==================== seq_divider
seq_divider, clock network drawn from the DEF:
Bar = 20 um.
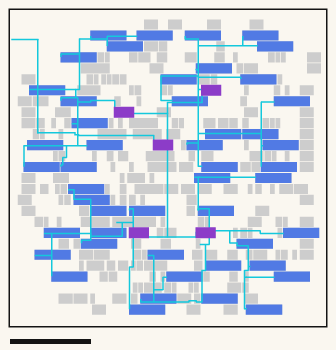

<file path="src/rtl/div_pkg.sv">
// Shared types and constants for the sequential restoring divider.
package div_pkg;

  localparam int DEFAULT_WIDTH = 8;

  typedef enum logic [1:0] {
    IDLE = 2'd0,
    CALC = 2'd1,
    FIN  = 2'd2
  } divState_t;

endpackage

</file>
<file path="src/rtl/rc_sub.sv">
// Ripple-carry subtractor (A - B) built from full-adder cells: B is inverted
// and the carry chain starts at 1, so the final carry-out means "no borrow".
module fullAdder (
  input  logic i_a,
  input  logic i_b,
  input  logic i_cin,
  output logic o_sum,
  output logic o_cout
);

  assign o_sum  = i_a ^ i_b ^ i_cin;
  assign o_cout = (i_a & i_b) | (i_a & i_cin) | (i_b & i_cin);

endmodule

module rc_sub #(
  parameter int N = 9
) (
  input  logic [N-1:0] i_a,
  input  logic [N-1:0] i_b,
  output logic [N-1:0] o_diff,
  output logic         o_noBorrow
);

  logic [N:0] w_carry;

  assign w_carry[0] = 1'b1;

  for (genvar i = 0; i < N; i++) begin : g_cell
    fullAdder u_fa (
      .i_a    (i_a[i]),
      .i_b    (~i_b[i]),
      .i_cin  (w_carry[i]),
      .o_sum  (o_diff[i]),
      .o_cout (w_carry[i+1])
    );
  end

  assign o_noBorrow = w_carry[N];

endmodule

</file>
<file path="src/rtl/seq_divider.sv">
// Unsigned restoring divider: one quotient bit per clock, WIDTH steps per
// division, with a short-circuit path for a zero divisor.
module seq_divider
  import div_pkg::*;
#(
  parameter int WIDTH = DEFAULT_WIDTH
) (
  input  logic             hz100,
  input  logic             reset,
  input  logic             start,
  input  logic [WIDTH-1:0] dividend,
  input  logic [WIDTH-1:0] divisor,
  output logic [WIDTH-1:0] quotient,
  output logic [WIDTH-1:0] remainder,
  output logic             busy,
  output logic             done,
  output logic             div_by_zero
);

  localparam int CW = $clog2(WIDTH) + 1;
  localparam logic [CW-1:0] LAST_STEP = CW'(WIDTH - 1);

  divState_t        r_state;
  divState_t        w_nextState;
  logic [WIDTH-1:0] r_dvd;
  logic [WIDTH-1:0] r_dvs;
  logic [WIDTH-1:0] r_rem;
  logic [WIDTH-1:0] r_quotient;
  logic [WIDTH-1:0] r_remainder;
  logic [CW-1:0]    r_cnt;
  logic             r_zeroPend;
  logic             r_dbz;

  logic             w_accept;
  logic             w_lastStep;
  logic             w_noBorrow;
  logic             w_qBit;
  logic [WIDTH:0]   w_shift;
  logic [WIDTH:0]   w_diff;
  logic [WIDTH-1:0] w_remNext;

  // A zero-divisor request spends one cycle pending in IDLE before FIN;
  // no new start is taken while it is pending.
  assign w_accept   = (r_state == IDLE) && !r_zeroPend && start;
  assign w_lastStep = (r_cnt == LAST_STEP);

  assign w_shift = {r_rem, r_dvd[WIDTH-1]};

  rc_sub #(.N(WIDTH + 1)) u_sub (
    .i_a        (w_shift),
    .i_b        ({1'b0, r_dvs}),
    .o_diff     (w_diff),
    .o_noBorrow (w_noBorrow)
  );

  // The partial remainder stays below the divisor, so a successful trial
  // never sets the top difference bit.
  assign w_qBit    = w_noBorrow & ~w_diff[WIDTH];
  assign w_remNext = w_qBit ? w_diff[WIDTH-1:0] : w_shift[WIDTH-1:0];

  always_ff @(posedge hz100 or posedge reset) begin
    if (reset) begin
      r_state <= IDLE;
    end else begin
      r_state <= w_nextState;
    end
  end

  always_comb begin
    w_nextState = r_state;
    case (r_state)
      IDLE: begin
        if (r_zeroPend) begin
          w_nextState = FIN;
        end else if (w_accept && (divisor != '0)) begin
          w_nextState = CALC;
        end
      end
      CALC: begin
        if (w_lastStep) begin
          w_nextState = FIN;
        end
      end
      FIN:     w_nextState = IDLE;
      default: w_nextState = IDLE;
    endcase
  end

  always_ff @(posedge hz100 or posedge reset) begin
    if (reset) begin
      r_dvd       <= '0;
      r_dvs       <= '0;
      r_rem       <= '0;
      r_cnt       <= '0;
      r_quotient  <= '0;
      r_remainder <= '0;
      r_zeroPend  <= 1'b0;
      r_dbz       <= 1'b0;
    end else begin
      if (w_accept) begin
        r_dvd <= dividend;
        r_dvs <= divisor;
        r_rem <= '0;
        r_cnt <= '0;
        if (divisor == '0) begin
          r_zeroPend <= 1'b1;
        end else begin
          r_dbz <= 1'b0;
        end
      end
      if (r_zeroPend) begin
        r_zeroPend  <= 1'b0;
        r_quotient  <= '1;
        r_remainder <= r_dvd;
        r_dbz       <= 1'b1;
      end
      // The dividend register doubles as the quotient shift register.
      if (r_state == CALC) begin
        r_rem <= w_remNext;
        r_dvd <= {r_dvd[WIDTH-2:0], w_qBit};
        r_cnt <= r_cnt + 1'b1;
        if (w_lastStep) begin
          r_quotient  <= {r_dvd[WIDTH-2:0], w_qBit};
          r_remainder <= w_remNext;
        end
      end
    end
  end

  assign quotient    = r_quotient;
  assign remainder   = r_remainder;
  assign div_by_zero = r_dbz;
  assign busy        = (r_state == CALC);
  assign done        = (r_state == FIN);

endmodule

</file>
<file path="config.mk">
export PLATFORM = sky130hd
export DESIGN_NAME = seq_divider
export DESIGN_NICKNAME = d
export VERILOG_FILES = /design/src/rtl/div_pkg.sv /design/src/rtl/rc_sub.sv /design/src/rtl/seq_divider.sv
export SDC_FILE = /design/constraint.sdc
export NUM_CORES = 1
export LEC_CHECK = 0
export CAP_MARGIN = 20
export CORE_UTILIZATION = 40
export DETAILED_ROUTE_END_ITERATION = 16
export PLACE_DENSITY_LB_ADDON = 0.12
export SYNTH_ARGS = -nofsm -noshare
export SYNTH_HDL_FRONTEND = slang
export SYNTH_SLANG_ARGS = --single-unit
</file>
<file path="constraint.sdc">
create_clock -name hz100 -period 5.85 [get_ports hz100]
set_clock_uncertainty 0.1 [all_clocks]
set_input_delay 1.17 -clock hz100 [delete_from_list [all_inputs] [get_ports hz100]]
set_output_delay 1.17 -clock hz100 [all_outputs]
set_load 0.01 [all_outputs]
</file>
==================== load_store_unit_flat
`config.mk`:
```
export PLATFORM = sky130hd
export DESIGN_NAME = load_store_unit_flat
export DESIGN_NICKNAME = d
export VERILOG_FILES = /design/src/rtl/lsu_pkg.sv /design/src/rtl/load_store_unit_if.sv /design/src/rtl/lsu_lane_align.sv /design/src/rtl/load_store_unit.sv /design/src/flat_wrapper.sv
export SDC_FILE = /design/constraint.sdc
export NUM_CORES = 1
export LEC_CHECK = 0
export ABC_AREA = 1
export CAP_MARGIN = 5
export CORE_MARGIN = 2
export CORE_UTILIZATION = 55
export CTS_CLUSTER_DIAMETER = 150
export DETAILED_ROUTE_END_ITERATION = 8
export PLACE_DENSITY = 0.95
export SLEW_MARGIN = 25
export SYNTH_ARGS = -nofsm -noshare
export SYNTH_HDL_FRONTEND = slang
export SYNTH_HIERARCHICAL = 1
export SYNTH_SLANG_ARGS = --single-unit
```
`constraint.sdc`:
```
create_clock -name clk -period 10.51 [get_ports clk]
set_input_delay 3.153 -clock clk [delete_from_list [all_inputs] [get_ports clk]]
set_output_delay 3.153 -clock clk [all_outputs]
set_load 0.02 [all_outputs]
```
`src/rtl/lsu_pkg.sv`:
```
`default_nettype none
// +----------------------------------------------------------------------------+
// | lsu_pkg : width encodings, FSM states and byte-count helpers shared by     |
// |           the load/store unit and its lane-alignment datapath.             |
// | Revision: 1.0                                                              |
// +----------------------------------------------------------------------------+
package lsu_pkg;

   localparam logic [1:0] WIDTH_B    = 2'b00;
   localparam logic [1:0] WIDTH_H    = 2'b01;
   localparam logic [1:0] WIDTH_W    = 2'b10;
   localparam logic [1:0] WIDTH_NONE = 2'b11;

   typedef enum logic [1:0] {
      ST_IDLE   = 2'd0,
      ST_FIRST  = 2'd1,
      ST_SECOND = 2'd2,
      ST_RESP   = 2'd3
   } lsu_state_e;

   function automatic logic [2:0] byte_count(input logic [1:0] width);
      logic [2:0] n;
      case (width)
         WIDTH_B: n = 3'd1;
         WIDTH_H: n = 3'd2;
         WIDTH_W: n = 3'd4;
         default: n = 3'd0;
      endcase
      return n;
   endfunction

   // An access spills into the next word when it runs past byte lane 3.
   function automatic logic crosses_word(input logic [1:0] off, input logic [2:0] n);
      return (({1'b0, off} + n) > 3'd4);
   endfunction

endpackage
`default_nettype wire

```
`src/rtl/load_store_unit_if.sv`:
```
`default_nettype none
// +----------------------------------------------------------------------------+
// | lsu_req_if / lsu_mem_if : MEM-stage request/response bus and word-memory   |
// |                           bus of the load/store unit.                      |
// | Revision: 1.0                                                              |
// +----------------------------------------------------------------------------+
interface lsu_req_if;
   logic        req_valid;
   logic        req_ready;
   logic [31:0] req_addr;
   logic [31:0] req_wdata;
   logic [1:0]  req_width;
   logic        req_write;
   logic        req_sign_extend;
   logic        resp_valid;
   logic [31:0] resp_rdata;

   modport master (
      output req_valid, req_addr, req_wdata, req_width, req_write, req_sign_extend,
      input  req_ready, resp_valid, resp_rdata
   );

   modport slave (
      input  req_valid, req_addr, req_wdata, req_width, req_write, req_sign_extend,
      output req_ready, resp_valid, resp_rdata
   );
endinterface

interface lsu_mem_if;
   logic        mem_en;
   logic        mem_we;
   logic [29:0] mem_word_addr;
   logic [3:0]  mem_be;
   logic [31:0] mem_wdata;
   logic [31:0] mem_rdata;

   modport master (
      output mem_en, mem_we, mem_word_addr, mem_be, mem_wdata,
      input  mem_rdata
   );

   modport slave (
      input  mem_en, mem_we, mem_word_addr, mem_be, mem_wdata,
      output mem_rdata
   );
endinterface
`default_nettype wire

```
`src/rtl/lsu_lane_align.sv`:
```
`default_nettype none
// +----------------------------------------------------------------------------+
// | lsu_lane_align : combinational byte-lane steering for stores and          |
// |                  reassembly plus zero/sign extension for loads.           |
// | Revision: 1.0                                                              |
// +----------------------------------------------------------------------------+
module lsu_lane_align
   import lsu_pkg::*;
(
   input  wire logic [1:0]  i_off,
   input  wire logic [2:0]  i_n,
   input  wire logic [31:0] i_wdata,
   input  wire logic        i_half,
   output logic      [3:0]  o_be,
   output logic      [31:0] o_wdata,
   input  wire logic [31:0] i_lo,
   input  wire logic [31:0] i_hi,
   input  wire logic        i_sign,
   output logic      [31:0] o_rdata
);

   logic [3:0]  w_mask4;
   logic [31:0] w_dmask32;
   logic [4:0]  w_shamt;
   logic [7:0]  w_be8;
   logic [63:0] w_wr64;
   logic [63:0] w_rd64;
   logic [31:0] w_rd_raw;
   logic        w_msb;

   always_comb begin
      w_mask4 = 4'b0000;
      case (i_n)
         3'd1:    w_mask4 = 4'b0001;
         3'd2:    w_mask4 = 4'b0011;
         3'd4:    w_mask4 = 4'b1111;
         default: w_mask4 = 4'b0000;
      endcase
   end

   for (genvar gi = 0; gi < 4; gi++) begin : g_lane
      assign w_dmask32[8*gi +: 8] = {8{w_mask4[gi]}};
   end

   assign w_shamt = {i_off, 3'b000};

   // The 8-bit / 64-bit shifted images hold both words of a split access:
   // the low half goes out first, the high half on the second access.
   assign w_be8   = {4'b0000, w_mask4} << i_off;
   assign w_wr64  = {32'h0, i_wdata & w_dmask32} << w_shamt;
   assign o_be    = i_half ? w_be8[7:4]    : w_be8[3:0];
   assign o_wdata = i_half ? w_wr64[63:32] : w_wr64[31:0];

   assign w_rd64   = {i_hi, i_lo} >> w_shamt;
   assign w_rd_raw = w_rd64[31:0];

   always_comb begin
      w_msb = 1'b0;
      case (i_n)
         3'd1:    w_msb = w_rd_raw[7];
         3'd2:    w_msb = w_rd_raw[15];
         3'd4:    w_msb = w_rd_raw[31];
         default: w_msb = 1'b0;
      endcase
   end

   assign o_rdata = (w_rd_raw & w_dmask32) | (~w_dmask32 & {32{i_sign & w_msb}});

endmodule
`default_nettype wire

```
`src/rtl/load_store_unit.sv`:
```
`default_nettype none
// +----------------------------------------------------------------------------+
// | load_store_unit : splits MEM-stage loads/stores into one or two aligned   |
// |                   word accesses and returns extended load data.           |
// | Revision: 1.0                                                              |
// +----------------------------------------------------------------------------+
module load_store_unit
   import lsu_pkg::*;
(
   input  wire logic  clk,
   input  wire logic  rst,
   lsu_req_if.slave   req_bus,
   lsu_mem_if.master  mem_bus
);

   lsu_state_e  r_state;
   lsu_state_e  w_state_nxt;

   logic [31:0] r_addr;
   logic [31:0] r_wdata;
   logic [1:0]  r_width;
   logic        r_write;
   logic        r_sign;
   logic [31:0] r_lo;

   logic [1:0]  w_off;
   logic [2:0]  w_n;
   logic        w_split;
   logic        w_accept;
   logic        w_half;
   logic [3:0]  w_be;
   logic [31:0] w_wdata;
   logic [31:0] w_ld_lo;
   logic [31:0] w_ld_hi;
   logic [31:0] w_rdata;

   assign w_off    = r_addr[1:0];
   assign w_n      = byte_count(r_width);
   assign w_split  = crosses_word(w_off, w_n);
   assign w_accept = req_bus.req_valid && (r_state == ST_IDLE);
   assign w_half   = (r_state == ST_SECOND);

   // Non-split loads see their only word on mem_rdata in RESP; split loads
   // see word1 there and word0 in the captured lo register.
   assign w_ld_lo = w_split ? r_lo           : mem_bus.mem_rdata;
   assign w_ld_hi = w_split ? mem_bus.mem_rdata : 32'h0;

   lsu_lane_align u_align (
      .i_off   (w_off),
      .i_n     (w_n),
      .i_wdata (r_wdata),
      .i_half  (w_half),
      .o_be    (w_be),
      .o_wdata (w_wdata),
      .i_lo    (w_ld_lo),
      .i_hi    (w_ld_hi),
      .i_sign  (r_sign),
      .o_rdata (w_rdata)
   );

   always_ff @(posedge clk) begin
      if (rst) begin
         r_state <= ST_IDLE;
         r_addr  <= 32'h0;
         r_wdata <= 32'h0;
         r_width <= WIDTH_NONE;
         r_write <= 1'b0;
         r_sign  <= 1'b0;
         r_lo    <= 32'h0;
      end else begin
         r_state <= w_state_nxt;
         if (w_accept) begin
            r_addr  <= req_bus.req_addr;
            r_wdata <= req_bus.req_wdata;
            r_width <= req_bus.req_width;
            r_write <= req_bus.req_write;
            r_sign  <= req_bus.req_sign_extend;
         end
         if (r_state == ST_SECOND) begin
            r_lo <= mem_bus.mem_rdata;
         end
      end
   end

   always_comb begin
      w_state_nxt            = r_state;
      req_bus.req_ready      = 1'b0;
      req_bus.resp_valid     = 1'b0;
      req_bus.resp_rdata     = 32'h0;
      mem_bus.mem_en         = 1'b0;
      mem_bus.mem_we         = 1'b0;
      mem_bus.mem_word_addr  = 30'h0;
      mem_bus.mem_be         = 4'b0000;
      mem_bus.mem_wdata      = 32'h0;

      case (r_state)
         ST_IDLE: begin
            req_bus.req_ready = 1'b1;
            if (req_bus.req_valid) begin
               w_state_nxt = (req_bus.req_width == WIDTH_NONE) ? ST_RESP : ST_FIRST;
            end
         end
         ST_FIRST: begin
            mem_bus.mem_en        = 1'b1;
            mem_bus.mem_we        = r_write;
            mem_bus.mem_word_addr = r_addr[31:2];
            mem_bus.mem_be        = w_be;
            mem_bus.mem_wdata     = w_wdata;
            w_state_nxt           = w_split ? ST_SECOND : ST_RESP;
         end
         ST_SECOND: begin
            mem_bus.mem_en        = 1'b1;
            mem_bus.mem_we        = r_write;
            mem_bus.mem_word_addr = r_addr[31:2] + 30'd1;
            mem_bus.mem_be        = w_be;
            mem_bus.mem_wdata     = w_wdata;
            w_state_nxt           = ST_RESP;
         end
         ST_RESP: begin
            req_bus.resp_valid = 1'b1;
            req_bus.resp_rdata = r_write ? 32'h0 : w_rdata;
            w_state_nxt        = ST_IDLE;
         end
         default: w_state_nxt = ST_IDLE;
      endcase
   end

endmodule
`default_nettype wire

```
`src/flat_wrapper.sv`:
```
// flat-port wrapper written by rule: the top's interface ports become plain ports
module load_store_unit_flat import lsu_pkg::*;
  (clk, rst, req_bus_req_valid, req_bus_req_addr, req_bus_req_wdata, req_bus_req_width, req_bus_req_write, req_bus_req_sign_extend, req_bus_req_ready, req_bus_resp_valid, req_bus_resp_rdata, mem_bus_mem_en, mem_bus_mem_we, mem_bus_mem_word_addr, mem_bus_mem_be, mem_bus_mem_wdata, mem_bus_mem_rdata);
  lsu_req_if req_bus_i ();
  lsu_mem_if mem_bus_i ();
  input  wire logic clk;
  input  wire logic rst;
  input wire logic [$bits(req_bus_i.req_valid)-1:0] req_bus_req_valid;
  input wire logic [$bits(req_bus_i.req_addr)-1:0] req_bus_req_addr;
  input wire logic [$bits(req_bus_i.req_wdata)-1:0] req_bus_req_wdata;
  input wire logic [$bits(req_bus_i.req_width)-1:0] req_bus_req_width;
  input wire logic [$bits(req_bus_i.req_write)-1:0] req_bus_req_write;
  input wire logic [$bits(req_bus_i.req_sign_extend)-1:0] req_bus_req_sign_extend;
  output wire logic [$bits(req_bus_i.req_ready)-1:0] req_bus_req_ready;
  output wire logic [$bits(req_bus_i.resp_valid)-1:0] req_bus_resp_valid;
  output wire logic [$bits(req_bus_i.resp_rdata)-1:0] req_bus_resp_rdata;
  output wire logic [$bits(mem_bus_i.mem_en)-1:0] mem_bus_mem_en;
  output wire logic [$bits(mem_bus_i.mem_we)-1:0] mem_bus_mem_we;
  output wire logic [$bits(mem_bus_i.mem_word_addr)-1:0] mem_bus_mem_word_addr;
  output wire logic [$bits(mem_bus_i.mem_be)-1:0] mem_bus_mem_be;
  output wire logic [$bits(mem_bus_i.mem_wdata)-1:0] mem_bus_mem_wdata;
  input wire logic [$bits(mem_bus_i.mem_rdata)-1:0] mem_bus_mem_rdata;
  assign req_bus_i.req_valid = req_bus_req_valid;
  assign req_bus_i.req_addr = req_bus_req_addr;
  assign req_bus_i.req_wdata = req_bus_req_wdata;
  assign req_bus_i.req_width = req_bus_req_width;
  assign req_bus_i.req_write = req_bus_req_write;
  assign req_bus_i.req_sign_extend = req_bus_req_sign_extend;
  assign req_bus_req_ready = req_bus_i.req_ready;
  assign req_bus_resp_valid = req_bus_i.resp_valid;
  assign req_bus_resp_rdata = req_bus_i.resp_rdata;
  assign mem_bus_mem_en = mem_bus_i.mem_en;
  assign mem_bus_mem_we = mem_bus_i.mem_we;
  assign mem_bus_mem_word_addr = mem_bus_i.mem_word_addr;
  assign mem_bus_mem_be = mem_bus_i.mem_be;
  assign mem_bus_mem_wdata = mem_bus_i.mem_wdata;
  assign mem_bus_i.mem_rdata = mem_bus_mem_rdata;
  load_store_unit u_core (.clk(clk), .rst(rst), .req_bus(req_bus_i), .mem_bus(mem_bus_i));
endmodule
```
==================== ram_req_port
--- src/rtl/ram_port_pkg.sv ---
// Shared types and constants for the RAM request port and its response buffer.
package ram_port_pkg;

   typedef enum logic [0:0] {StIdle, StClear} port_state_e;

   localparam int unsigned OCC_W   = 2;
   localparam int unsigned OCC_MAX = 2;

endpackage

--- src/rtl/ram_rsp_buf.sv ---
// Two-entry response FIFO holding read data the consumer has not yet taken.
module ram_rsp_buf
   import ram_port_pkg::*;
#(
   parameter int unsigned DWidth = 16
) (
   input  logic              clk_i,
   input  logic              reset_i,
   input  logic              push_i,
   input  logic              pop_i,
   input  logic [DWidth-1:0] data_i,
   output logic [DWidth-1:0] head_o,
   output logic [OCC_W-1:0]  count_o
);

   logic [DWidth-1:0] mem_q [2];
   logic              rd_ptr_q, rd_ptr_d;
   logic              wr_ptr_q, wr_ptr_d;
   logic [OCC_W-1:0]  count_q, count_d;

   always_comb begin
      rd_ptr_d = rd_ptr_q;
      wr_ptr_d = wr_ptr_q;
      count_d  = count_q;
      if (push_i) begin
         wr_ptr_d = ~wr_ptr_q;
      end
      if (pop_i) begin
         rd_ptr_d = ~rd_ptr_q;
      end
      case ({push_i, pop_i})
         2'b10:   count_d = count_q + OCC_W'(1);
         2'b01:   count_d = count_q - OCC_W'(1);
         default: count_d = count_q;
      endcase
   end

   always_ff @(posedge clk_i) begin
      if (reset_i) begin
         rd_ptr_q <= 1'b0;
         wr_ptr_q <= 1'b0;
         count_q  <= '0;
      end else begin
         rd_ptr_q <= rd_ptr_d;
         wr_ptr_q <= wr_ptr_d;
         count_q  <= count_d;
      end
   end

   // Storage carries no reset; validity is tracked solely by count_q.
   always_ff @(posedge clk_i) begin
      if (push_i) begin
         mem_q[wr_ptr_q] <= data_i;
      end
   end

   assign head_o  = mem_q[rd_ptr_q];
   assign count_o = count_q;

endmodule

--- src/rtl/ram_req_port.sv ---
// Valid/ready front-end for a single-port registered-read RAM with in-order read responses.
// Define RAM_PORT_CLEAR_EN to sweep the RAM to zero after every reset.
module ram_req_port
   import ram_port_pkg::*;
#(
   parameter int unsigned DWidth = 16,
   parameter int unsigned AWidth = 3
) (
   input  logic              clk_i,
   input  logic              reset_i,
   input  logic              req_valid_i,
   output logic              req_ready_o,
   input  logic              req_we_i,
   input  logic [AWidth-1:0] req_addr_i,
   input  logic [DWidth-1:0] req_wdata_i,
   output logic              rsp_valid_o,
   input  logic              rsp_ready_i,
   output logic [DWidth-1:0] rsp_rdata_o,
   output logic              busy_o,
   output logic              ram_we_o,
   output logic [AWidth-1:0] ram_addr_o,
   output logic [DWidth-1:0] ram_wdata_o,
   input  logic [DWidth-1:0] ram_rdata_i
);

   logic              busy;
   logic [AWidth-1:0] clr_addr;
   logic              rd_inflight_q, rd_inflight_d;
   logic [OCC_W-1:0]  count;
   logic [OCC_W-1:0]  occ;
   logic [DWidth-1:0] head;
   logic              req_ready;
   logic              accept;
   logic              buf_nonempty;
   logic              push;
   logic              pop;

`ifdef RAM_PORT_CLEAR_EN
   port_state_e       state_q, state_d;
   logic [AWidth-1:0] clr_cnt_q, clr_cnt_d;

   always_comb begin
      state_d   = state_q;
      clr_cnt_d = clr_cnt_q;
      if (state_q == StClear) begin
         clr_cnt_d = clr_cnt_q + AWidth'(1);
         if (clr_cnt_q == '1) begin
            state_d = StIdle;
         end
      end
   end

   always_ff @(posedge clk_i) begin
      if (reset_i) begin
         state_q   <= StClear;
         clr_cnt_q <= '0;
      end else begin
         state_q   <= state_d;
         clr_cnt_q <= clr_cnt_d;
      end
   end

   assign busy     = (state_q == StClear);
   assign clr_addr = clr_cnt_q;
`else
   assign busy     = 1'b0;
   assign clr_addr = '0;
`endif

   // Occupancy counts every accepted read not yet delivered; capping it at two
   // guarantees the buffer always has room when the in-flight data lands.
   assign occ       = count + OCC_W'(rd_inflight_q);
   assign req_ready = !busy && (occ < OCC_W'(OCC_MAX));
   assign accept    = req_valid_i && req_ready;

   assign buf_nonempty  = (count != '0);
   assign rd_inflight_d = accept && !req_we_i;
   assign pop           = buf_nonempty && rsp_ready_i;
   // In-flight data is buffered unless it leaves this cycle through the bypass path.
   assign push          = rd_inflight_q && !(rsp_ready_i && !buf_nonempty);

   always_ff @(posedge clk_i) begin
      if (reset_i) begin
         rd_inflight_q <= 1'b0;
      end else begin
         rd_inflight_q <= rd_inflight_d;
      end
   end

   ram_rsp_buf #(
      .DWidth (DWidth)
   ) u_rsp_buf (
      .clk_i   (clk_i),
      .reset_i (reset_i),
      .push_i  (push),
      .pop_i   (pop),
      .data_i  (ram_rdata_i),
      .head_o  (head),
      .count_o (count)
   );

   always_comb begin
      ram_we_o    = accept && req_we_i;
      ram_addr_o  = req_addr_i;
      ram_wdata_o = req_wdata_i;
      if (busy) begin
         ram_we_o    = 1'b1;
         ram_addr_o  = clr_addr;
         ram_wdata_o = '0;
      end
   end

   assign req_ready_o = req_ready;
   assign rsp_valid_o = buf_nonempty || rd_inflight_q;
   assign rsp_rdata_o = buf_nonempty ? head : ram_rdata_i;
   assign busy_o      = busy;

endmodule
--- config.mk ---
export PLATFORM = sky130hd
export DESIGN_NAME = ram_req_port
export DESIGN_NICKNAME = d
export VERILOG_FILES = /design/src/rtl/ram_port_pkg.sv /design/src/rtl/ram_rsp_buf.sv /design/src/rtl/ram_req_port.sv
export SDC_FILE = /design/constraint.sdc
export NUM_CORES = 1
export LEC_CHECK = 0
export ABC_CLOCK_PERIOD_IN_PS = 2150
export CORE_AREA = 4 4 71 73
export DETAILED_ROUTE_END_ITERATION = 7
export DIE_AREA = 0 0 75 77
export GPL_ROUTABILITY_DRIVEN = 0
export PLACE_DENSITY = 0.77
export SLEW_MARGIN = 40
export SYNTH_ARGS = -nofsm -noshare
export SYNTH_HDL_FRONTEND = slang
export SYNTH_SLANG_ARGS = --single-unit
--- constraint.sdc ---
create_clock -name clk_i -period 2.15 [get_ports clk_i]
set_clock_uncertainty 0.2 [all_clocks]
set_input_delay 0.215 -clock clk_i [delete_from_list [all_inputs] [get_ports clk_i]]
set_output_delay 0.215 -clock clk_i [all_outputs]
set_load 0.05 [all_outputs]
==================== pong_game_ctrl
File: config.mk
export PLATFORM = sky130hd
export DESIGN_NAME = pong_game_ctrl
export DESIGN_NICKNAME = d
export VERILOG_FILES = /design/src/rtl/pong_game_ctrl.sv
export SDC_FILE = /design/constraint.sdc
export NUM_CORES = 1
export LEC_CHECK = 0
export CORE_UTILIZATION = 55
export DETAILED_ROUTE_END_ITERATION = 6
export PLACE_DENSITY_LB_ADDON = 0.2
export SYNTH_ARGS = -nofsm -noshare
export SYNTH_HDL_FRONTEND = slang
export SYNTH_SLANG_ARGS = --single-unit
File: constraint.sdc
create_clock -name clock_100Mhz -period 3.9 [get_ports clock_100Mhz]
set_clock_uncertainty 0.1 [all_clocks]
set_input_delay 0.975 -clock clock_100Mhz [delete_from_list [all_inputs] [get_ports clock_100Mhz]]
set_output_delay 0.975 -clock clock_100Mhz [all_outputs]
set_load 0.02 [all_outputs]
File: src/rtl/pong_game_ctrl.sv
// Pong frame sequencer. On each vertical-blank tick it moves the paddle, then
// the ball, then resolves wall, paddle and floor collisions. All positions
// change only during blanking, so the renderer sees them stable for the
// whole active frame.
module pong_game_ctrl #(
    parameter int SCREEN_W     = 800,
    parameter int SCREEN_H     = 600,
    parameter int PADDLE_W     = 100,
    parameter int PADDLE_Y     = 560,
    parameter int BALL_SIZE    = 8,
    parameter int PADDLE_STEP  = 4,
    parameter int BALL_STEP    = 2,
    parameter int SERVE_FRAMES = 60
) (
    input  logic       clock_100Mhz,
    input  logic       rst,
    input  logic       frame_tick,
    input  logic       right,
    input  logic       left,
    output logic [9:0] paddlePos,
    output logic [9:0] ball_x,
    output logic [9:0] ball_y,
    output logic [7:0] score,
    output logic       miss,
    output logic       busy
);

    localparam int CW = $clog2(SERVE_FRAMES + 1);

    // 11-bit constants keep every comparison free of 10-bit wrap
    localparam logic [10:0]        PAD_MAX  = 11'(SCREEN_W - PADDLE_W);
    localparam logic [10:0]        PSTEP    = 11'(PADDLE_STEP);
    localparam logic signed [10:0] BSTEP    = 11'(BALL_STEP);
    localparam logic signed [10:0] BSZ      = 11'(BALL_SIZE);
    localparam logic signed [10:0] PY       = 11'(PADDLE_Y);
    localparam logic signed [10:0] PW       = 11'(PADDLE_W);
    localparam logic signed [10:0] XMAX     = 11'(SCREEN_W - BALL_SIZE);
    localparam logic signed [10:0] YMAX     = 11'(SCREEN_H - BALL_SIZE);
    localparam logic [9:0]         PAD_RST  = 10'((SCREEN_W - PADDLE_W) / 2);
    localparam logic [9:0]         BX_RST   = 10'((SCREEN_W - BALL_SIZE) / 2);
    localparam logic [9:0]         BY_RST   = 10'((SCREEN_H - BALL_SIZE) / 2);

    typedef enum logic [2:0] {SERVE, WAIT, PADDLE, BALL, COLLIDE, MISS} state_t;

    state_t             state;
    logic [CW-1:0]      srv_cnt;
    logic               dx, dy;        // dx=1 right, dy=1 down
    logic signed [10:0] cx, cy, oy;    // candidate position and pre-move y

    logic [10:0]        pp_up;
    logic [9:0]         pad_nxt;
    logic signed [10:0] pp_s, bx_s, by_s;
    logic signed [10:0] nx, ny;
    logic               ndx, ndy, hit, do_miss;

    assign pp_s = signed'({1'b0, paddlePos});
    assign bx_s = signed'({1'b0, ball_x});
    assign by_s = signed'({1'b0, ball_y});
    assign pp_up = {1'b0, paddlePos} + PSTEP;

    // Paddle next position from buttons, clamped to the screen
    always_comb begin
        pad_nxt = paddlePos;
        if (right && !left)
            pad_nxt = (pp_up > PAD_MAX) ? PAD_MAX[9:0] : pp_up[9:0];
        else if (left && !right)
            pad_nxt = ({1'b0, paddlePos} < PSTEP) ? 10'd0 : 10'(pp_s - signed'(PSTEP));
    end

    // Collision resolution on the candidate position; axes are independent
    always_comb begin
        hit = dy && (cy + BSZ >= PY) && (oy + BSZ <= PY) &&
              (cx + BSZ > pp_s) && (cx < pp_s + PW);
        nx  = cx;
        ndx = dx;
        if (cx <= 0) begin
            nx  = '0;
            ndx = 1'b1;
        end else if (cx >= XMAX) begin
            nx  = XMAX;
            ndx = 1'b0;
        end
        ny  = cy;
        ndy = dy;
        if (cy <= 0) begin
            ny  = '0;
            ndy = 1'b1;
        end else if (hit) begin
            ny  = PY - BSZ;
            ndy = 1'b0;
        end
        do_miss = !hit && (cy >= YMAX);
    end

    // Sequencer FSM with registered outputs
    always_ff @(posedge clock_100Mhz or negedge rst) begin
        if (!rst) begin
            state     <= SERVE;
            srv_cnt   <= '0;
            paddlePos <= PAD_RST;
            ball_x    <= BX_RST;
            ball_y    <= BY_RST;
            dx        <= 1'b1;
            dy        <= 1'b0;
            score     <= '0;
            miss      <= 1'b0;
            busy      <= 1'b0;
            cx        <= '0;
            cy        <= '0;
            oy        <= '0;
        end else begin
            miss <= 1'b0;
            case (state)
                SERVE: if (frame_tick) begin
                    paddlePos <= pad_nxt;
                    if (srv_cnt == CW'(SERVE_FRAMES - 1)) begin
                        srv_cnt <= '0;
                        state   <= WAIT;
                    end else begin
                        srv_cnt <= srv_cnt + 1'b1;
                    end
                end
                WAIT: if (frame_tick) begin
                    busy  <= 1'b1;
                    state <= PADDLE;
                end
                PADDLE: begin
                    paddlePos <= pad_nxt;
                    state     <= BALL;
                end
                BALL: begin
                    cx    <= dx ? bx_s + BSTEP : bx_s - BSTEP;
                    cy    <= dy ? by_s + BSTEP : by_s - BSTEP;
                    oy    <= by_s;
                    state <= COLLIDE;
                end
                COLLIDE: begin
                    ball_x <= 10'(nx);
                    ball_y <= 10'(ny);
                    dx     <= ndx;
                    dy     <= ndy;
                    if (hit && score != 8'hFF)
                        score <= score + 8'd1;
                    if (do_miss) begin
                        miss  <= 1'b1;
                        state <= MISS;
                    end else begin
                        busy  <= 1'b0;
                        state <= WAIT;
                    end
                end
                MISS: begin
                    ball_x  <= BX_RST;
                    ball_y  <= BY_RST;
                    dx      <= 1'b1;
                    dy      <= 1'b0;
                    busy    <= 1'b0;
                    srv_cnt <= '0;
                    state   <= SERVE;
                end
                default: state <= SERVE;
            endcase
        end
    end

endmodule

load_store_unit_flat, pin map:
Pins as bars across the die edge, other pins in grey.
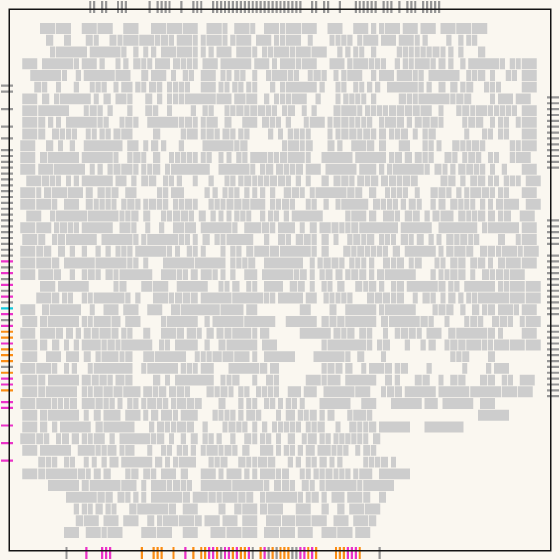
| colour | port | pins | direction | edge |
|---|---|---|---|---|
| cyan | `rst` | 1 | input | west |
| magenta | `req_bus_req_addr` | 32 | input | 18 south, 14 west |
| orange | `mem_bus_mem_word_addr` | 30 | output | 23 south, 7 west |
IO Port Bufs: 204
die height: 125 um

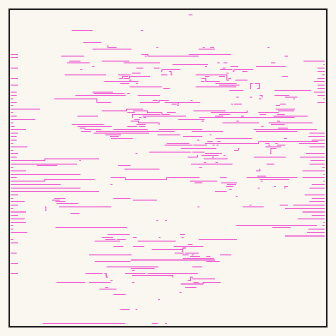
load_store_unit_flat: signal wires on met3
longest straight run: 37.5 um
share of all routed wire: 9.0%
main direction: horizontal
final WL: 26400 um
GR Util met3: 6.29%
via count: 9946

==> reports/metrics.cfg, load_store_unit_flat <==
[outcome]
outcome=finished, final reports clean

[power]
vdd_drop_max_uv=160
p_switching_uw=854
fin_total_pwr_mw=1.79
p_sw_share_pct=47.9

[timing]
timing.fmax_mhz=113

[clocking]
cts_root_buf=clkbuf_16
path_clk_slew_ns=0.07
cts_tree=done

[route]
drc=0
antenna_left=0

[setup_path]
path_common_cell=nand3_1
worst-setup-path-type=in -> out

[final_layout]
fin_cells=1774
diodes=0

-- load_store_unit_flat: area by class of cell --
type | count | area [sq um] | share of cell area (%)
multi-input cells | 1077 | 4970 | 48.2
repair buffers | 210 | 2090 | 20.2
flip-flops and latches | 102 | 2040 | 19.8
inverters | 185 | 696 | 6.74
well taps | 184 | 230 | 2.23
clock buffers | 9 | 225 | 2.18
clock inverters | 7 | 60.1 | 0.582
-- load_store_unit_flat: critical path: cells and delay by family --
family / cells / cell delay [ns]
AND/OR/NAND/NOR: 7 / 1.12
buffers and inverters: 4 / 1.19
AND-OR/OR-AND: 1 / 0.21
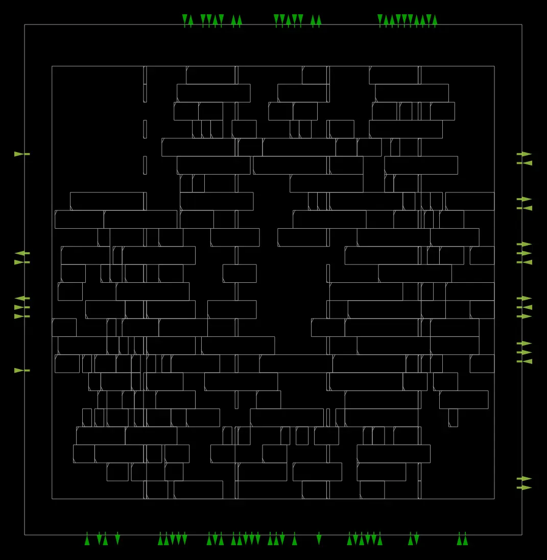
ram_req_port: placed standard cells
fin util: 54.3%
Non-Filler Instances: 219
sequential cell area share: 45.8%
row cnt: 24
Core ar.: 4350 sq um

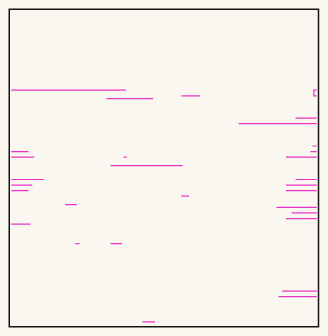
ram_req_port: signal wires on met3
main direction: horizontal
share of all routed wire: 6.3%
nets with wire on the layer: 25

==> reports/metrics.cfg, ram_req_port <==
[final_layout]
largest_reg_flops=32
area_delta_synth_final_pct=35.5
nNetsFinal=207

[clocking]
cts_repair_resize_count=4
clock_latency_ns=0.28
cts-buffers-inserted=5

[logic_synthesis]
synth.net_count=181
top_area_share_pct=55.1
synth_cell_types=21
top_area_cell=edfxtp_1
ys_sh_mux_pct=10.0
top_cells_by_area=edfxtp_1, mux2i_1, buf_4
ys_warn_count=0

[route]
routed-wl-met3_um=194
vias=1047
drtIter0Drc=42

[min_path]
min_from=req_addr_i[0]
worstHoldEndpoint=ram_addr_o[0]

[floorplan]
fp.dieH_um=77
chip_area_sq_um=5780

[placed_design]
postPlaceCellArea_sq_um=2270

[timing]
grt_setup_unrepaired=no
hold_violations=0

[global_route]
grt_pass1_vias=1099

[setup_path]
critPathCaptureType=output port
r2r_cells=5
r2r_setup_slack_ns=0.27

[power]
p_switching_uw=695

[outcome]
outcome=finished, final reports clean

[ram_req_port: layer usage]
| layer | vias up | global-route usage [%] |
|---|---|---|
| li1 | 517 | - |
| met1 | 490 | 11.5 |
| met2 | 31 | 20.1 |
| met3 | 9 | 3.40 |
| met4 | 0 | 6.23 |
| met5 | - | 0 |
[ram_req_port: layout make-up]
cell class / count / area, sq um
inverter: 3 / 11.3
multi-input combinational: 73 / 477
clock inverter: 2 / 8.76
timing repair buffer: 45 / 647
clock buffer: 6 / 72.6
fill: 361 / 1990
sequential: 38 / 1080
tap: 52 / 65.1
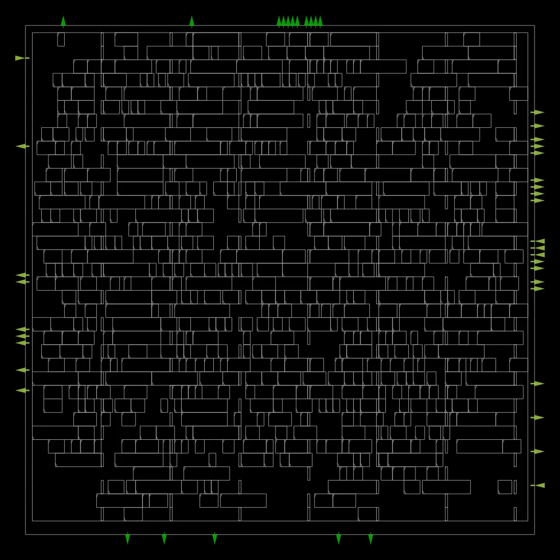
pong_game_ctrl: placed standard cells
sequential cell area share: 32.8%
row cnt: 36
Core ar.: 9730 sq um
flip-flops: 81

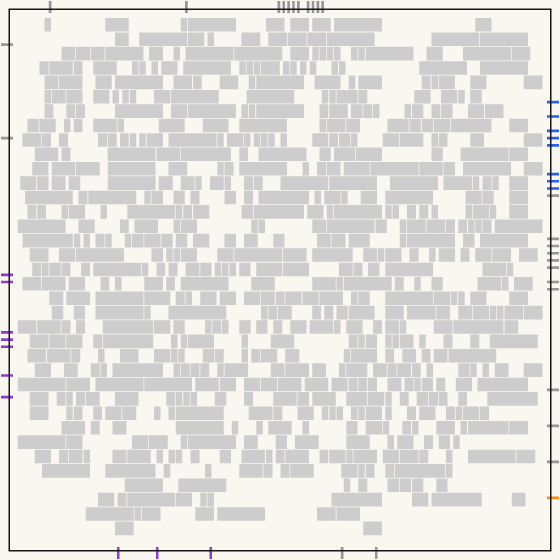
pong_game_ctrl: pin map
Pins as bars across the die edge, other pins in grey.
| colour | port | pins | direction | edge |
|---|---|---|---|---|
| purple | `ball_x` | 10 | output | 7 west, 3 south |
| orange | `rst` | 1 | input | east |
| blue | `score` | 8 | output | east |
all pins by edge: 20 east, 11 north, 9 west, 5 south
IO Port Bufs: 43
die width: 102 um
die height: 102 um

==> reports/metrics.cfg, pong_game_ctrl <==
[outcome]
outcome=finished, final reports clean

[route]
drc=0

[logic_synthesis]
edf_count=0
ys_sh_mux_pct=1.04
top_area_cell=dfrtp_1

[global_route]
grt_pass1_wl_um=20800

[min_path]
min_from=oy[2]

[final_layout]
final_design_area_no_fill_sq_um=6230
layout_top_cells=nand2_1, dfrtp_1, o21ai_0
fill_cells=867

[clocking]
path_clk_slew_ns=0.10

[timing]
worstMarginPinSlew_ns=1.01
timing.fmax_mhz=285
fin_ws_ns=0.397
slew_headroom_pct=32.7

pong_game_ctrl: worst max-delay path by stage:
stage                     slack, ns  depth (start not counted)    startpoint        to
after floorplan                0.59                         11  paddlePos[4]  score[7]
after global placement         0.50                         11  paddlePos[2]  score[1]
after detailed placement       0.41                         11  paddlePos[2]  score[1]
after CTS                      0.39                         11  paddlePos[2]  score[1]
after global routing           0.18                         11  paddlePos[2]  score[1]
final                          0.40                         11  paddlePos[2]  score[1]
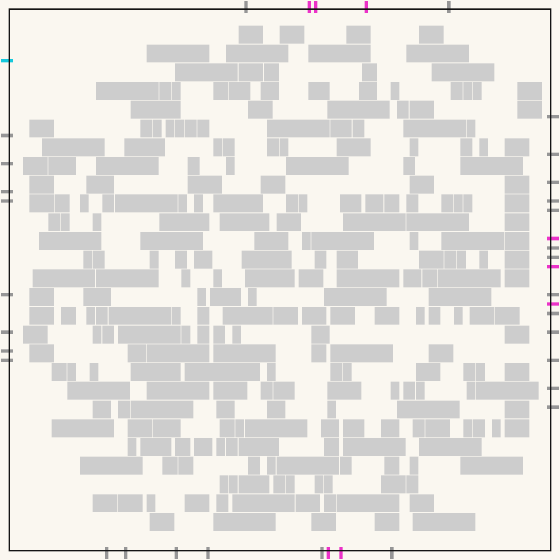
seq_divider: pin map
Pins as bars across the die edge, other pins in grey.
| colour | port | pins | direction | edge |
|---|---|---|---|---|
| cyan | `hz100` | 1 | input | west |
| magenta | `remainder` | 8 | output | 3 east, 3 north, 2 south |
IO Port Bufs: 37
die height: 78.4 um

## Picture notes: 'clock network drawn from the DEF' of seq_divider
[purple] clock-net drivers | count: 5
[cyan] clock wires | length: 610 um
[blue] flip-flops | count: 48
flops lie: widely spread
routed clock nets: 6
worst skew pair latency: 0.30 ns
P_clk: 236 uW
Clk pwr share: 14.5%

==> reports/metrics.cfg, seq_divider <==
[outcome]
outcome=finished, final reports clean

[power]
p_per_area_nw_per_um2=566
leakagePower_nw=1.22
internal-power_uw=985

[final_layout]
fin_cells=331
largestClassByArea=registers
nMultiInputCombCells=150

[setup_path]
cpMaxStageDelayCell=xor2_2
r2r-start=r_dvd[7]
r2r_cells=14

[logic_synthesis]
edf_count=0
async_reset_ff_share_pct=100
ys_sh_mux_pct=7.88
synth.cellmix.simpleShare_pct=13.2
netlist_area_sq_um=2330

[timing]
timing.final.crit_share_pct=76.9

[min_path]
holdCritPathClass=reg -> reg

[placed_design]
dp_worst_setup_slack_ns=1.28

[route]
drtPass1Iterations=4

[floorplan]
placeableCoreArea_sq_um=5570
std_cell_rows=27

## seq_divider: cell usage after synthesis, types with 3 or more instances
cell type | count | area [sq um]
a211oi_1 | 8 | 60.1
a21oi_1 | 5 | 25.0
a21oi_2 | 7 | 61.3
buf_2 | 4 | 20.0
buf_6 | 3 | 33.8
dfrtp_1 | 48 | 1200
fa_1 | 7 | 140
inv_1 | 11 | 41.3
mux2_2 | 3 | 33.8
mux2i_1 | 15 | 150
nand2_1 | 34 | 128
nor2_1 | 13 | 48.8
nor2b_1 | 10 | 62.6
o21ai_0 | 22 | 110
o21ai_1 | 11 | 55.1

==> layout pictures side by side <==
Clock network drawn from the DEF.
Plate I
Bar = 20 um.
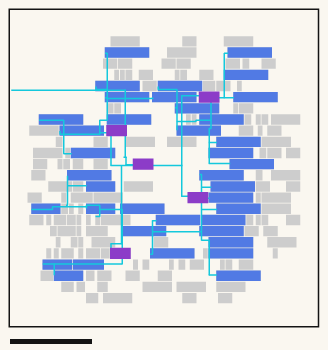
Plate II
Bar = 20 um.
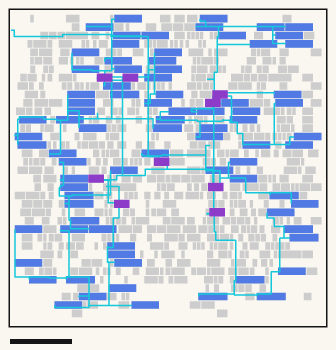
Plate III
Bar = 50 um.
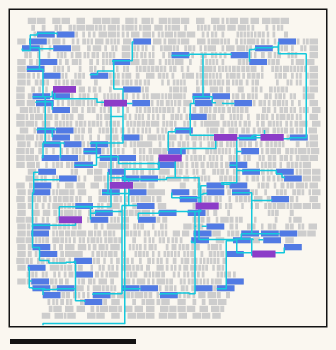
Plate III is load_store_unit_flat.
Plate I is ram_req_port.
Plate II is pong_game_ctrl.

Key to Plate I:
[purple] clock-net drivers | count: 5
[blue] flip-flops | count: 38
[cyan] clock wires | length: 398 um
routed clock nets: 6


==================== mips_state_dump
mips_state_dump, placed standard cells:
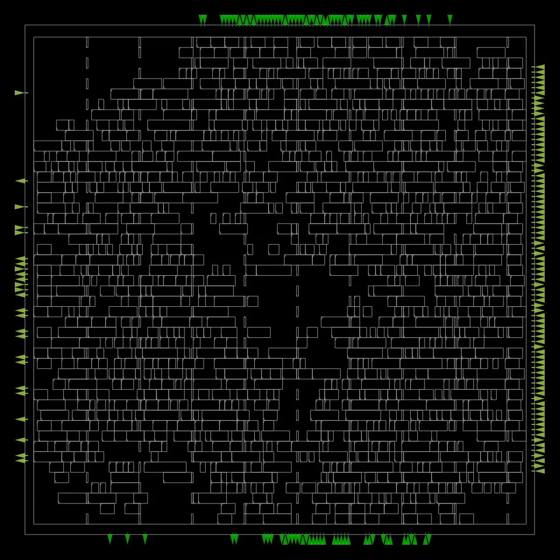

### config.mk
export PLATFORM = sky130hd
export DESIGN_NAME = mips_state_dump
export DESIGN_NICKNAME = d
export VERILOG_FILES = /design/src/rtl/dump_pkg.sv /design/src/rtl/dump_trigger.sv /design/src/rtl/mips_state_dump.sv
export SDC_FILE = /design/constraint.sdc
export NUM_CORES = 1
export LEC_CHECK = 0
export CORE_MARGIN = 2
export CORE_UTILIZATION = 45
export DETAILED_ROUTE_END_ITERATION = 8
export MAX_ROUTING_LAYER = met4
export PLACE_DENSITY = 0.75
export SLEW_MARGIN = 30
export SYNTH_ARGS = -nofsm -noshare
export SYNTH_HDL_FRONTEND = slang
export SYNTH_SLANG_ARGS = --single-unit
### constraint.sdc
create_clock -name clk -period 4 [get_ports clk]
set_clock_uncertainty 0.15 [all_clocks]
set_input_delay 1 -clock clk [delete_from_list [all_inputs] [get_ports clk]]
set_output_delay 1 -clock clk [all_outputs]
set_load 0.02 [all_outputs]
### src/rtl/dump_pkg.sv
// -----------------------------------------------------------------------------
// dump_pkg
//   Shared definitions for the MIPS architectural-state dump engine:
//   record-kind codes, FSM state encoding, item-pointer layout and a helper
//   that maps an item number to its record kind.
//
//   Item layout walked by the dump, in order:
//     0            PC
//     1            current instruction word
//     2..33        register file r0..r31
//     34..         data-memory window (DM_WORDS words)
// -----------------------------------------------------------------------------
package dump_pkg;

  // Record kinds carried on out_kind
  localparam logic [1:0] KIND_PC   = 2'd0;
  localparam logic [1:0] KIND_INST = 2'd1;
  localparam logic [1:0] KIND_REG  = 2'd2;
  localparam logic [1:0] KIND_MEM  = 2'd3;

  // Item pointer: 34 + up to 256 memory words needs 9 bits
  localparam int ITEM_W = 9;

  localparam logic [ITEM_W-1:0] ITEM_PC   = 9'd0;
  localparam logic [ITEM_W-1:0] ITEM_INST = 9'd1;
  localparam logic [ITEM_W-1:0] ITEM_REG0 = 9'd2;
  localparam logic [ITEM_W-1:0] ITEM_MEM0 = 9'd34;

  typedef enum logic [2:0] {
    ST_IDLE = 3'd0,
    ST_HALT = 3'd1,
    ST_ADDR = 3'd2,
    ST_DATA = 3'd3,
    ST_DONE = 3'd4
  } state_t;

  function automatic logic [1:0] item_kind(input logic [ITEM_W-1:0] item);
    if (item == ITEM_PC)        return KIND_PC;
    else if (item == ITEM_INST) return KIND_INST;
    else if (item < ITEM_MEM0)  return KIND_REG;
    else                        return KIND_MEM;
  endfunction

endpackage

### src/rtl/dump_trigger.sv
// -----------------------------------------------------------------------------
// dump_trigger
//   Free-running 16-bit saturating cycle counter plus a one-shot "fired" flag.
//   Emits a single-cycle trig pulse the first time the counter equals
//   CYCLE_TRIGGER while the dump FSM is idle. CYCLE_TRIGGER = 0 disables it.
//   The counter only advances while the core runs, so it tracks core cycles.
//
// Ports
//   clk    in   system clock
//   rst    in   synchronous active-high reset (clears counter and fired flag)
//   halt   in   core frozen; counter holds
//   idle   in   dump FSM is in IDLE
//   trig   out  one-cycle automatic dump request (combinational)
// -----------------------------------------------------------------------------
module dump_trigger #(
  parameter int CYCLE_TRIGGER = 45
) (
  input  logic clk,
  input  logic rst,
  input  logic halt,
  input  logic idle,
  output logic trig
);

  localparam logic [15:0] TRIG_AT  = 16'(CYCLE_TRIGGER);
  localparam bit          TRIG_EN  = (CYCLE_TRIGGER != 0);

  logic [15:0] cnt;
  logic        fired;

  if (CYCLE_TRIGGER < 0 || CYCLE_TRIGGER > 65535) begin : g_bad_trigger
    $error("dump_trigger: CYCLE_TRIGGER must fit in 16 bits");
  end

  assign trig = TRIG_EN && !fired && idle && (cnt == TRIG_AT);

  always_ff @(posedge clk) begin
    if (rst) begin
      cnt   <= '0;
      fired <= 1'b0;
    end else begin
      if (!halt && cnt != 16'hFFFF)
        cnt <= cnt + 16'd1;
      if (trig)
        fired <= 1'b1;
    end
  end

endmodule

### src/rtl/mips_state_dump.sv
// -----------------------------------------------------------------------------
// mips_state_dump
//   Freezes the single-cycle MIPS core on a start pulse (or after a programmed
//   number of cycles) and streams its architectural state as tagged records:
//   PC, current instruction, r0..r31, then a window of data memory.
//
//   Per record the FSM spends one ADDR cycle presenting the debug read address
//   (register file / data memory read combinationally) and one or more DATA
//   cycles holding the registered record until the sink accepts it.
//
// Ports
//   clk, rst          clock, synchronous active-high reset
//   start             one-cycle manual dump request (ignored while busy)
//   resume            in DONE: release the core and return to IDLE
//   pc_in, inst_in    core PC and current instruction word
//   rf_raddr/rf_rdata register-file debug read port
//   dm_raddr/dm_rdata data-memory debug read port (word address)
//   cpu_halt          freezes PC, RF and DM writes
//   busy              dump in progress (HALT .. streaming)
//   done              dump complete, core still halted
//   out_*             record stream, valid/ready handshake
// -----------------------------------------------------------------------------
module mips_state_dump
  import dump_pkg::*;
#(
  parameter int CYCLE_TRIGGER = 45,
  parameter int DM_WORDS      = 9,
  parameter int DM_BASE_WORD  = 0,
  parameter int DM_AW         = 10
) (
  input  logic             clk,
  input  logic             rst,
  input  logic             start,
  input  logic             resume,
  input  logic [31:0]      pc_in,
  input  logic [31:0]      inst_in,
  output logic [4:0]       rf_raddr,
  input  logic [31:0]      rf_rdata,
  output logic [DM_AW-1:0] dm_raddr,
  input  logic [31:0]      dm_rdata,
  output logic             cpu_halt,
  output logic             busy,
  output logic             done,
  output logic             out_valid,
  input  logic             out_ready,
  output logic [1:0]       out_kind,
  output logic [7:0]       out_index,
  output logic [31:0]      out_data,
  output logic             out_last
);

  localparam logic [ITEM_W-1:0] ITEM_LAST = ITEM_W'(34 + DM_WORDS - 1);

  if (DM_WORDS < 1 || DM_WORDS > 256) begin : g_bad_words
    $error("mips_state_dump: DM_WORDS must be in 1..256");
  end
  if (DM_BASE_WORD < 0 || (DM_BASE_WORD + DM_WORDS - 1) >= (1 << DM_AW)) begin : g_bad_window
    $error("mips_state_dump: dump window exceeds DM_AW address space");
  end

  state_t      state;
  logic [ITEM_W-1:0] item;
  logic [31:0] pc_hold;
  logic [31:0] inst_hold;
  logic        trig;

  dump_trigger #(
    .CYCLE_TRIGGER(CYCLE_TRIGGER)
  ) u_trigger (
    .clk  (clk),
    .rst  (rst),
    .halt (cpu_halt),
    .idle (state == ST_IDLE),
    .trig (trig)
  );

  // Debug read addresses for an item; zero for items that read neither port
  function automatic logic [4:0] rf_addr_of(input logic [ITEM_W-1:0] it);
    if (it >= ITEM_REG0 && it < ITEM_MEM0) return 5'(it - ITEM_REG0);
    return '0;
  endfunction

  function automatic logic [DM_AW-1:0] dm_addr_of(input logic [ITEM_W-1:0] it);
    if (it >= ITEM_MEM0) return DM_AW'(DM_BASE_WORD) + DM_AW'(it - ITEM_MEM0);
    return '0;
  endfunction

  function automatic logic [7:0] index_of(input logic [ITEM_W-1:0] it);
    if (it >= ITEM_MEM0)      return 8'(it - ITEM_MEM0);
    else if (it >= ITEM_REG0) return 8'(it - ITEM_REG0);
    return '0;
  endfunction

  // Record payload for the current item; r0 is architecturally zero even if
  // the debug port reads something else
  logic [31:0] item_data;
  always_comb begin
    item_data = '0;
    case (item_kind(item))
      KIND_PC:   item_data = pc_hold;
      KIND_INST: item_data = inst_hold;
      KIND_REG:  item_data = (item == ITEM_REG0) ? 32'd0 : rf_rdata;
      default:   item_data = dm_rdata;
    endcase
  end

  always_ff @(posedge clk) begin
    if (rst) begin
      state     <= ST_IDLE;
      item      <= '0;
      pc_hold   <= '0;
      inst_hold <= '0;
      rf_raddr  <= '0;
      dm_raddr  <= '0;
      cpu_halt  <= 1'b0;
      busy      <= 1'b0;
      done      <= 1'b0;
      out_valid <= 1'b0;
      out_kind  <= '0;
      out_index <= '0;
      out_data  <= '0;
      out_last  <= 1'b0;
    end else begin
      case (state)
        ST_IDLE: begin
          // start and trig together still yield one dump
          if (start || trig) begin
            state    <= ST_HALT;
            cpu_halt <= 1'b1;
            busy     <= 1'b1;
          end
        end

        ST_HALT: begin
          // Core is frozen this cycle, so PC/inst are stable to capture
          pc_hold   <= pc_in;
          inst_hold <= inst_in;
          item      <= ITEM_PC;
          rf_raddr  <= '0;
          dm_raddr  <= '0;
          state     <= ST_ADDR;
        end

        ST_ADDR: begin
          out_valid <= 1'b1;
          out_kind  <= item_kind(item);
          out_index <= index_of(item);
          out_data  <= item_data;
          out_last  <= (item == ITEM_LAST);
          rf_raddr  <= '0;
          dm_raddr  <= '0;
          state     <= ST_DATA;
        end

        ST_DATA: begin
          // out_valid is always high here, so out_ready alone is the handshake
          if (out_ready) begin
            out_valid <= 1'b0;
            out_last  <= 1'b0;
            if (item == ITEM_LAST) begin
              state <= ST_DONE;
              busy  <= 1'b0;
              done  <= 1'b1;
            end else begin
              item     <= item + 9'd1;
              rf_raddr <= rf_addr_of(item + 9'd1);
              dm_raddr <= dm_addr_of(item + 9'd1);
              state    <= ST_ADDR;
            end
          end
        end

        ST_DONE: begin
          if (start) begin
            state <= ST_HALT;
            done  <= 1'b0;
            busy  <= 1'b1;
          end else if (resume) begin
            state    <= ST_IDLE;
            done     <= 1'b0;
            cpu_halt <= 1'b0;
          end
        end

        default: state <= ST_IDLE;
      endcase
    end
  end

endmodule

==================== sha_msg_sched_window
[config.mk]
export PLATFORM = sky130hd
export DESIGN_NAME = sha_msg_sched_window
export DESIGN_NICKNAME = d
export VERILOG_FILES = /design/src/rtl/sha_pkg.sv /design/src/rtl/sha_small_sigma.sv /design/src/rtl/sha_msg_sched_window.sv
export SDC_FILE = /design/constraint.sdc
export NUM_CORES = 2
export LEC_CHECK = 0
export CAP_MARGIN = 30
export CORE_MARGIN = 8
export CORE_UTILIZATION = 40
export DETAILED_ROUTE_END_ITERATION = 8
export PLACE_DENSITY = 0.63
export SETUP_SLACK_MARGIN = 0.05
export SYNTH_ARGS = -nofsm -noshare
export SYNTH_HDL_FRONTEND = slang
export SYNTH_SLANG_ARGS = --single-unit
[constraint.sdc]
create_clock -name CLK -period 21.8 [get_ports CLK]
set_clock_uncertainty 0.2 [all_clocks]
set_input_delay 3.27 -clock CLK [delete_from_list [all_inputs] [get_ports CLK]]
set_output_delay 3.27 -clock CLK [all_outputs]
set_load 0.02 [all_outputs]
[src/rtl/sha_pkg.sv]
`default_nettype none
`timescale 1ns/1ps
// +----------------------------------------------------------------------+
// | Module      : sha_pkg                                                |
// | Description : Shared types and constants for the SHA message         |
// |               schedule window (FSM states, window depth, sigma       |
// |               rotate/shift amounts for SHA-256 and SHA-512).         |
// | Revision    : 1.0 - initial release                                  |
// +----------------------------------------------------------------------+
package sha_pkg;

  // Schedule window control states
  typedef enum logic [1:0] {
    ST_IDLE = 2'd0,
    ST_LOAD = 2'd1,
    ST_RUN  = 2'd2,
    ST_DONE = 2'd3
  } sched_state_e;

  // Number of words held by the sliding schedule window
  localparam int SCHED_DEPTH = 16;

  // SHA-256 small sigma amounts (32-bit words)
  localparam int SIG256_S0_ROT_A = 7;
  localparam int SIG256_S0_ROT_B = 18;
  localparam int SIG256_S0_SHR   = 3;
  localparam int SIG256_S1_ROT_A = 17;
  localparam int SIG256_S1_ROT_B = 19;
  localparam int SIG256_S1_SHR   = 10;

  // SHA-512 small sigma amounts (64-bit words)
  localparam int SIG512_S0_ROT_A = 1;
  localparam int SIG512_S0_ROT_B = 8;
  localparam int SIG512_S0_SHR   = 7;
  localparam int SIG512_S1_ROT_A = 19;
  localparam int SIG512_S1_ROT_B = 61;
  localparam int SIG512_S1_SHR   = 6;

endpackage
`default_nettype wire

[src/rtl/sha_small_sigma.sv]
`default_nettype none
`timescale 1ns/1ps
// +----------------------------------------------------------------------+
// | Module      : sha_small_sigma                                        |
// | Description : Combinational SHA small sigma0/sigma1 of one word.     |
// |               WORD_W selects the SHA-256 (32) or SHA-512 (64) set.   |
// | Revision    : 1.0 - initial release                                  |
// +----------------------------------------------------------------------+
module sha_small_sigma
  import sha_pkg::*;
#(
  parameter int WORD_W = 32
) (
  input  logic [WORD_W-1:0] x,
  output logic [WORD_W-1:0] s0,
  output logic [WORD_W-1:0] s1
);

  // Rotate right by a constant amount within one word
  function automatic logic [WORD_W-1:0] rotr(input logic [WORD_W-1:0] v, input int n);
    return (v >> n) | (v << (WORD_W - n));
  endfunction

  generate
    if (WORD_W == 32) begin : g_sha256
      assign s0 = rotr(x, SIG256_S0_ROT_A) ^ rotr(x, SIG256_S0_ROT_B) ^ (x >> SIG256_S0_SHR);
      assign s1 = rotr(x, SIG256_S1_ROT_A) ^ rotr(x, SIG256_S1_ROT_B) ^ (x >> SIG256_S1_SHR);
    end else if (WORD_W == 64) begin : g_sha512
      assign s0 = rotr(x, SIG512_S0_ROT_A) ^ rotr(x, SIG512_S0_ROT_B) ^ (x >> SIG512_S0_SHR);
      assign s1 = rotr(x, SIG512_S1_ROT_A) ^ rotr(x, SIG512_S1_ROT_B) ^ (x >> SIG512_S1_SHR);
    end else begin : g_bad_word_w
      $error("sha_small_sigma: WORD_W must be 32 or 64");
      assign s0 = '0;
      assign s1 = '0;
    end
  endgenerate

endmodule
`default_nettype wire

[src/rtl/sha_msg_sched_window.sv]
`default_nettype none
`timescale 1ns/1ps
// +----------------------------------------------------------------------+
// | Module      : sha_msg_sched_window                                   |
// | Description : 16-word sliding message-schedule window. Loads one     |
// |               block over valid/ready, then streams W_0..W_(ROUNDS-1) |
// |               expanding W_16 onward in place.                        |
// | Revision    : 1.0 - initial release                                  |
// +----------------------------------------------------------------------+
module sha_msg_sched_window
  import sha_pkg::*;
#(
  parameter int WORD_W = 32,
  parameter int ROUNDS = 64,
  parameter int IDX_W  = $clog2(ROUNDS)
) (
  input  logic              CLK,
  input  logic              RST,
  input  logic              start,
  input  logic              clear,
  input  logic              in_valid,
  output logic              in_ready,
  input  logic [WORD_W-1:0] in_data,
  output logic              w_valid,
  input  logic              w_ready,
  output logic [WORD_W-1:0] w_data,
  output logic [IDX_W-1:0]  w_index,
  output logic              busy,
  output logic              done
);

  generate
    if (ROUNDS < SCHED_DEPTH) begin : g_bad_rounds
      $error("sha_msg_sched_window: ROUNDS must be >= 16");
    end
  endgenerate

  sched_state_e      state_q;
  logic [3:0]        load_cnt_q;
  logic [IDX_W-1:0]  t_q;
  logic              in_ready_q;
  logic              w_valid_q;
  logic              busy_q;
  logic              done_q;

  logic [WORD_W-1:0] win_q [SCHED_DEPTH];
  logic [WORD_W-1:0] win_d [SCHED_DEPTH];

  logic [WORD_W-1:0] sig0_w1;
  logic [WORD_W-1:0] sig1_w1_unused;
  logic [WORD_W-1:0] sig0_w14_unused;
  logic [WORD_W-1:0] sig1_w14;
  logic [WORD_W-1:0] expand_word;
  logic              load_acc;
  logic              run_acc;

  // Handshakes qualified by the registered ready/valid; clear cancels both
  assign load_acc = in_ready_q & in_valid & ~clear;
  assign run_acc  = w_valid_q & w_ready & ~clear;

  sha_small_sigma #(.WORD_W(WORD_W)) u_sigma_w1 (
    .x  (win_q[1]),
    .s0 (sig0_w1),
    .s1 (sig1_w1_unused)
  );

  sha_small_sigma #(.WORD_W(WORD_W)) u_sigma_w14 (
    .x  (win_q[14]),
    .s0 (sig0_w14_unused),
    .s1 (sig1_w14)
  );

  // W_(t+16) = s1(W_(t+14)) + W_(t+9) + s0(W_(t+1)) + W_t, modulo word size
  assign expand_word = sig1_w14 + win_q[9] + sig0_w1 + win_q[0];

  // Next window: shift down one place on any accepted word, else hold
  always_comb begin
    for (int i = 0; i < SCHED_DEPTH; i++) begin
      win_d[i] = win_q[i];
    end
    if (load_acc || run_acc) begin
      for (int i = 0; i < SCHED_DEPTH - 1; i++) begin
        win_d[i] = win_q[i + 1];
      end
      win_d[SCHED_DEPTH-1] = load_acc ? in_data : expand_word;
    end
  end

  // Window storage
  always_ff @(posedge CLK or posedge RST) begin
    if (RST) begin
      for (int i = 0; i < SCHED_DEPTH; i++) begin
        win_q[i] <= '0;
      end
    end else begin
      for (int i = 0; i < SCHED_DEPTH; i++) begin
        win_q[i] <= win_d[i];
      end
    end
  end

  // Control FSM with registered handshake/status outputs
  always_ff @(posedge CLK or posedge RST) begin
    if (RST) begin
      state_q    <= ST_IDLE;
      load_cnt_q <= 4'd0;
      t_q        <= '0;
      in_ready_q <= 1'b0;
      w_valid_q  <= 1'b0;
      busy_q     <= 1'b0;
      done_q     <= 1'b0;
    end else if (clear) begin
      state_q    <= ST_IDLE;
      load_cnt_q <= 4'd0;
      t_q        <= '0;
      in_ready_q <= 1'b0;
      w_valid_q  <= 1'b0;
      busy_q     <= 1'b0;
      done_q     <= 1'b0;
    end else begin
      done_q <= 1'b0;
      case (state_q)
        ST_IDLE: begin
          if (start) begin
            state_q    <= ST_LOAD;
            load_cnt_q <= 4'd0;
            in_ready_q <= 1'b1;
            busy_q     <= 1'b1;
          end
        end
        ST_LOAD: begin
          if (load_acc) begin
            load_cnt_q <= load_cnt_q + 4'd1;
            if (load_cnt_q == 4'd15) begin
              state_q    <= ST_RUN;
              t_q        <= '0;
              in_ready_q <= 1'b0;
              w_valid_q  <= 1'b1;
            end
          end
        end
        ST_RUN: begin
          if (run_acc) begin
            if (t_q == IDX_W'(ROUNDS - 1)) begin
              state_q   <= ST_DONE;
              w_valid_q <= 1'b0;
              busy_q    <= 1'b0;
              done_q    <= 1'b1;
            end else begin
              t_q <= t_q + IDX_W'(1);
            end
          end
        end
        ST_DONE: begin
          state_q <= ST_IDLE;
          t_q     <= '0;
        end
        default: begin
          state_q    <= ST_IDLE;
          in_ready_q <= 1'b0;
          w_valid_q  <= 1'b0;
          busy_q     <= 1'b0;
        end
      endcase
    end
  end

  assign in_ready = in_ready_q;
  assign w_valid  = w_valid_q;
  assign busy     = busy_q;
  assign done     = done_q;
  assign w_data   = win_q[0];
  assign w_index  = t_q;

endmodule
`default_nettype wire

==================== axi_master_bridge
## config.mk

```make
export PLATFORM = sky130hd
export DESIGN_NAME = axi_master_bridge
export DESIGN_NICKNAME = d
export VERILOG_FILES = /design/src/rtl/axi_master_bridge.sv
export SDC_FILE = /design/constraint.sdc
export NUM_CORES = 1
export LEC_CHECK = 0
export CORE_AREA = 8 8 177 179
export DETAILED_ROUTE_END_ITERATION = 10
export DIE_AREA = 0 0 185 187
export DONT_BUFFER_PORTS = 1
export SLEW_MARGIN = 20
export SYNTH_ARGS = -nofsm -noshare
export SYNTH_HDL_FRONTEND = slang
export SYNTH_SLANG_ARGS = --single-unit
```

## constraint.sdc

```tcl
create_clock -name aclk -period 5.4 [get_ports aclk]
set_input_delay 0.81 -clock aclk [delete_from_list [all_inputs] [get_ports aclk]]
set_output_delay 0.81 -clock aclk [all_outputs]
set_load 0.1 [all_outputs]
```

## src/rtl/axi_master_bridge.sv

```systemverilog
// Single-outstanding AXI4 master: turns a request/response port into INCR read bursts
// and single-beat writes, and flags responses that break the protocol.
module axi_master_bridge #(
  parameter logic [3:0] AXI_ID = 4'h0
) (
  input  logic        aclk,
  input  logic        areset,
  input  logic        req_valid,
  output logic        req_ready,
  input  logic        req_write,
  input  logic [31:0] req_addr,
  input  logic [7:0]  req_len,
  input  logic [2:0]  req_size,
  input  logic [63:0] req_wdata,
  input  logic [7:0]  req_wstrb,
  output logic        rsp_valid,
  input  logic        rsp_ready,
  output logic [63:0] rsp_data,
  output logic        rsp_last,
  output logic        rsp_write,
  output logic        rsp_err,
  output logic        proto_err,
  output logic [31:0] araddr,
  output logic [3:0]  arid,
  output logic [7:0]  arlen,
  output logic [2:0]  arsize,
  output logic        arvalid,
  input  logic        arready,
  output logic [1:0]  arburst,
  output logic [1:0]  arlock,
  output logic [3:0]  arcache,
  output logic [2:0]  arprot,
  input  logic [3:0]  rid,
  input  logic [63:0] rdata,
  input  logic [1:0]  rresp,
  input  logic        rlast,
  input  logic        rvalid,
  output logic        rready,
  output logic [31:0] awaddr,
  output logic [3:0]  awid,
  output logic [7:0]  awlen,
  output logic [2:0]  awsize,
  output logic        awvalid,
  input  logic        awready,
  output logic [1:0]  awburst,
  output logic [1:0]  awlock,
  output logic [3:0]  awcache,
  output logic [2:0]  awprot,
  output logic [3:0]  wid,
  output logic [63:0] wdata,
  output logic [7:0]  wstrb,
  output logic        wlast,
  output logic        wvalid,
  input  logic        wready,
  input  logic [3:0]  bid,
  input  logic [1:0]  bresp,
  input  logic        bvalid,
  output logic        bready
);

  typedef enum logic [2:0] {
    S_IDLE = 3'd0,
    S_AR   = 3'd1,
    S_R    = 3'd2,
    S_WR   = 3'd3,
    S_B    = 3'd4
  } state_t;

  state_t      r_state;
  logic [31:0] r_addr;
  logic [7:0]  r_len;
  logic [2:0]  r_size;
  logic [63:0] r_wdata;
  logic [7:0]  r_wstrb;
  logic [7:0]  r_beat_cnt;
  logic        r_aw_done;
  logic        r_w_done;
  logic        r_proto_err;

  logic w_last_beat;
  logic w_r_hs;
  logic w_b_hs;
  logic w_aw_hs;
  logic w_w_hs;

  assign w_last_beat = (r_beat_cnt == r_len);
  assign w_r_hs      = (r_state == S_R) && rvalid && rsp_ready;
  assign w_b_hs      = (r_state == S_B) && bvalid && rsp_ready;
  assign w_aw_hs     = awvalid && awready;
  assign w_w_hs      = wvalid && wready;

  // Completion is governed by the beat count; rlast is only cross-checked against it.
  always_ff @(posedge aclk or posedge areset) begin
    if (areset) begin
      r_state     <= S_IDLE;
      r_addr      <= 32'd0;
      r_len       <= 8'd0;
      r_size      <= 3'd0;
      r_wdata     <= 64'd0;
      r_wstrb     <= 8'd0;
      r_beat_cnt  <= 8'd0;
      r_aw_done   <= 1'b0;
      r_w_done    <= 1'b0;
      r_proto_err <= 1'b0;
    end else begin
      case (r_state)
        S_IDLE: begin
          if (req_valid) begin
            r_addr     <= req_addr;
            r_len      <= req_len;
            r_size     <= req_size;
            r_wdata    <= req_wdata;
            r_wstrb    <= req_wstrb;
            r_beat_cnt <= 8'd0;
            r_aw_done  <= 1'b0;
            r_w_done   <= 1'b0;
            r_state    <= req_write ? S_WR : S_AR;
          end
        end
        S_AR: begin
          if (arready) r_state <= S_R;
        end
        S_R: begin
          if (w_r_hs) begin
            if ((rlast != w_last_beat) || (rid != AXI_ID)) r_proto_err <= 1'b1;
            if (w_last_beat) r_state <= S_IDLE;
            else r_beat_cnt <= r_beat_cnt + 8'd1;
          end
        end
        S_WR: begin
          if (w_aw_hs) r_aw_done <= 1'b1;
          if (w_w_hs) r_w_done <= 1'b1;
          if ((r_aw_done || w_aw_hs) && (r_w_done || w_w_hs)) r_state <= S_B;
        end
        S_B: begin
          if (w_b_hs) begin
            if (bid != AXI_ID) r_proto_err <= 1'b1;
            r_state <= S_IDLE;
          end
        end
        default: r_state <= S_IDLE;
      endcase
    end
  end

  assign req_ready = (r_state == S_IDLE) && !areset;
  assign proto_err = r_proto_err;

  assign araddr  = r_addr;
  assign arid    = AXI_ID;
  assign arlen   = r_len;
  assign arsize  = r_size;
  assign arvalid = (r_state == S_AR);
  assign arburst = 2'b01;
  assign arlock  = 2'b00;
  assign arcache = 4'd0;
  assign arprot  = 3'd0;
  assign rready  = (r_state == S_R) && rsp_ready;

  assign awaddr  = r_addr;
  assign awid    = AXI_ID;
  assign awlen   = 8'd0;
  assign awsize  = r_size;
  assign awvalid = (r_state == S_WR) && !r_aw_done;
  assign awburst = 2'b01;
  assign awlock  = 2'b00;
  assign awcache = 4'd0;
  assign awprot  = 3'd0;
  assign wid     = AXI_ID;
  assign wdata   = r_wdata;
  assign wstrb   = r_wstrb;
  assign wlast   = 1'b1;
  assign wvalid  = (r_state == S_WR) && !r_w_done;
  assign bready  = (r_state == S_B) && rsp_ready;

  // Response port is a zero-latency view of whichever AXI response channel is active.
  assign rsp_valid = ((r_state == S_R) && rvalid) || ((r_state == S_B) && bvalid);
  assign rsp_data  = (r_state == S_R) ? rdata : 64'd0;
  assign rsp_last  = (r_state == S_R) ? w_last_beat : 1'b1;
  assign rsp_write = (r_state == S_B);
  assign rsp_err   = ((r_state == S_R) && (rresp != 2'b00)) ||
                     ((r_state == S_B) && (bresp != 2'b00));

endmodule

```

==================== note_sequencer
--- config.mk ---
export PLATFORM = sky130hd
export DESIGN_NAME = note_sequencer
export DESIGN_NICKNAME = d
export VERILOG_FILES = /design/src/rtl/note_sequencer_pkg.sv /design/src/rtl/note_sequencer_tick_prescaler.sv /design/src/rtl/note_sequencer.sv
export SDC_FILE = /design/constraint.sdc
export NUM_CORES = 1
export LEC_CHECK = 0
export CAP_MARGIN = 10
export CORE_ASPECT_RATIO = 1.1
export CORE_MARGIN = 2
export CORE_UTILIZATION = 65
export DETAILED_ROUTE_END_ITERATION = 8
export PLACE_DENSITY_LB_ADDON = 0.1
export RECOVER_POWER = 50
export REMOVE_ABC_BUFFERS = 1
export SYNTH_ARGS = -nofsm -noshare
export SYNTH_HDL_FRONTEND = slang
export SYNTH_SLANG_ARGS = --single-unit
--- constraint.sdc ---
create_clock -name clk -period 6.8 [get_ports clk]
set_input_delay 2.04 -clock clk [delete_from_list [all_inputs] [get_ports clk]]
set_output_delay 2.04 -clock clk [all_outputs]
set_load 0.02 [all_outputs]
--- src/rtl/note_sequencer_pkg.sv ---
// Shared synth definitions: sequencer state encoding and step-entry field layout.
// Entry layout: [20] rest, [19:12] length in ticks, [11:0] oscillator count.
package note_sequencer_pkg;

    typedef enum logic [1:0] {
        ST_IDLE  = 2'd0,
        ST_FETCH = 2'd1,
        ST_NOTE  = 2'd2
    } seq_state_t;

    localparam int ENTRY_W   = 21;
    localparam int REST_BIT  = 20;
    localparam int LEN_LSB   = 12;
    localparam int LEN_W     = 8;
    localparam int COUNT_LSB = 0;
    localparam int COUNT_W   = 12;

    typedef struct packed {
        logic               rest;
        logic [LEN_W-1:0]   len;
        logic [COUNT_W-1:0] count;
    } step_entry_t;

    function automatic step_entry_t unpack_entry(input logic [ENTRY_W-1:0] raw);
        step_entry_t e;
        e.rest  = raw[REST_BIT];
        e.len   = raw[LEN_LSB +: LEN_W];
        e.count = raw[COUNT_LSB +: COUNT_W];
        return e;
    endfunction

endpackage

--- src/rtl/note_sequencer_tick_prescaler.sv ---
// Free-running tick divider: one-cycle tick every TICK_DIV clocks, count 0..TICK_DIV-1.
// Tick is combinational on the terminal count; clr restarts the count at 0 on the next edge.
module tick_prescaler #(
    parameter int TICK_DIV = 20480
) (
    input  logic clk,
    input  logic rst,
    input  logic clr,
    output logic tick
);

    localparam int             CW   = (TICK_DIV > 1) ? $clog2(TICK_DIV) : 1;
    localparam logic [CW-1:0]  LAST = CW'(TICK_DIV - 1);

    logic [CW-1:0] cnt;

    always_ff @(posedge clk or posedge rst) begin
        if (rst) begin
            cnt <= '0;
        end else if (clr || cnt == LAST) begin
            cnt <= '0;
        end else begin
            cnt <= cnt + CW'(1);
        end
    end

    assign tick = (cnt == LAST);

endmodule

--- src/rtl/note_sequencer.sv ---
// Step sequencer: plays a stored pattern of notes/rests, driving osc_count and an ADSR gate.
// Latency: outputs valid two cycles after start is sampled; no backpressure, stop aborts at once.
module note_sequencer
    import note_sequencer_pkg::*;
#(
    parameter int STEPS    = 16,
    parameter int TICK_DIV = 20480,
    localparam int SW      = $clog2(STEPS)
) (
    input  logic               clk,
    input  logic               rst,
    input  logic               wr_en,
    input  logic [SW-1:0]      wr_addr,
    input  logic [ENTRY_W-1:0] wr_data,
    input  logic               start,
    input  logic               stop,
    input  logic               loop_en,
    input  logic [SW:0]        seq_len,
    input  logic [7:0]         gate_ticks,
    output logic [COUNT_W-1:0] osc_count,
    output logic               trig,
    output logic               busy,
    output logic [SW-1:0]      step_idx,
    output logic               done
);

    logic [ENTRY_W-1:0] mem [STEPS];
    seq_state_t         state;
    logic [LEN_W-1:0]   remaining;
    logic [LEN_W-1:0]   elapsed;
    logic               cur_rest;
    logic               tick;
    logic               start_ok;
    logic               last_step;
    logic [SW:0]        next_idx;
    step_entry_t        entry;

    // Pattern memory is deliberately unreset; writes land on the edge, so a
    // FETCH of the same address in that cycle still sees the old entry.
    always_ff @(posedge clk) begin
        if (wr_en) begin
            mem[wr_addr] <= wr_data;
        end
    end

    assign entry     = unpack_entry(mem[step_idx]);
    assign start_ok  = (state == ST_IDLE) && start && !stop &&
                       (seq_len != '0) && (seq_len <= (SW+1)'(STEPS));
    assign next_idx  = {1'b0, step_idx} + (SW+1)'(1);
    assign last_step = !(next_idx < seq_len);

    tick_prescaler #(
        .TICK_DIV (TICK_DIV)
    ) u_tick (
        .clk  (clk),
        .rst  (rst),
        .clr  (start_ok),
        .tick (tick)
    );

    always_ff @(posedge clk or posedge rst) begin
        if (rst) begin
            state     <= ST_IDLE;
            osc_count <= '0;
            trig      <= 1'b0;
            busy      <= 1'b0;
            done      <= 1'b0;
            step_idx  <= '0;
            remaining <= '0;
            elapsed   <= '0;
            cur_rest  <= 1'b0;
        end else begin
            done <= 1'b0;
            if (stop) begin
                state <= ST_IDLE;
                trig  <= 1'b0;
                busy  <= 1'b0;
            end else begin
                case (state)
                    ST_IDLE: begin
                        if (start_ok) begin
                            state    <= ST_FETCH;
                            step_idx <= '0;
                            busy     <= 1'b1;
                        end
                    end
                    ST_FETCH: begin
                        if (!entry.rest) begin
                            osc_count <= entry.count;
                        end
                        remaining <= (entry.len == '0) ? LEN_W'(1) : entry.len;
                        elapsed   <= '0;
                        cur_rest  <= entry.rest;
                        trig      <= !entry.rest && (gate_ticks != '0);
                        state     <= ST_NOTE;
                    end
                    ST_NOTE: begin
                        // Gate follows elapsed one cycle late, which also carries a held
                        // gate through the following FETCH for legato steps.
                        trig <= !cur_rest && (elapsed < gate_ticks);
                        if (tick) begin
                            remaining <= remaining - LEN_W'(1);
                            if (elapsed != '1) begin
                                elapsed <= elapsed + LEN_W'(1);
                            end
                            if (remaining == LEN_W'(1)) begin
                                if (!last_step) begin
                                    step_idx <= next_idx[SW-1:0];
                                    state    <= ST_FETCH;
                                end else if (loop_en) begin
                                    step_idx <= '0;
                                    state    <= ST_FETCH;
                                end else begin
                                    state <= ST_IDLE;
                                    busy  <= 1'b0;
                                    trig  <= 1'b0;
                                    done  <= 1'b1;
                                end
                            end
                        end
                    end
                    default: begin
                        state <= ST_IDLE;
                    end
                endcase
            end
        end
    end

endmodule

==> screenshots <==
Signal wires on met3.
picture 1
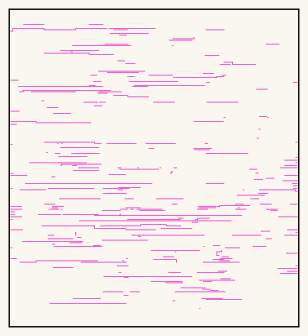
picture 2
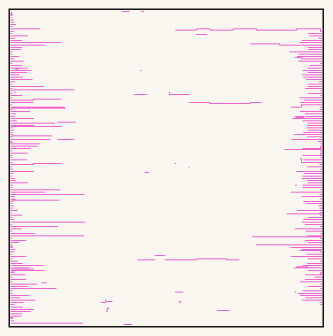
picture 3
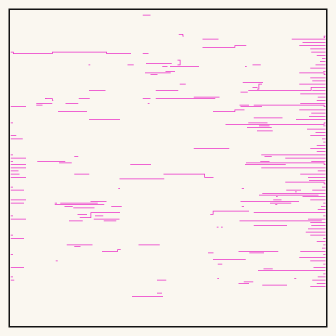
picture 4
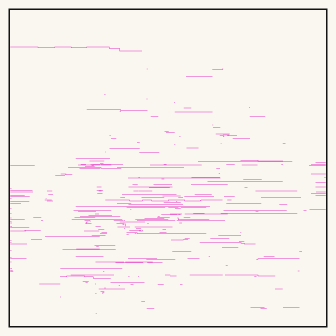
picture 2: axi_master_bridge
picture 1: note_sequencer
picture 3: mips_state_dump
picture 4: sha_msg_sched_window

note_sequencer, pin map:
Pins as bars across the die edge, other pins in grey.
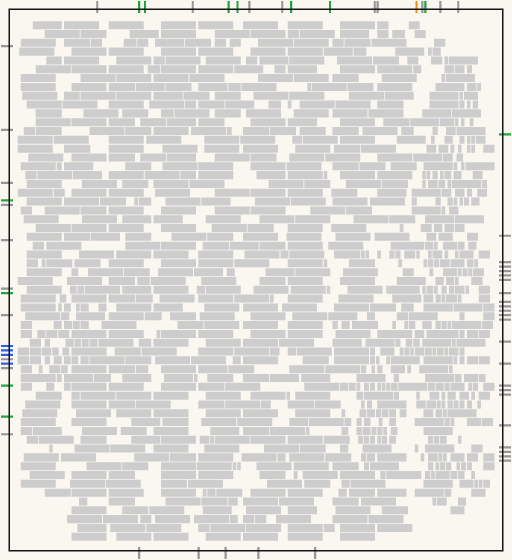
| colour | port | pins | direction | edge |
|---|---|---|---|---|
| green | `osc_count` | 12 | output | 7 north, 4 west, 1 east |
| orange | `rst` | 1 | input | north |
| blue | `wr_addr` | 4 | input | west |

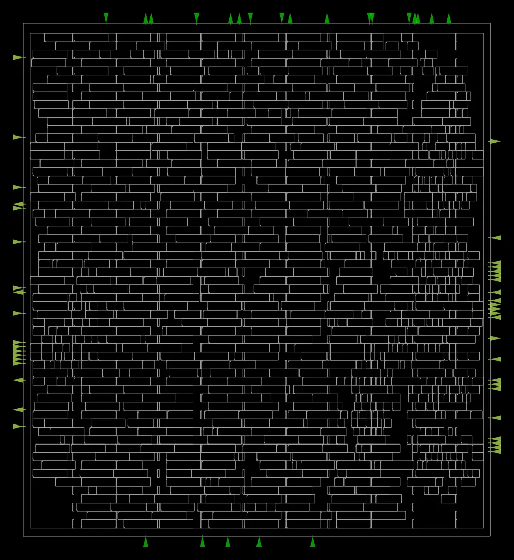
note_sequencer: placed standard cells
Tap Cells: 305
fin util: 75.9%
flip-flops: 389

==> reports/metrics.cfg, note_sequencer <==
[final_layout]
fin_cells=1249

[timing]
hold_violations=0
slew_viol_final=22
setup_viol_count_final=0

[route]
routed.top_layer=met4
drtPass1Iterations=5
wl_met1_um=12500
vias=8226
met2_wirelength_um=17200

[clocking]
clockBufferDepth=3
cts_repair_resize_count=0

[global_route]
use_met3_pct=5.56

[logic_synthesis]
common_cells=edfxtp_1, mux4_2, dfrtp_1, nor2_1, nand2_1
ys_cells=825
synth-compound-area-share_pct=3.28

[job]
cap_viol_max_count=1

[outcome]
violations=capacitance limit, slew limit
outcome=complete, but fails checks

[setup_path]
r2r-end=osc_count[2]

==> note_sequencer: metrics by stage <==
step | util, % | worst slack, ns
floorplan | - | 1.07
global placement | 70.5 | 2.37
detailed placement | 70.5 | 2.27
CTS | 75.7 | 2.80
global route | 75.9 | 2.51
finish | 75.9 | 2.63
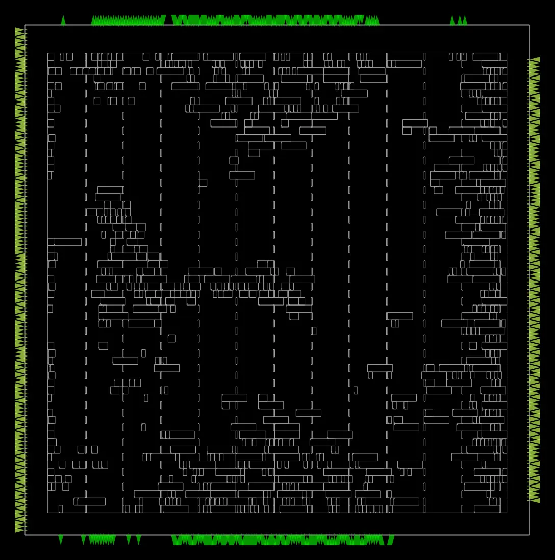
axi_master_bridge: placed standard cells
Tap Cells: 384
flip-flops: 129
fill cell count: 3075
fin util: 24.7%
Core ar.: 28400 sq um

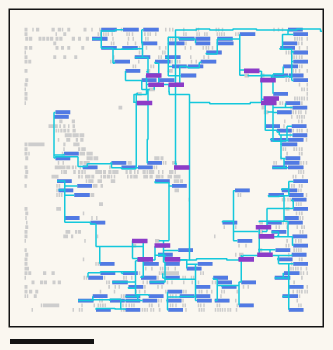
axi_master_bridge: clock network drawn from the DEF
Bar = 50 um.
[cyan] clock wires | length: 2080 um
[blue] flip-flops | count: 129
[purple] clock-net drivers | count: 17
routed clock nets: 18

==> reports/metrics.cfg, axi_master_bridge <==
[final_layout]
lay_top_count=nand2_1
fin_cells=1124
sh_comb_area_pct=36.5

[route]
routed-wl-met3_um=2720
avgRoutedWirePerCell_um=20.7

[setup_path]
path_common_cell=nand2_1
crit_family=simple AND/OR/NAND/NOR gates
critPathBufInv=0
r2r_setup_slack_ns=2.54
worst-setup-path-type=reg -> out

[floorplan]
die-width_um=185

[timing]
worstMarginPinSlew_ns=1.16
clock_skew_ns=0.0157

[global_route]
antenna_found_initial=11

[clocking]
path_clk_slew_ns=0.07
cts_setup_buffers=0

[logic_synthesis]
synth-compound-area-share_pct=2.63

[outcome]
outcome=finished, final reports clean

-- axi_master_bridge: worst min-delay path by stage --
stage | from | end | slack (ns) | cells after the start
detailed placement | r_beat_cnt[7] | r_beat_cnt[7] | 0.57 | 2
global route | areset | proto_err | 0.44 | 1
CTS | areset | proto_err | 0.41 | 1
global placement | r_beat_cnt[7] | r_beat_cnt[7] | 0.54 | 2
floorplan | r_aw_done | r_aw_done | 0.52 | 2
finish | areset | r_state[2] | 0.40 | 1
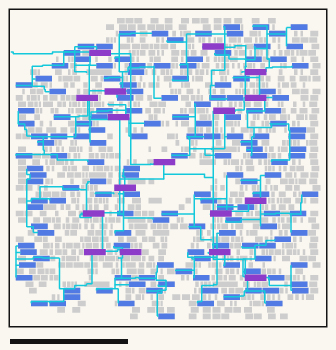
mips_state_dump: clock network drawn from the DEF
Bar = 50 um.
[cyan] clock wires | length: 1960 um
[purple] clock-net drivers | count: 17
[blue] flip-flops | count: 155
routed clock nets: 18
worst skew pair latency: 0.43 ns

## Picture notes: 'placed standard cells' of mips_state_dump
flip-flops: 155
Tap Cells: 220
sequential cell area share: 30.3%
fill cell count: 1477

==> reports/metrics.cfg, mips_state_dump <==
[outcome]
outcome=finished, final reports clean

[setup_path]
crit_start=item[0]
r2r-end=dm_raddr[7]

[logic_synthesis]
ys_sh_mux_pct=0
ys_warn_count=0
netlist_area_sq_um=7580
synth.cellmix.xorXnorShare_pct=3.12

[placed_design]
placed_cells=1308

[route]
routed.top_layer=met4

[final_layout]
drive_gt1_share_pct=6.07

[timing]
hold_violations=0

[floorplan]
placeableCoreArea_sq_um=16500

==> mips_state_dump: synthesized netlist by cell type, drive strengths merged, types with 3 or more instances <==
library cell	instances
buf	29
a22oi	10
a2111oi	3
clkbuf	53
nor4	9
nor3	15
nand3	45
xor2	22
o211a	3
or3	11
o31ai	4
nand2	185
nor2	44
nor2b	3
o211ai	35
and4	4
nor3b	3
a21oi	121
a22o	5
ha	12
and2	7
or4	3
dfxtp	155
o2111ai	33
inv	42
xnor2	5
nand4	43
a32o	4
and3	3
o21ai	16
nand2b	3
o31a	3
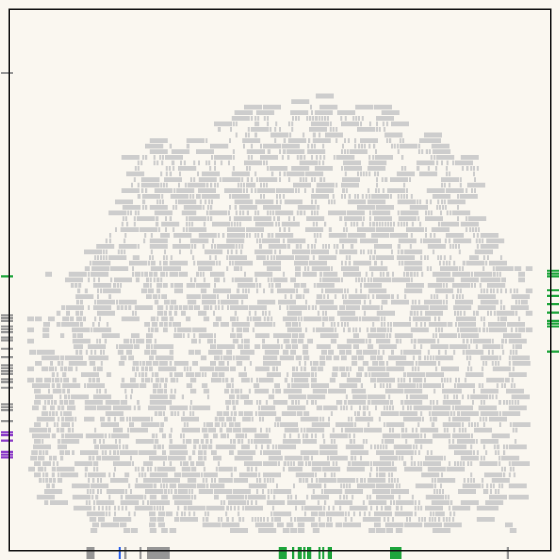
sha_msg_sched_window: pin map
Pins as bars across the die edge, other pins in grey.
| colour | port | pins | direction | edge |
|---|---|---|---|---|
| green | `w_data` | 32 | output | 20 south, 11 east, 1 west |
| blue | `clear` | 1 | input | south |
| purple | `w_index` | 6 | output | west |
all pins by edge: 40 south, 29 west, 11 east
die width: 264 um
die height: 264 um
IO Port Bufs: 79

==> reports/metrics.cfg, sha_msg_sched_window <==
[global_route]
grt_util_all_layers_pct=16.9
grt_pass1_vias=17000

[clocking]
cts-buffers-inserted=55
cts_tree=done
cts_setup_buffers=0

[floorplan]
io-pin-count=80

[setup_path]
critPathCaptureType=flop
cp.arrival_ns=6.28

[route]
routed_wl_um=58600

[logic_synthesis]
synth.net_count=2899
async_reset_ff_share_pct=100
ys_seq_share_pct=53.9
ff_type=dfrtp_1

[timing]
timing.fmax_mhz=166
fin_crit_ns=6.03
slew_viol_final=0

[final_layout]
top_register=win_q
seq_cells=528
nClkBuffers=84
lay_top_count=nand2_1
sh_seq_area_pct=47.8
layout_top_cells=nand2_1, dfrtp_1, o21ai_0

[outcome]
outcome=finished, final reports clean

[min_path]
min_from=win_q[157]
worstHoldEndpoint=win_q[189]

[sha_msg_sched_window: worst max-delay path, cell delays in order]
cell             delay (ns)
clkdlybuf4s50_1        0.47
nand2_1                0.06
buf_4                  0.24
a21oi_4                0.27
buf_12                 0.55
buf_4                  0.92
o21ai_0                0.20
[sha_msg_sched_window: per-layer routing]
metal  vias up  share of wire [%]  global-route usage [%]
met3        91                6.2                    3.18
li1       8418                  -                       -
met5         -                  0                       0
met4         0                2.3                    4.65
met2       425                 44                    25.1
met1      8574                 47                    25.0


==> notes/layouts.md <==
Pictures saved along the way, in no particular order.

Pin map.
Pins as bars across the die edge, other pins in grey.
image #1
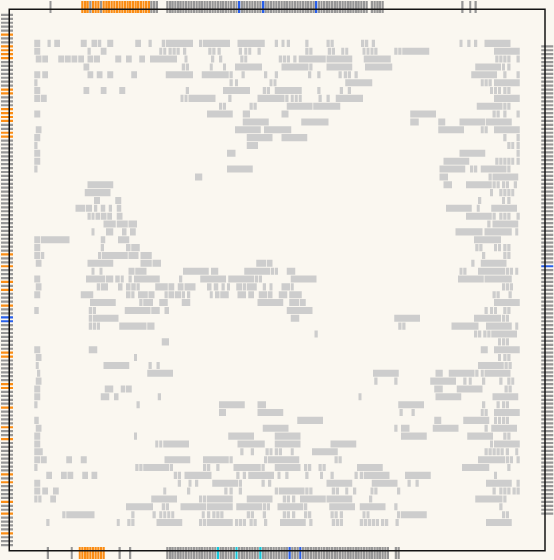
image #2
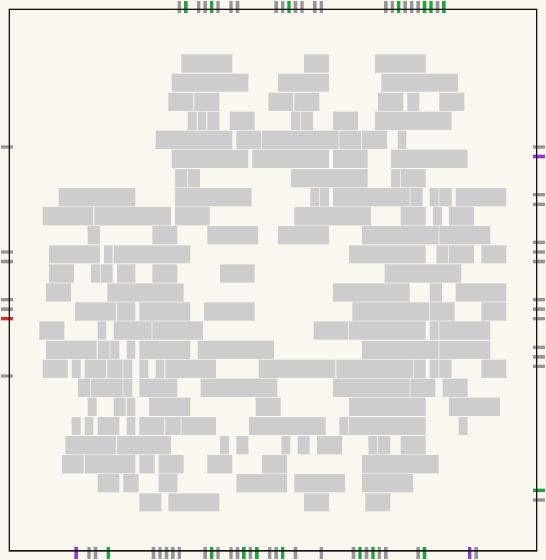
image #3
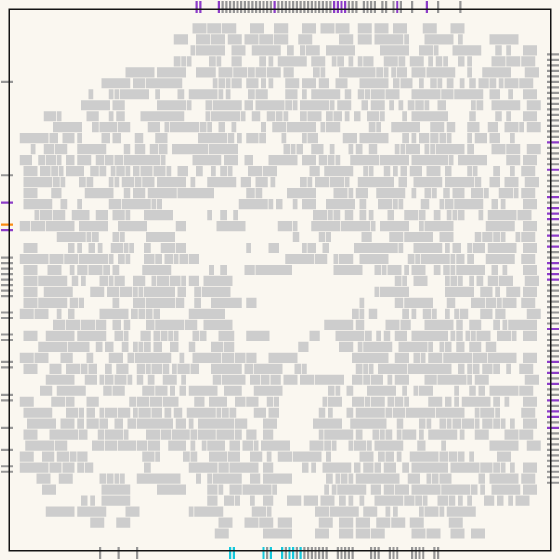
Of these, most pins: image #1
Of these, fewest pins: image #2
ram_req_port is image #2.
axi_master_bridge is image #1.
mips_state_dump is image #3.


==> layout pictures side by side <==
Local utilization.
(a)
The die is cut into 26 by 26 equal tiles; white is low, dark blue is high, 0 to 100% covered.
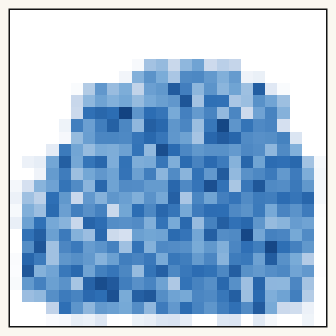
(b)
The die is cut into 18 by 19 equal tiles; white is low, dark blue is high, 0 to 100% covered.
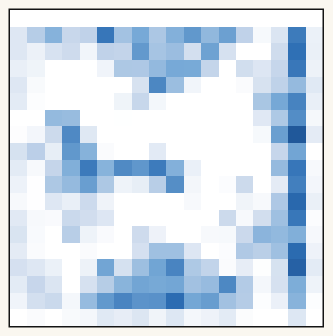
(c)
The die is cut into 13 by 13 equal tiles; white is low, dark blue is high, 0 to 100% covered.
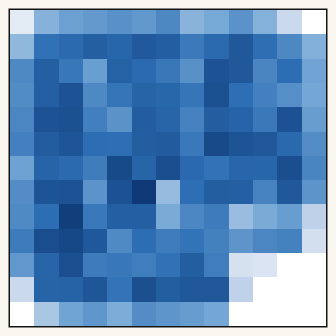
(d)
The die is cut into 13 by 13 equal tiles; white is low, dark blue is high, 0 to 100% covered.
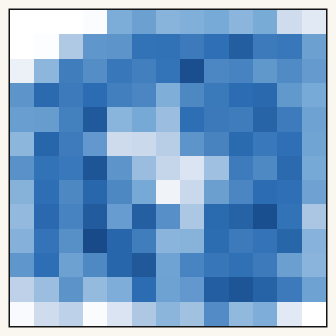
(e)
The die is cut into 10 by 10 equal tiles; white is low, dark blue is high, 0 to 100% covered.
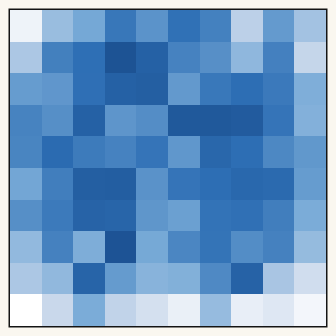
(f)
The die is cut into 8 by 8 equal tiles; white is low, dark blue is high, 0 to 100% covered.
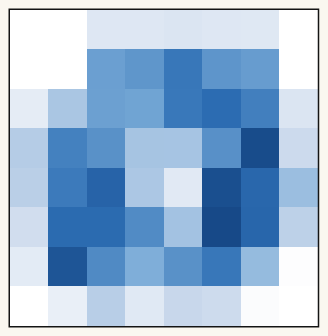
Of these, lowest utilization: (b)
| from | picture |
|---|---|
| load_store_unit_flat | (c) |
| mips_state_dump | (d) |
| axi_master_bridge | (b) |
| pong_game_ctrl | (e) |
| ram_req_port | (f) |
| sha_msg_sched_window | (a) |

Key to (e):
nearly empty tiles: 1.0%
tiles over 75% full: 21%
mean over tiles: 58%
fullest tile: 86%

Power is estimated from default activity; no workload was simulated.
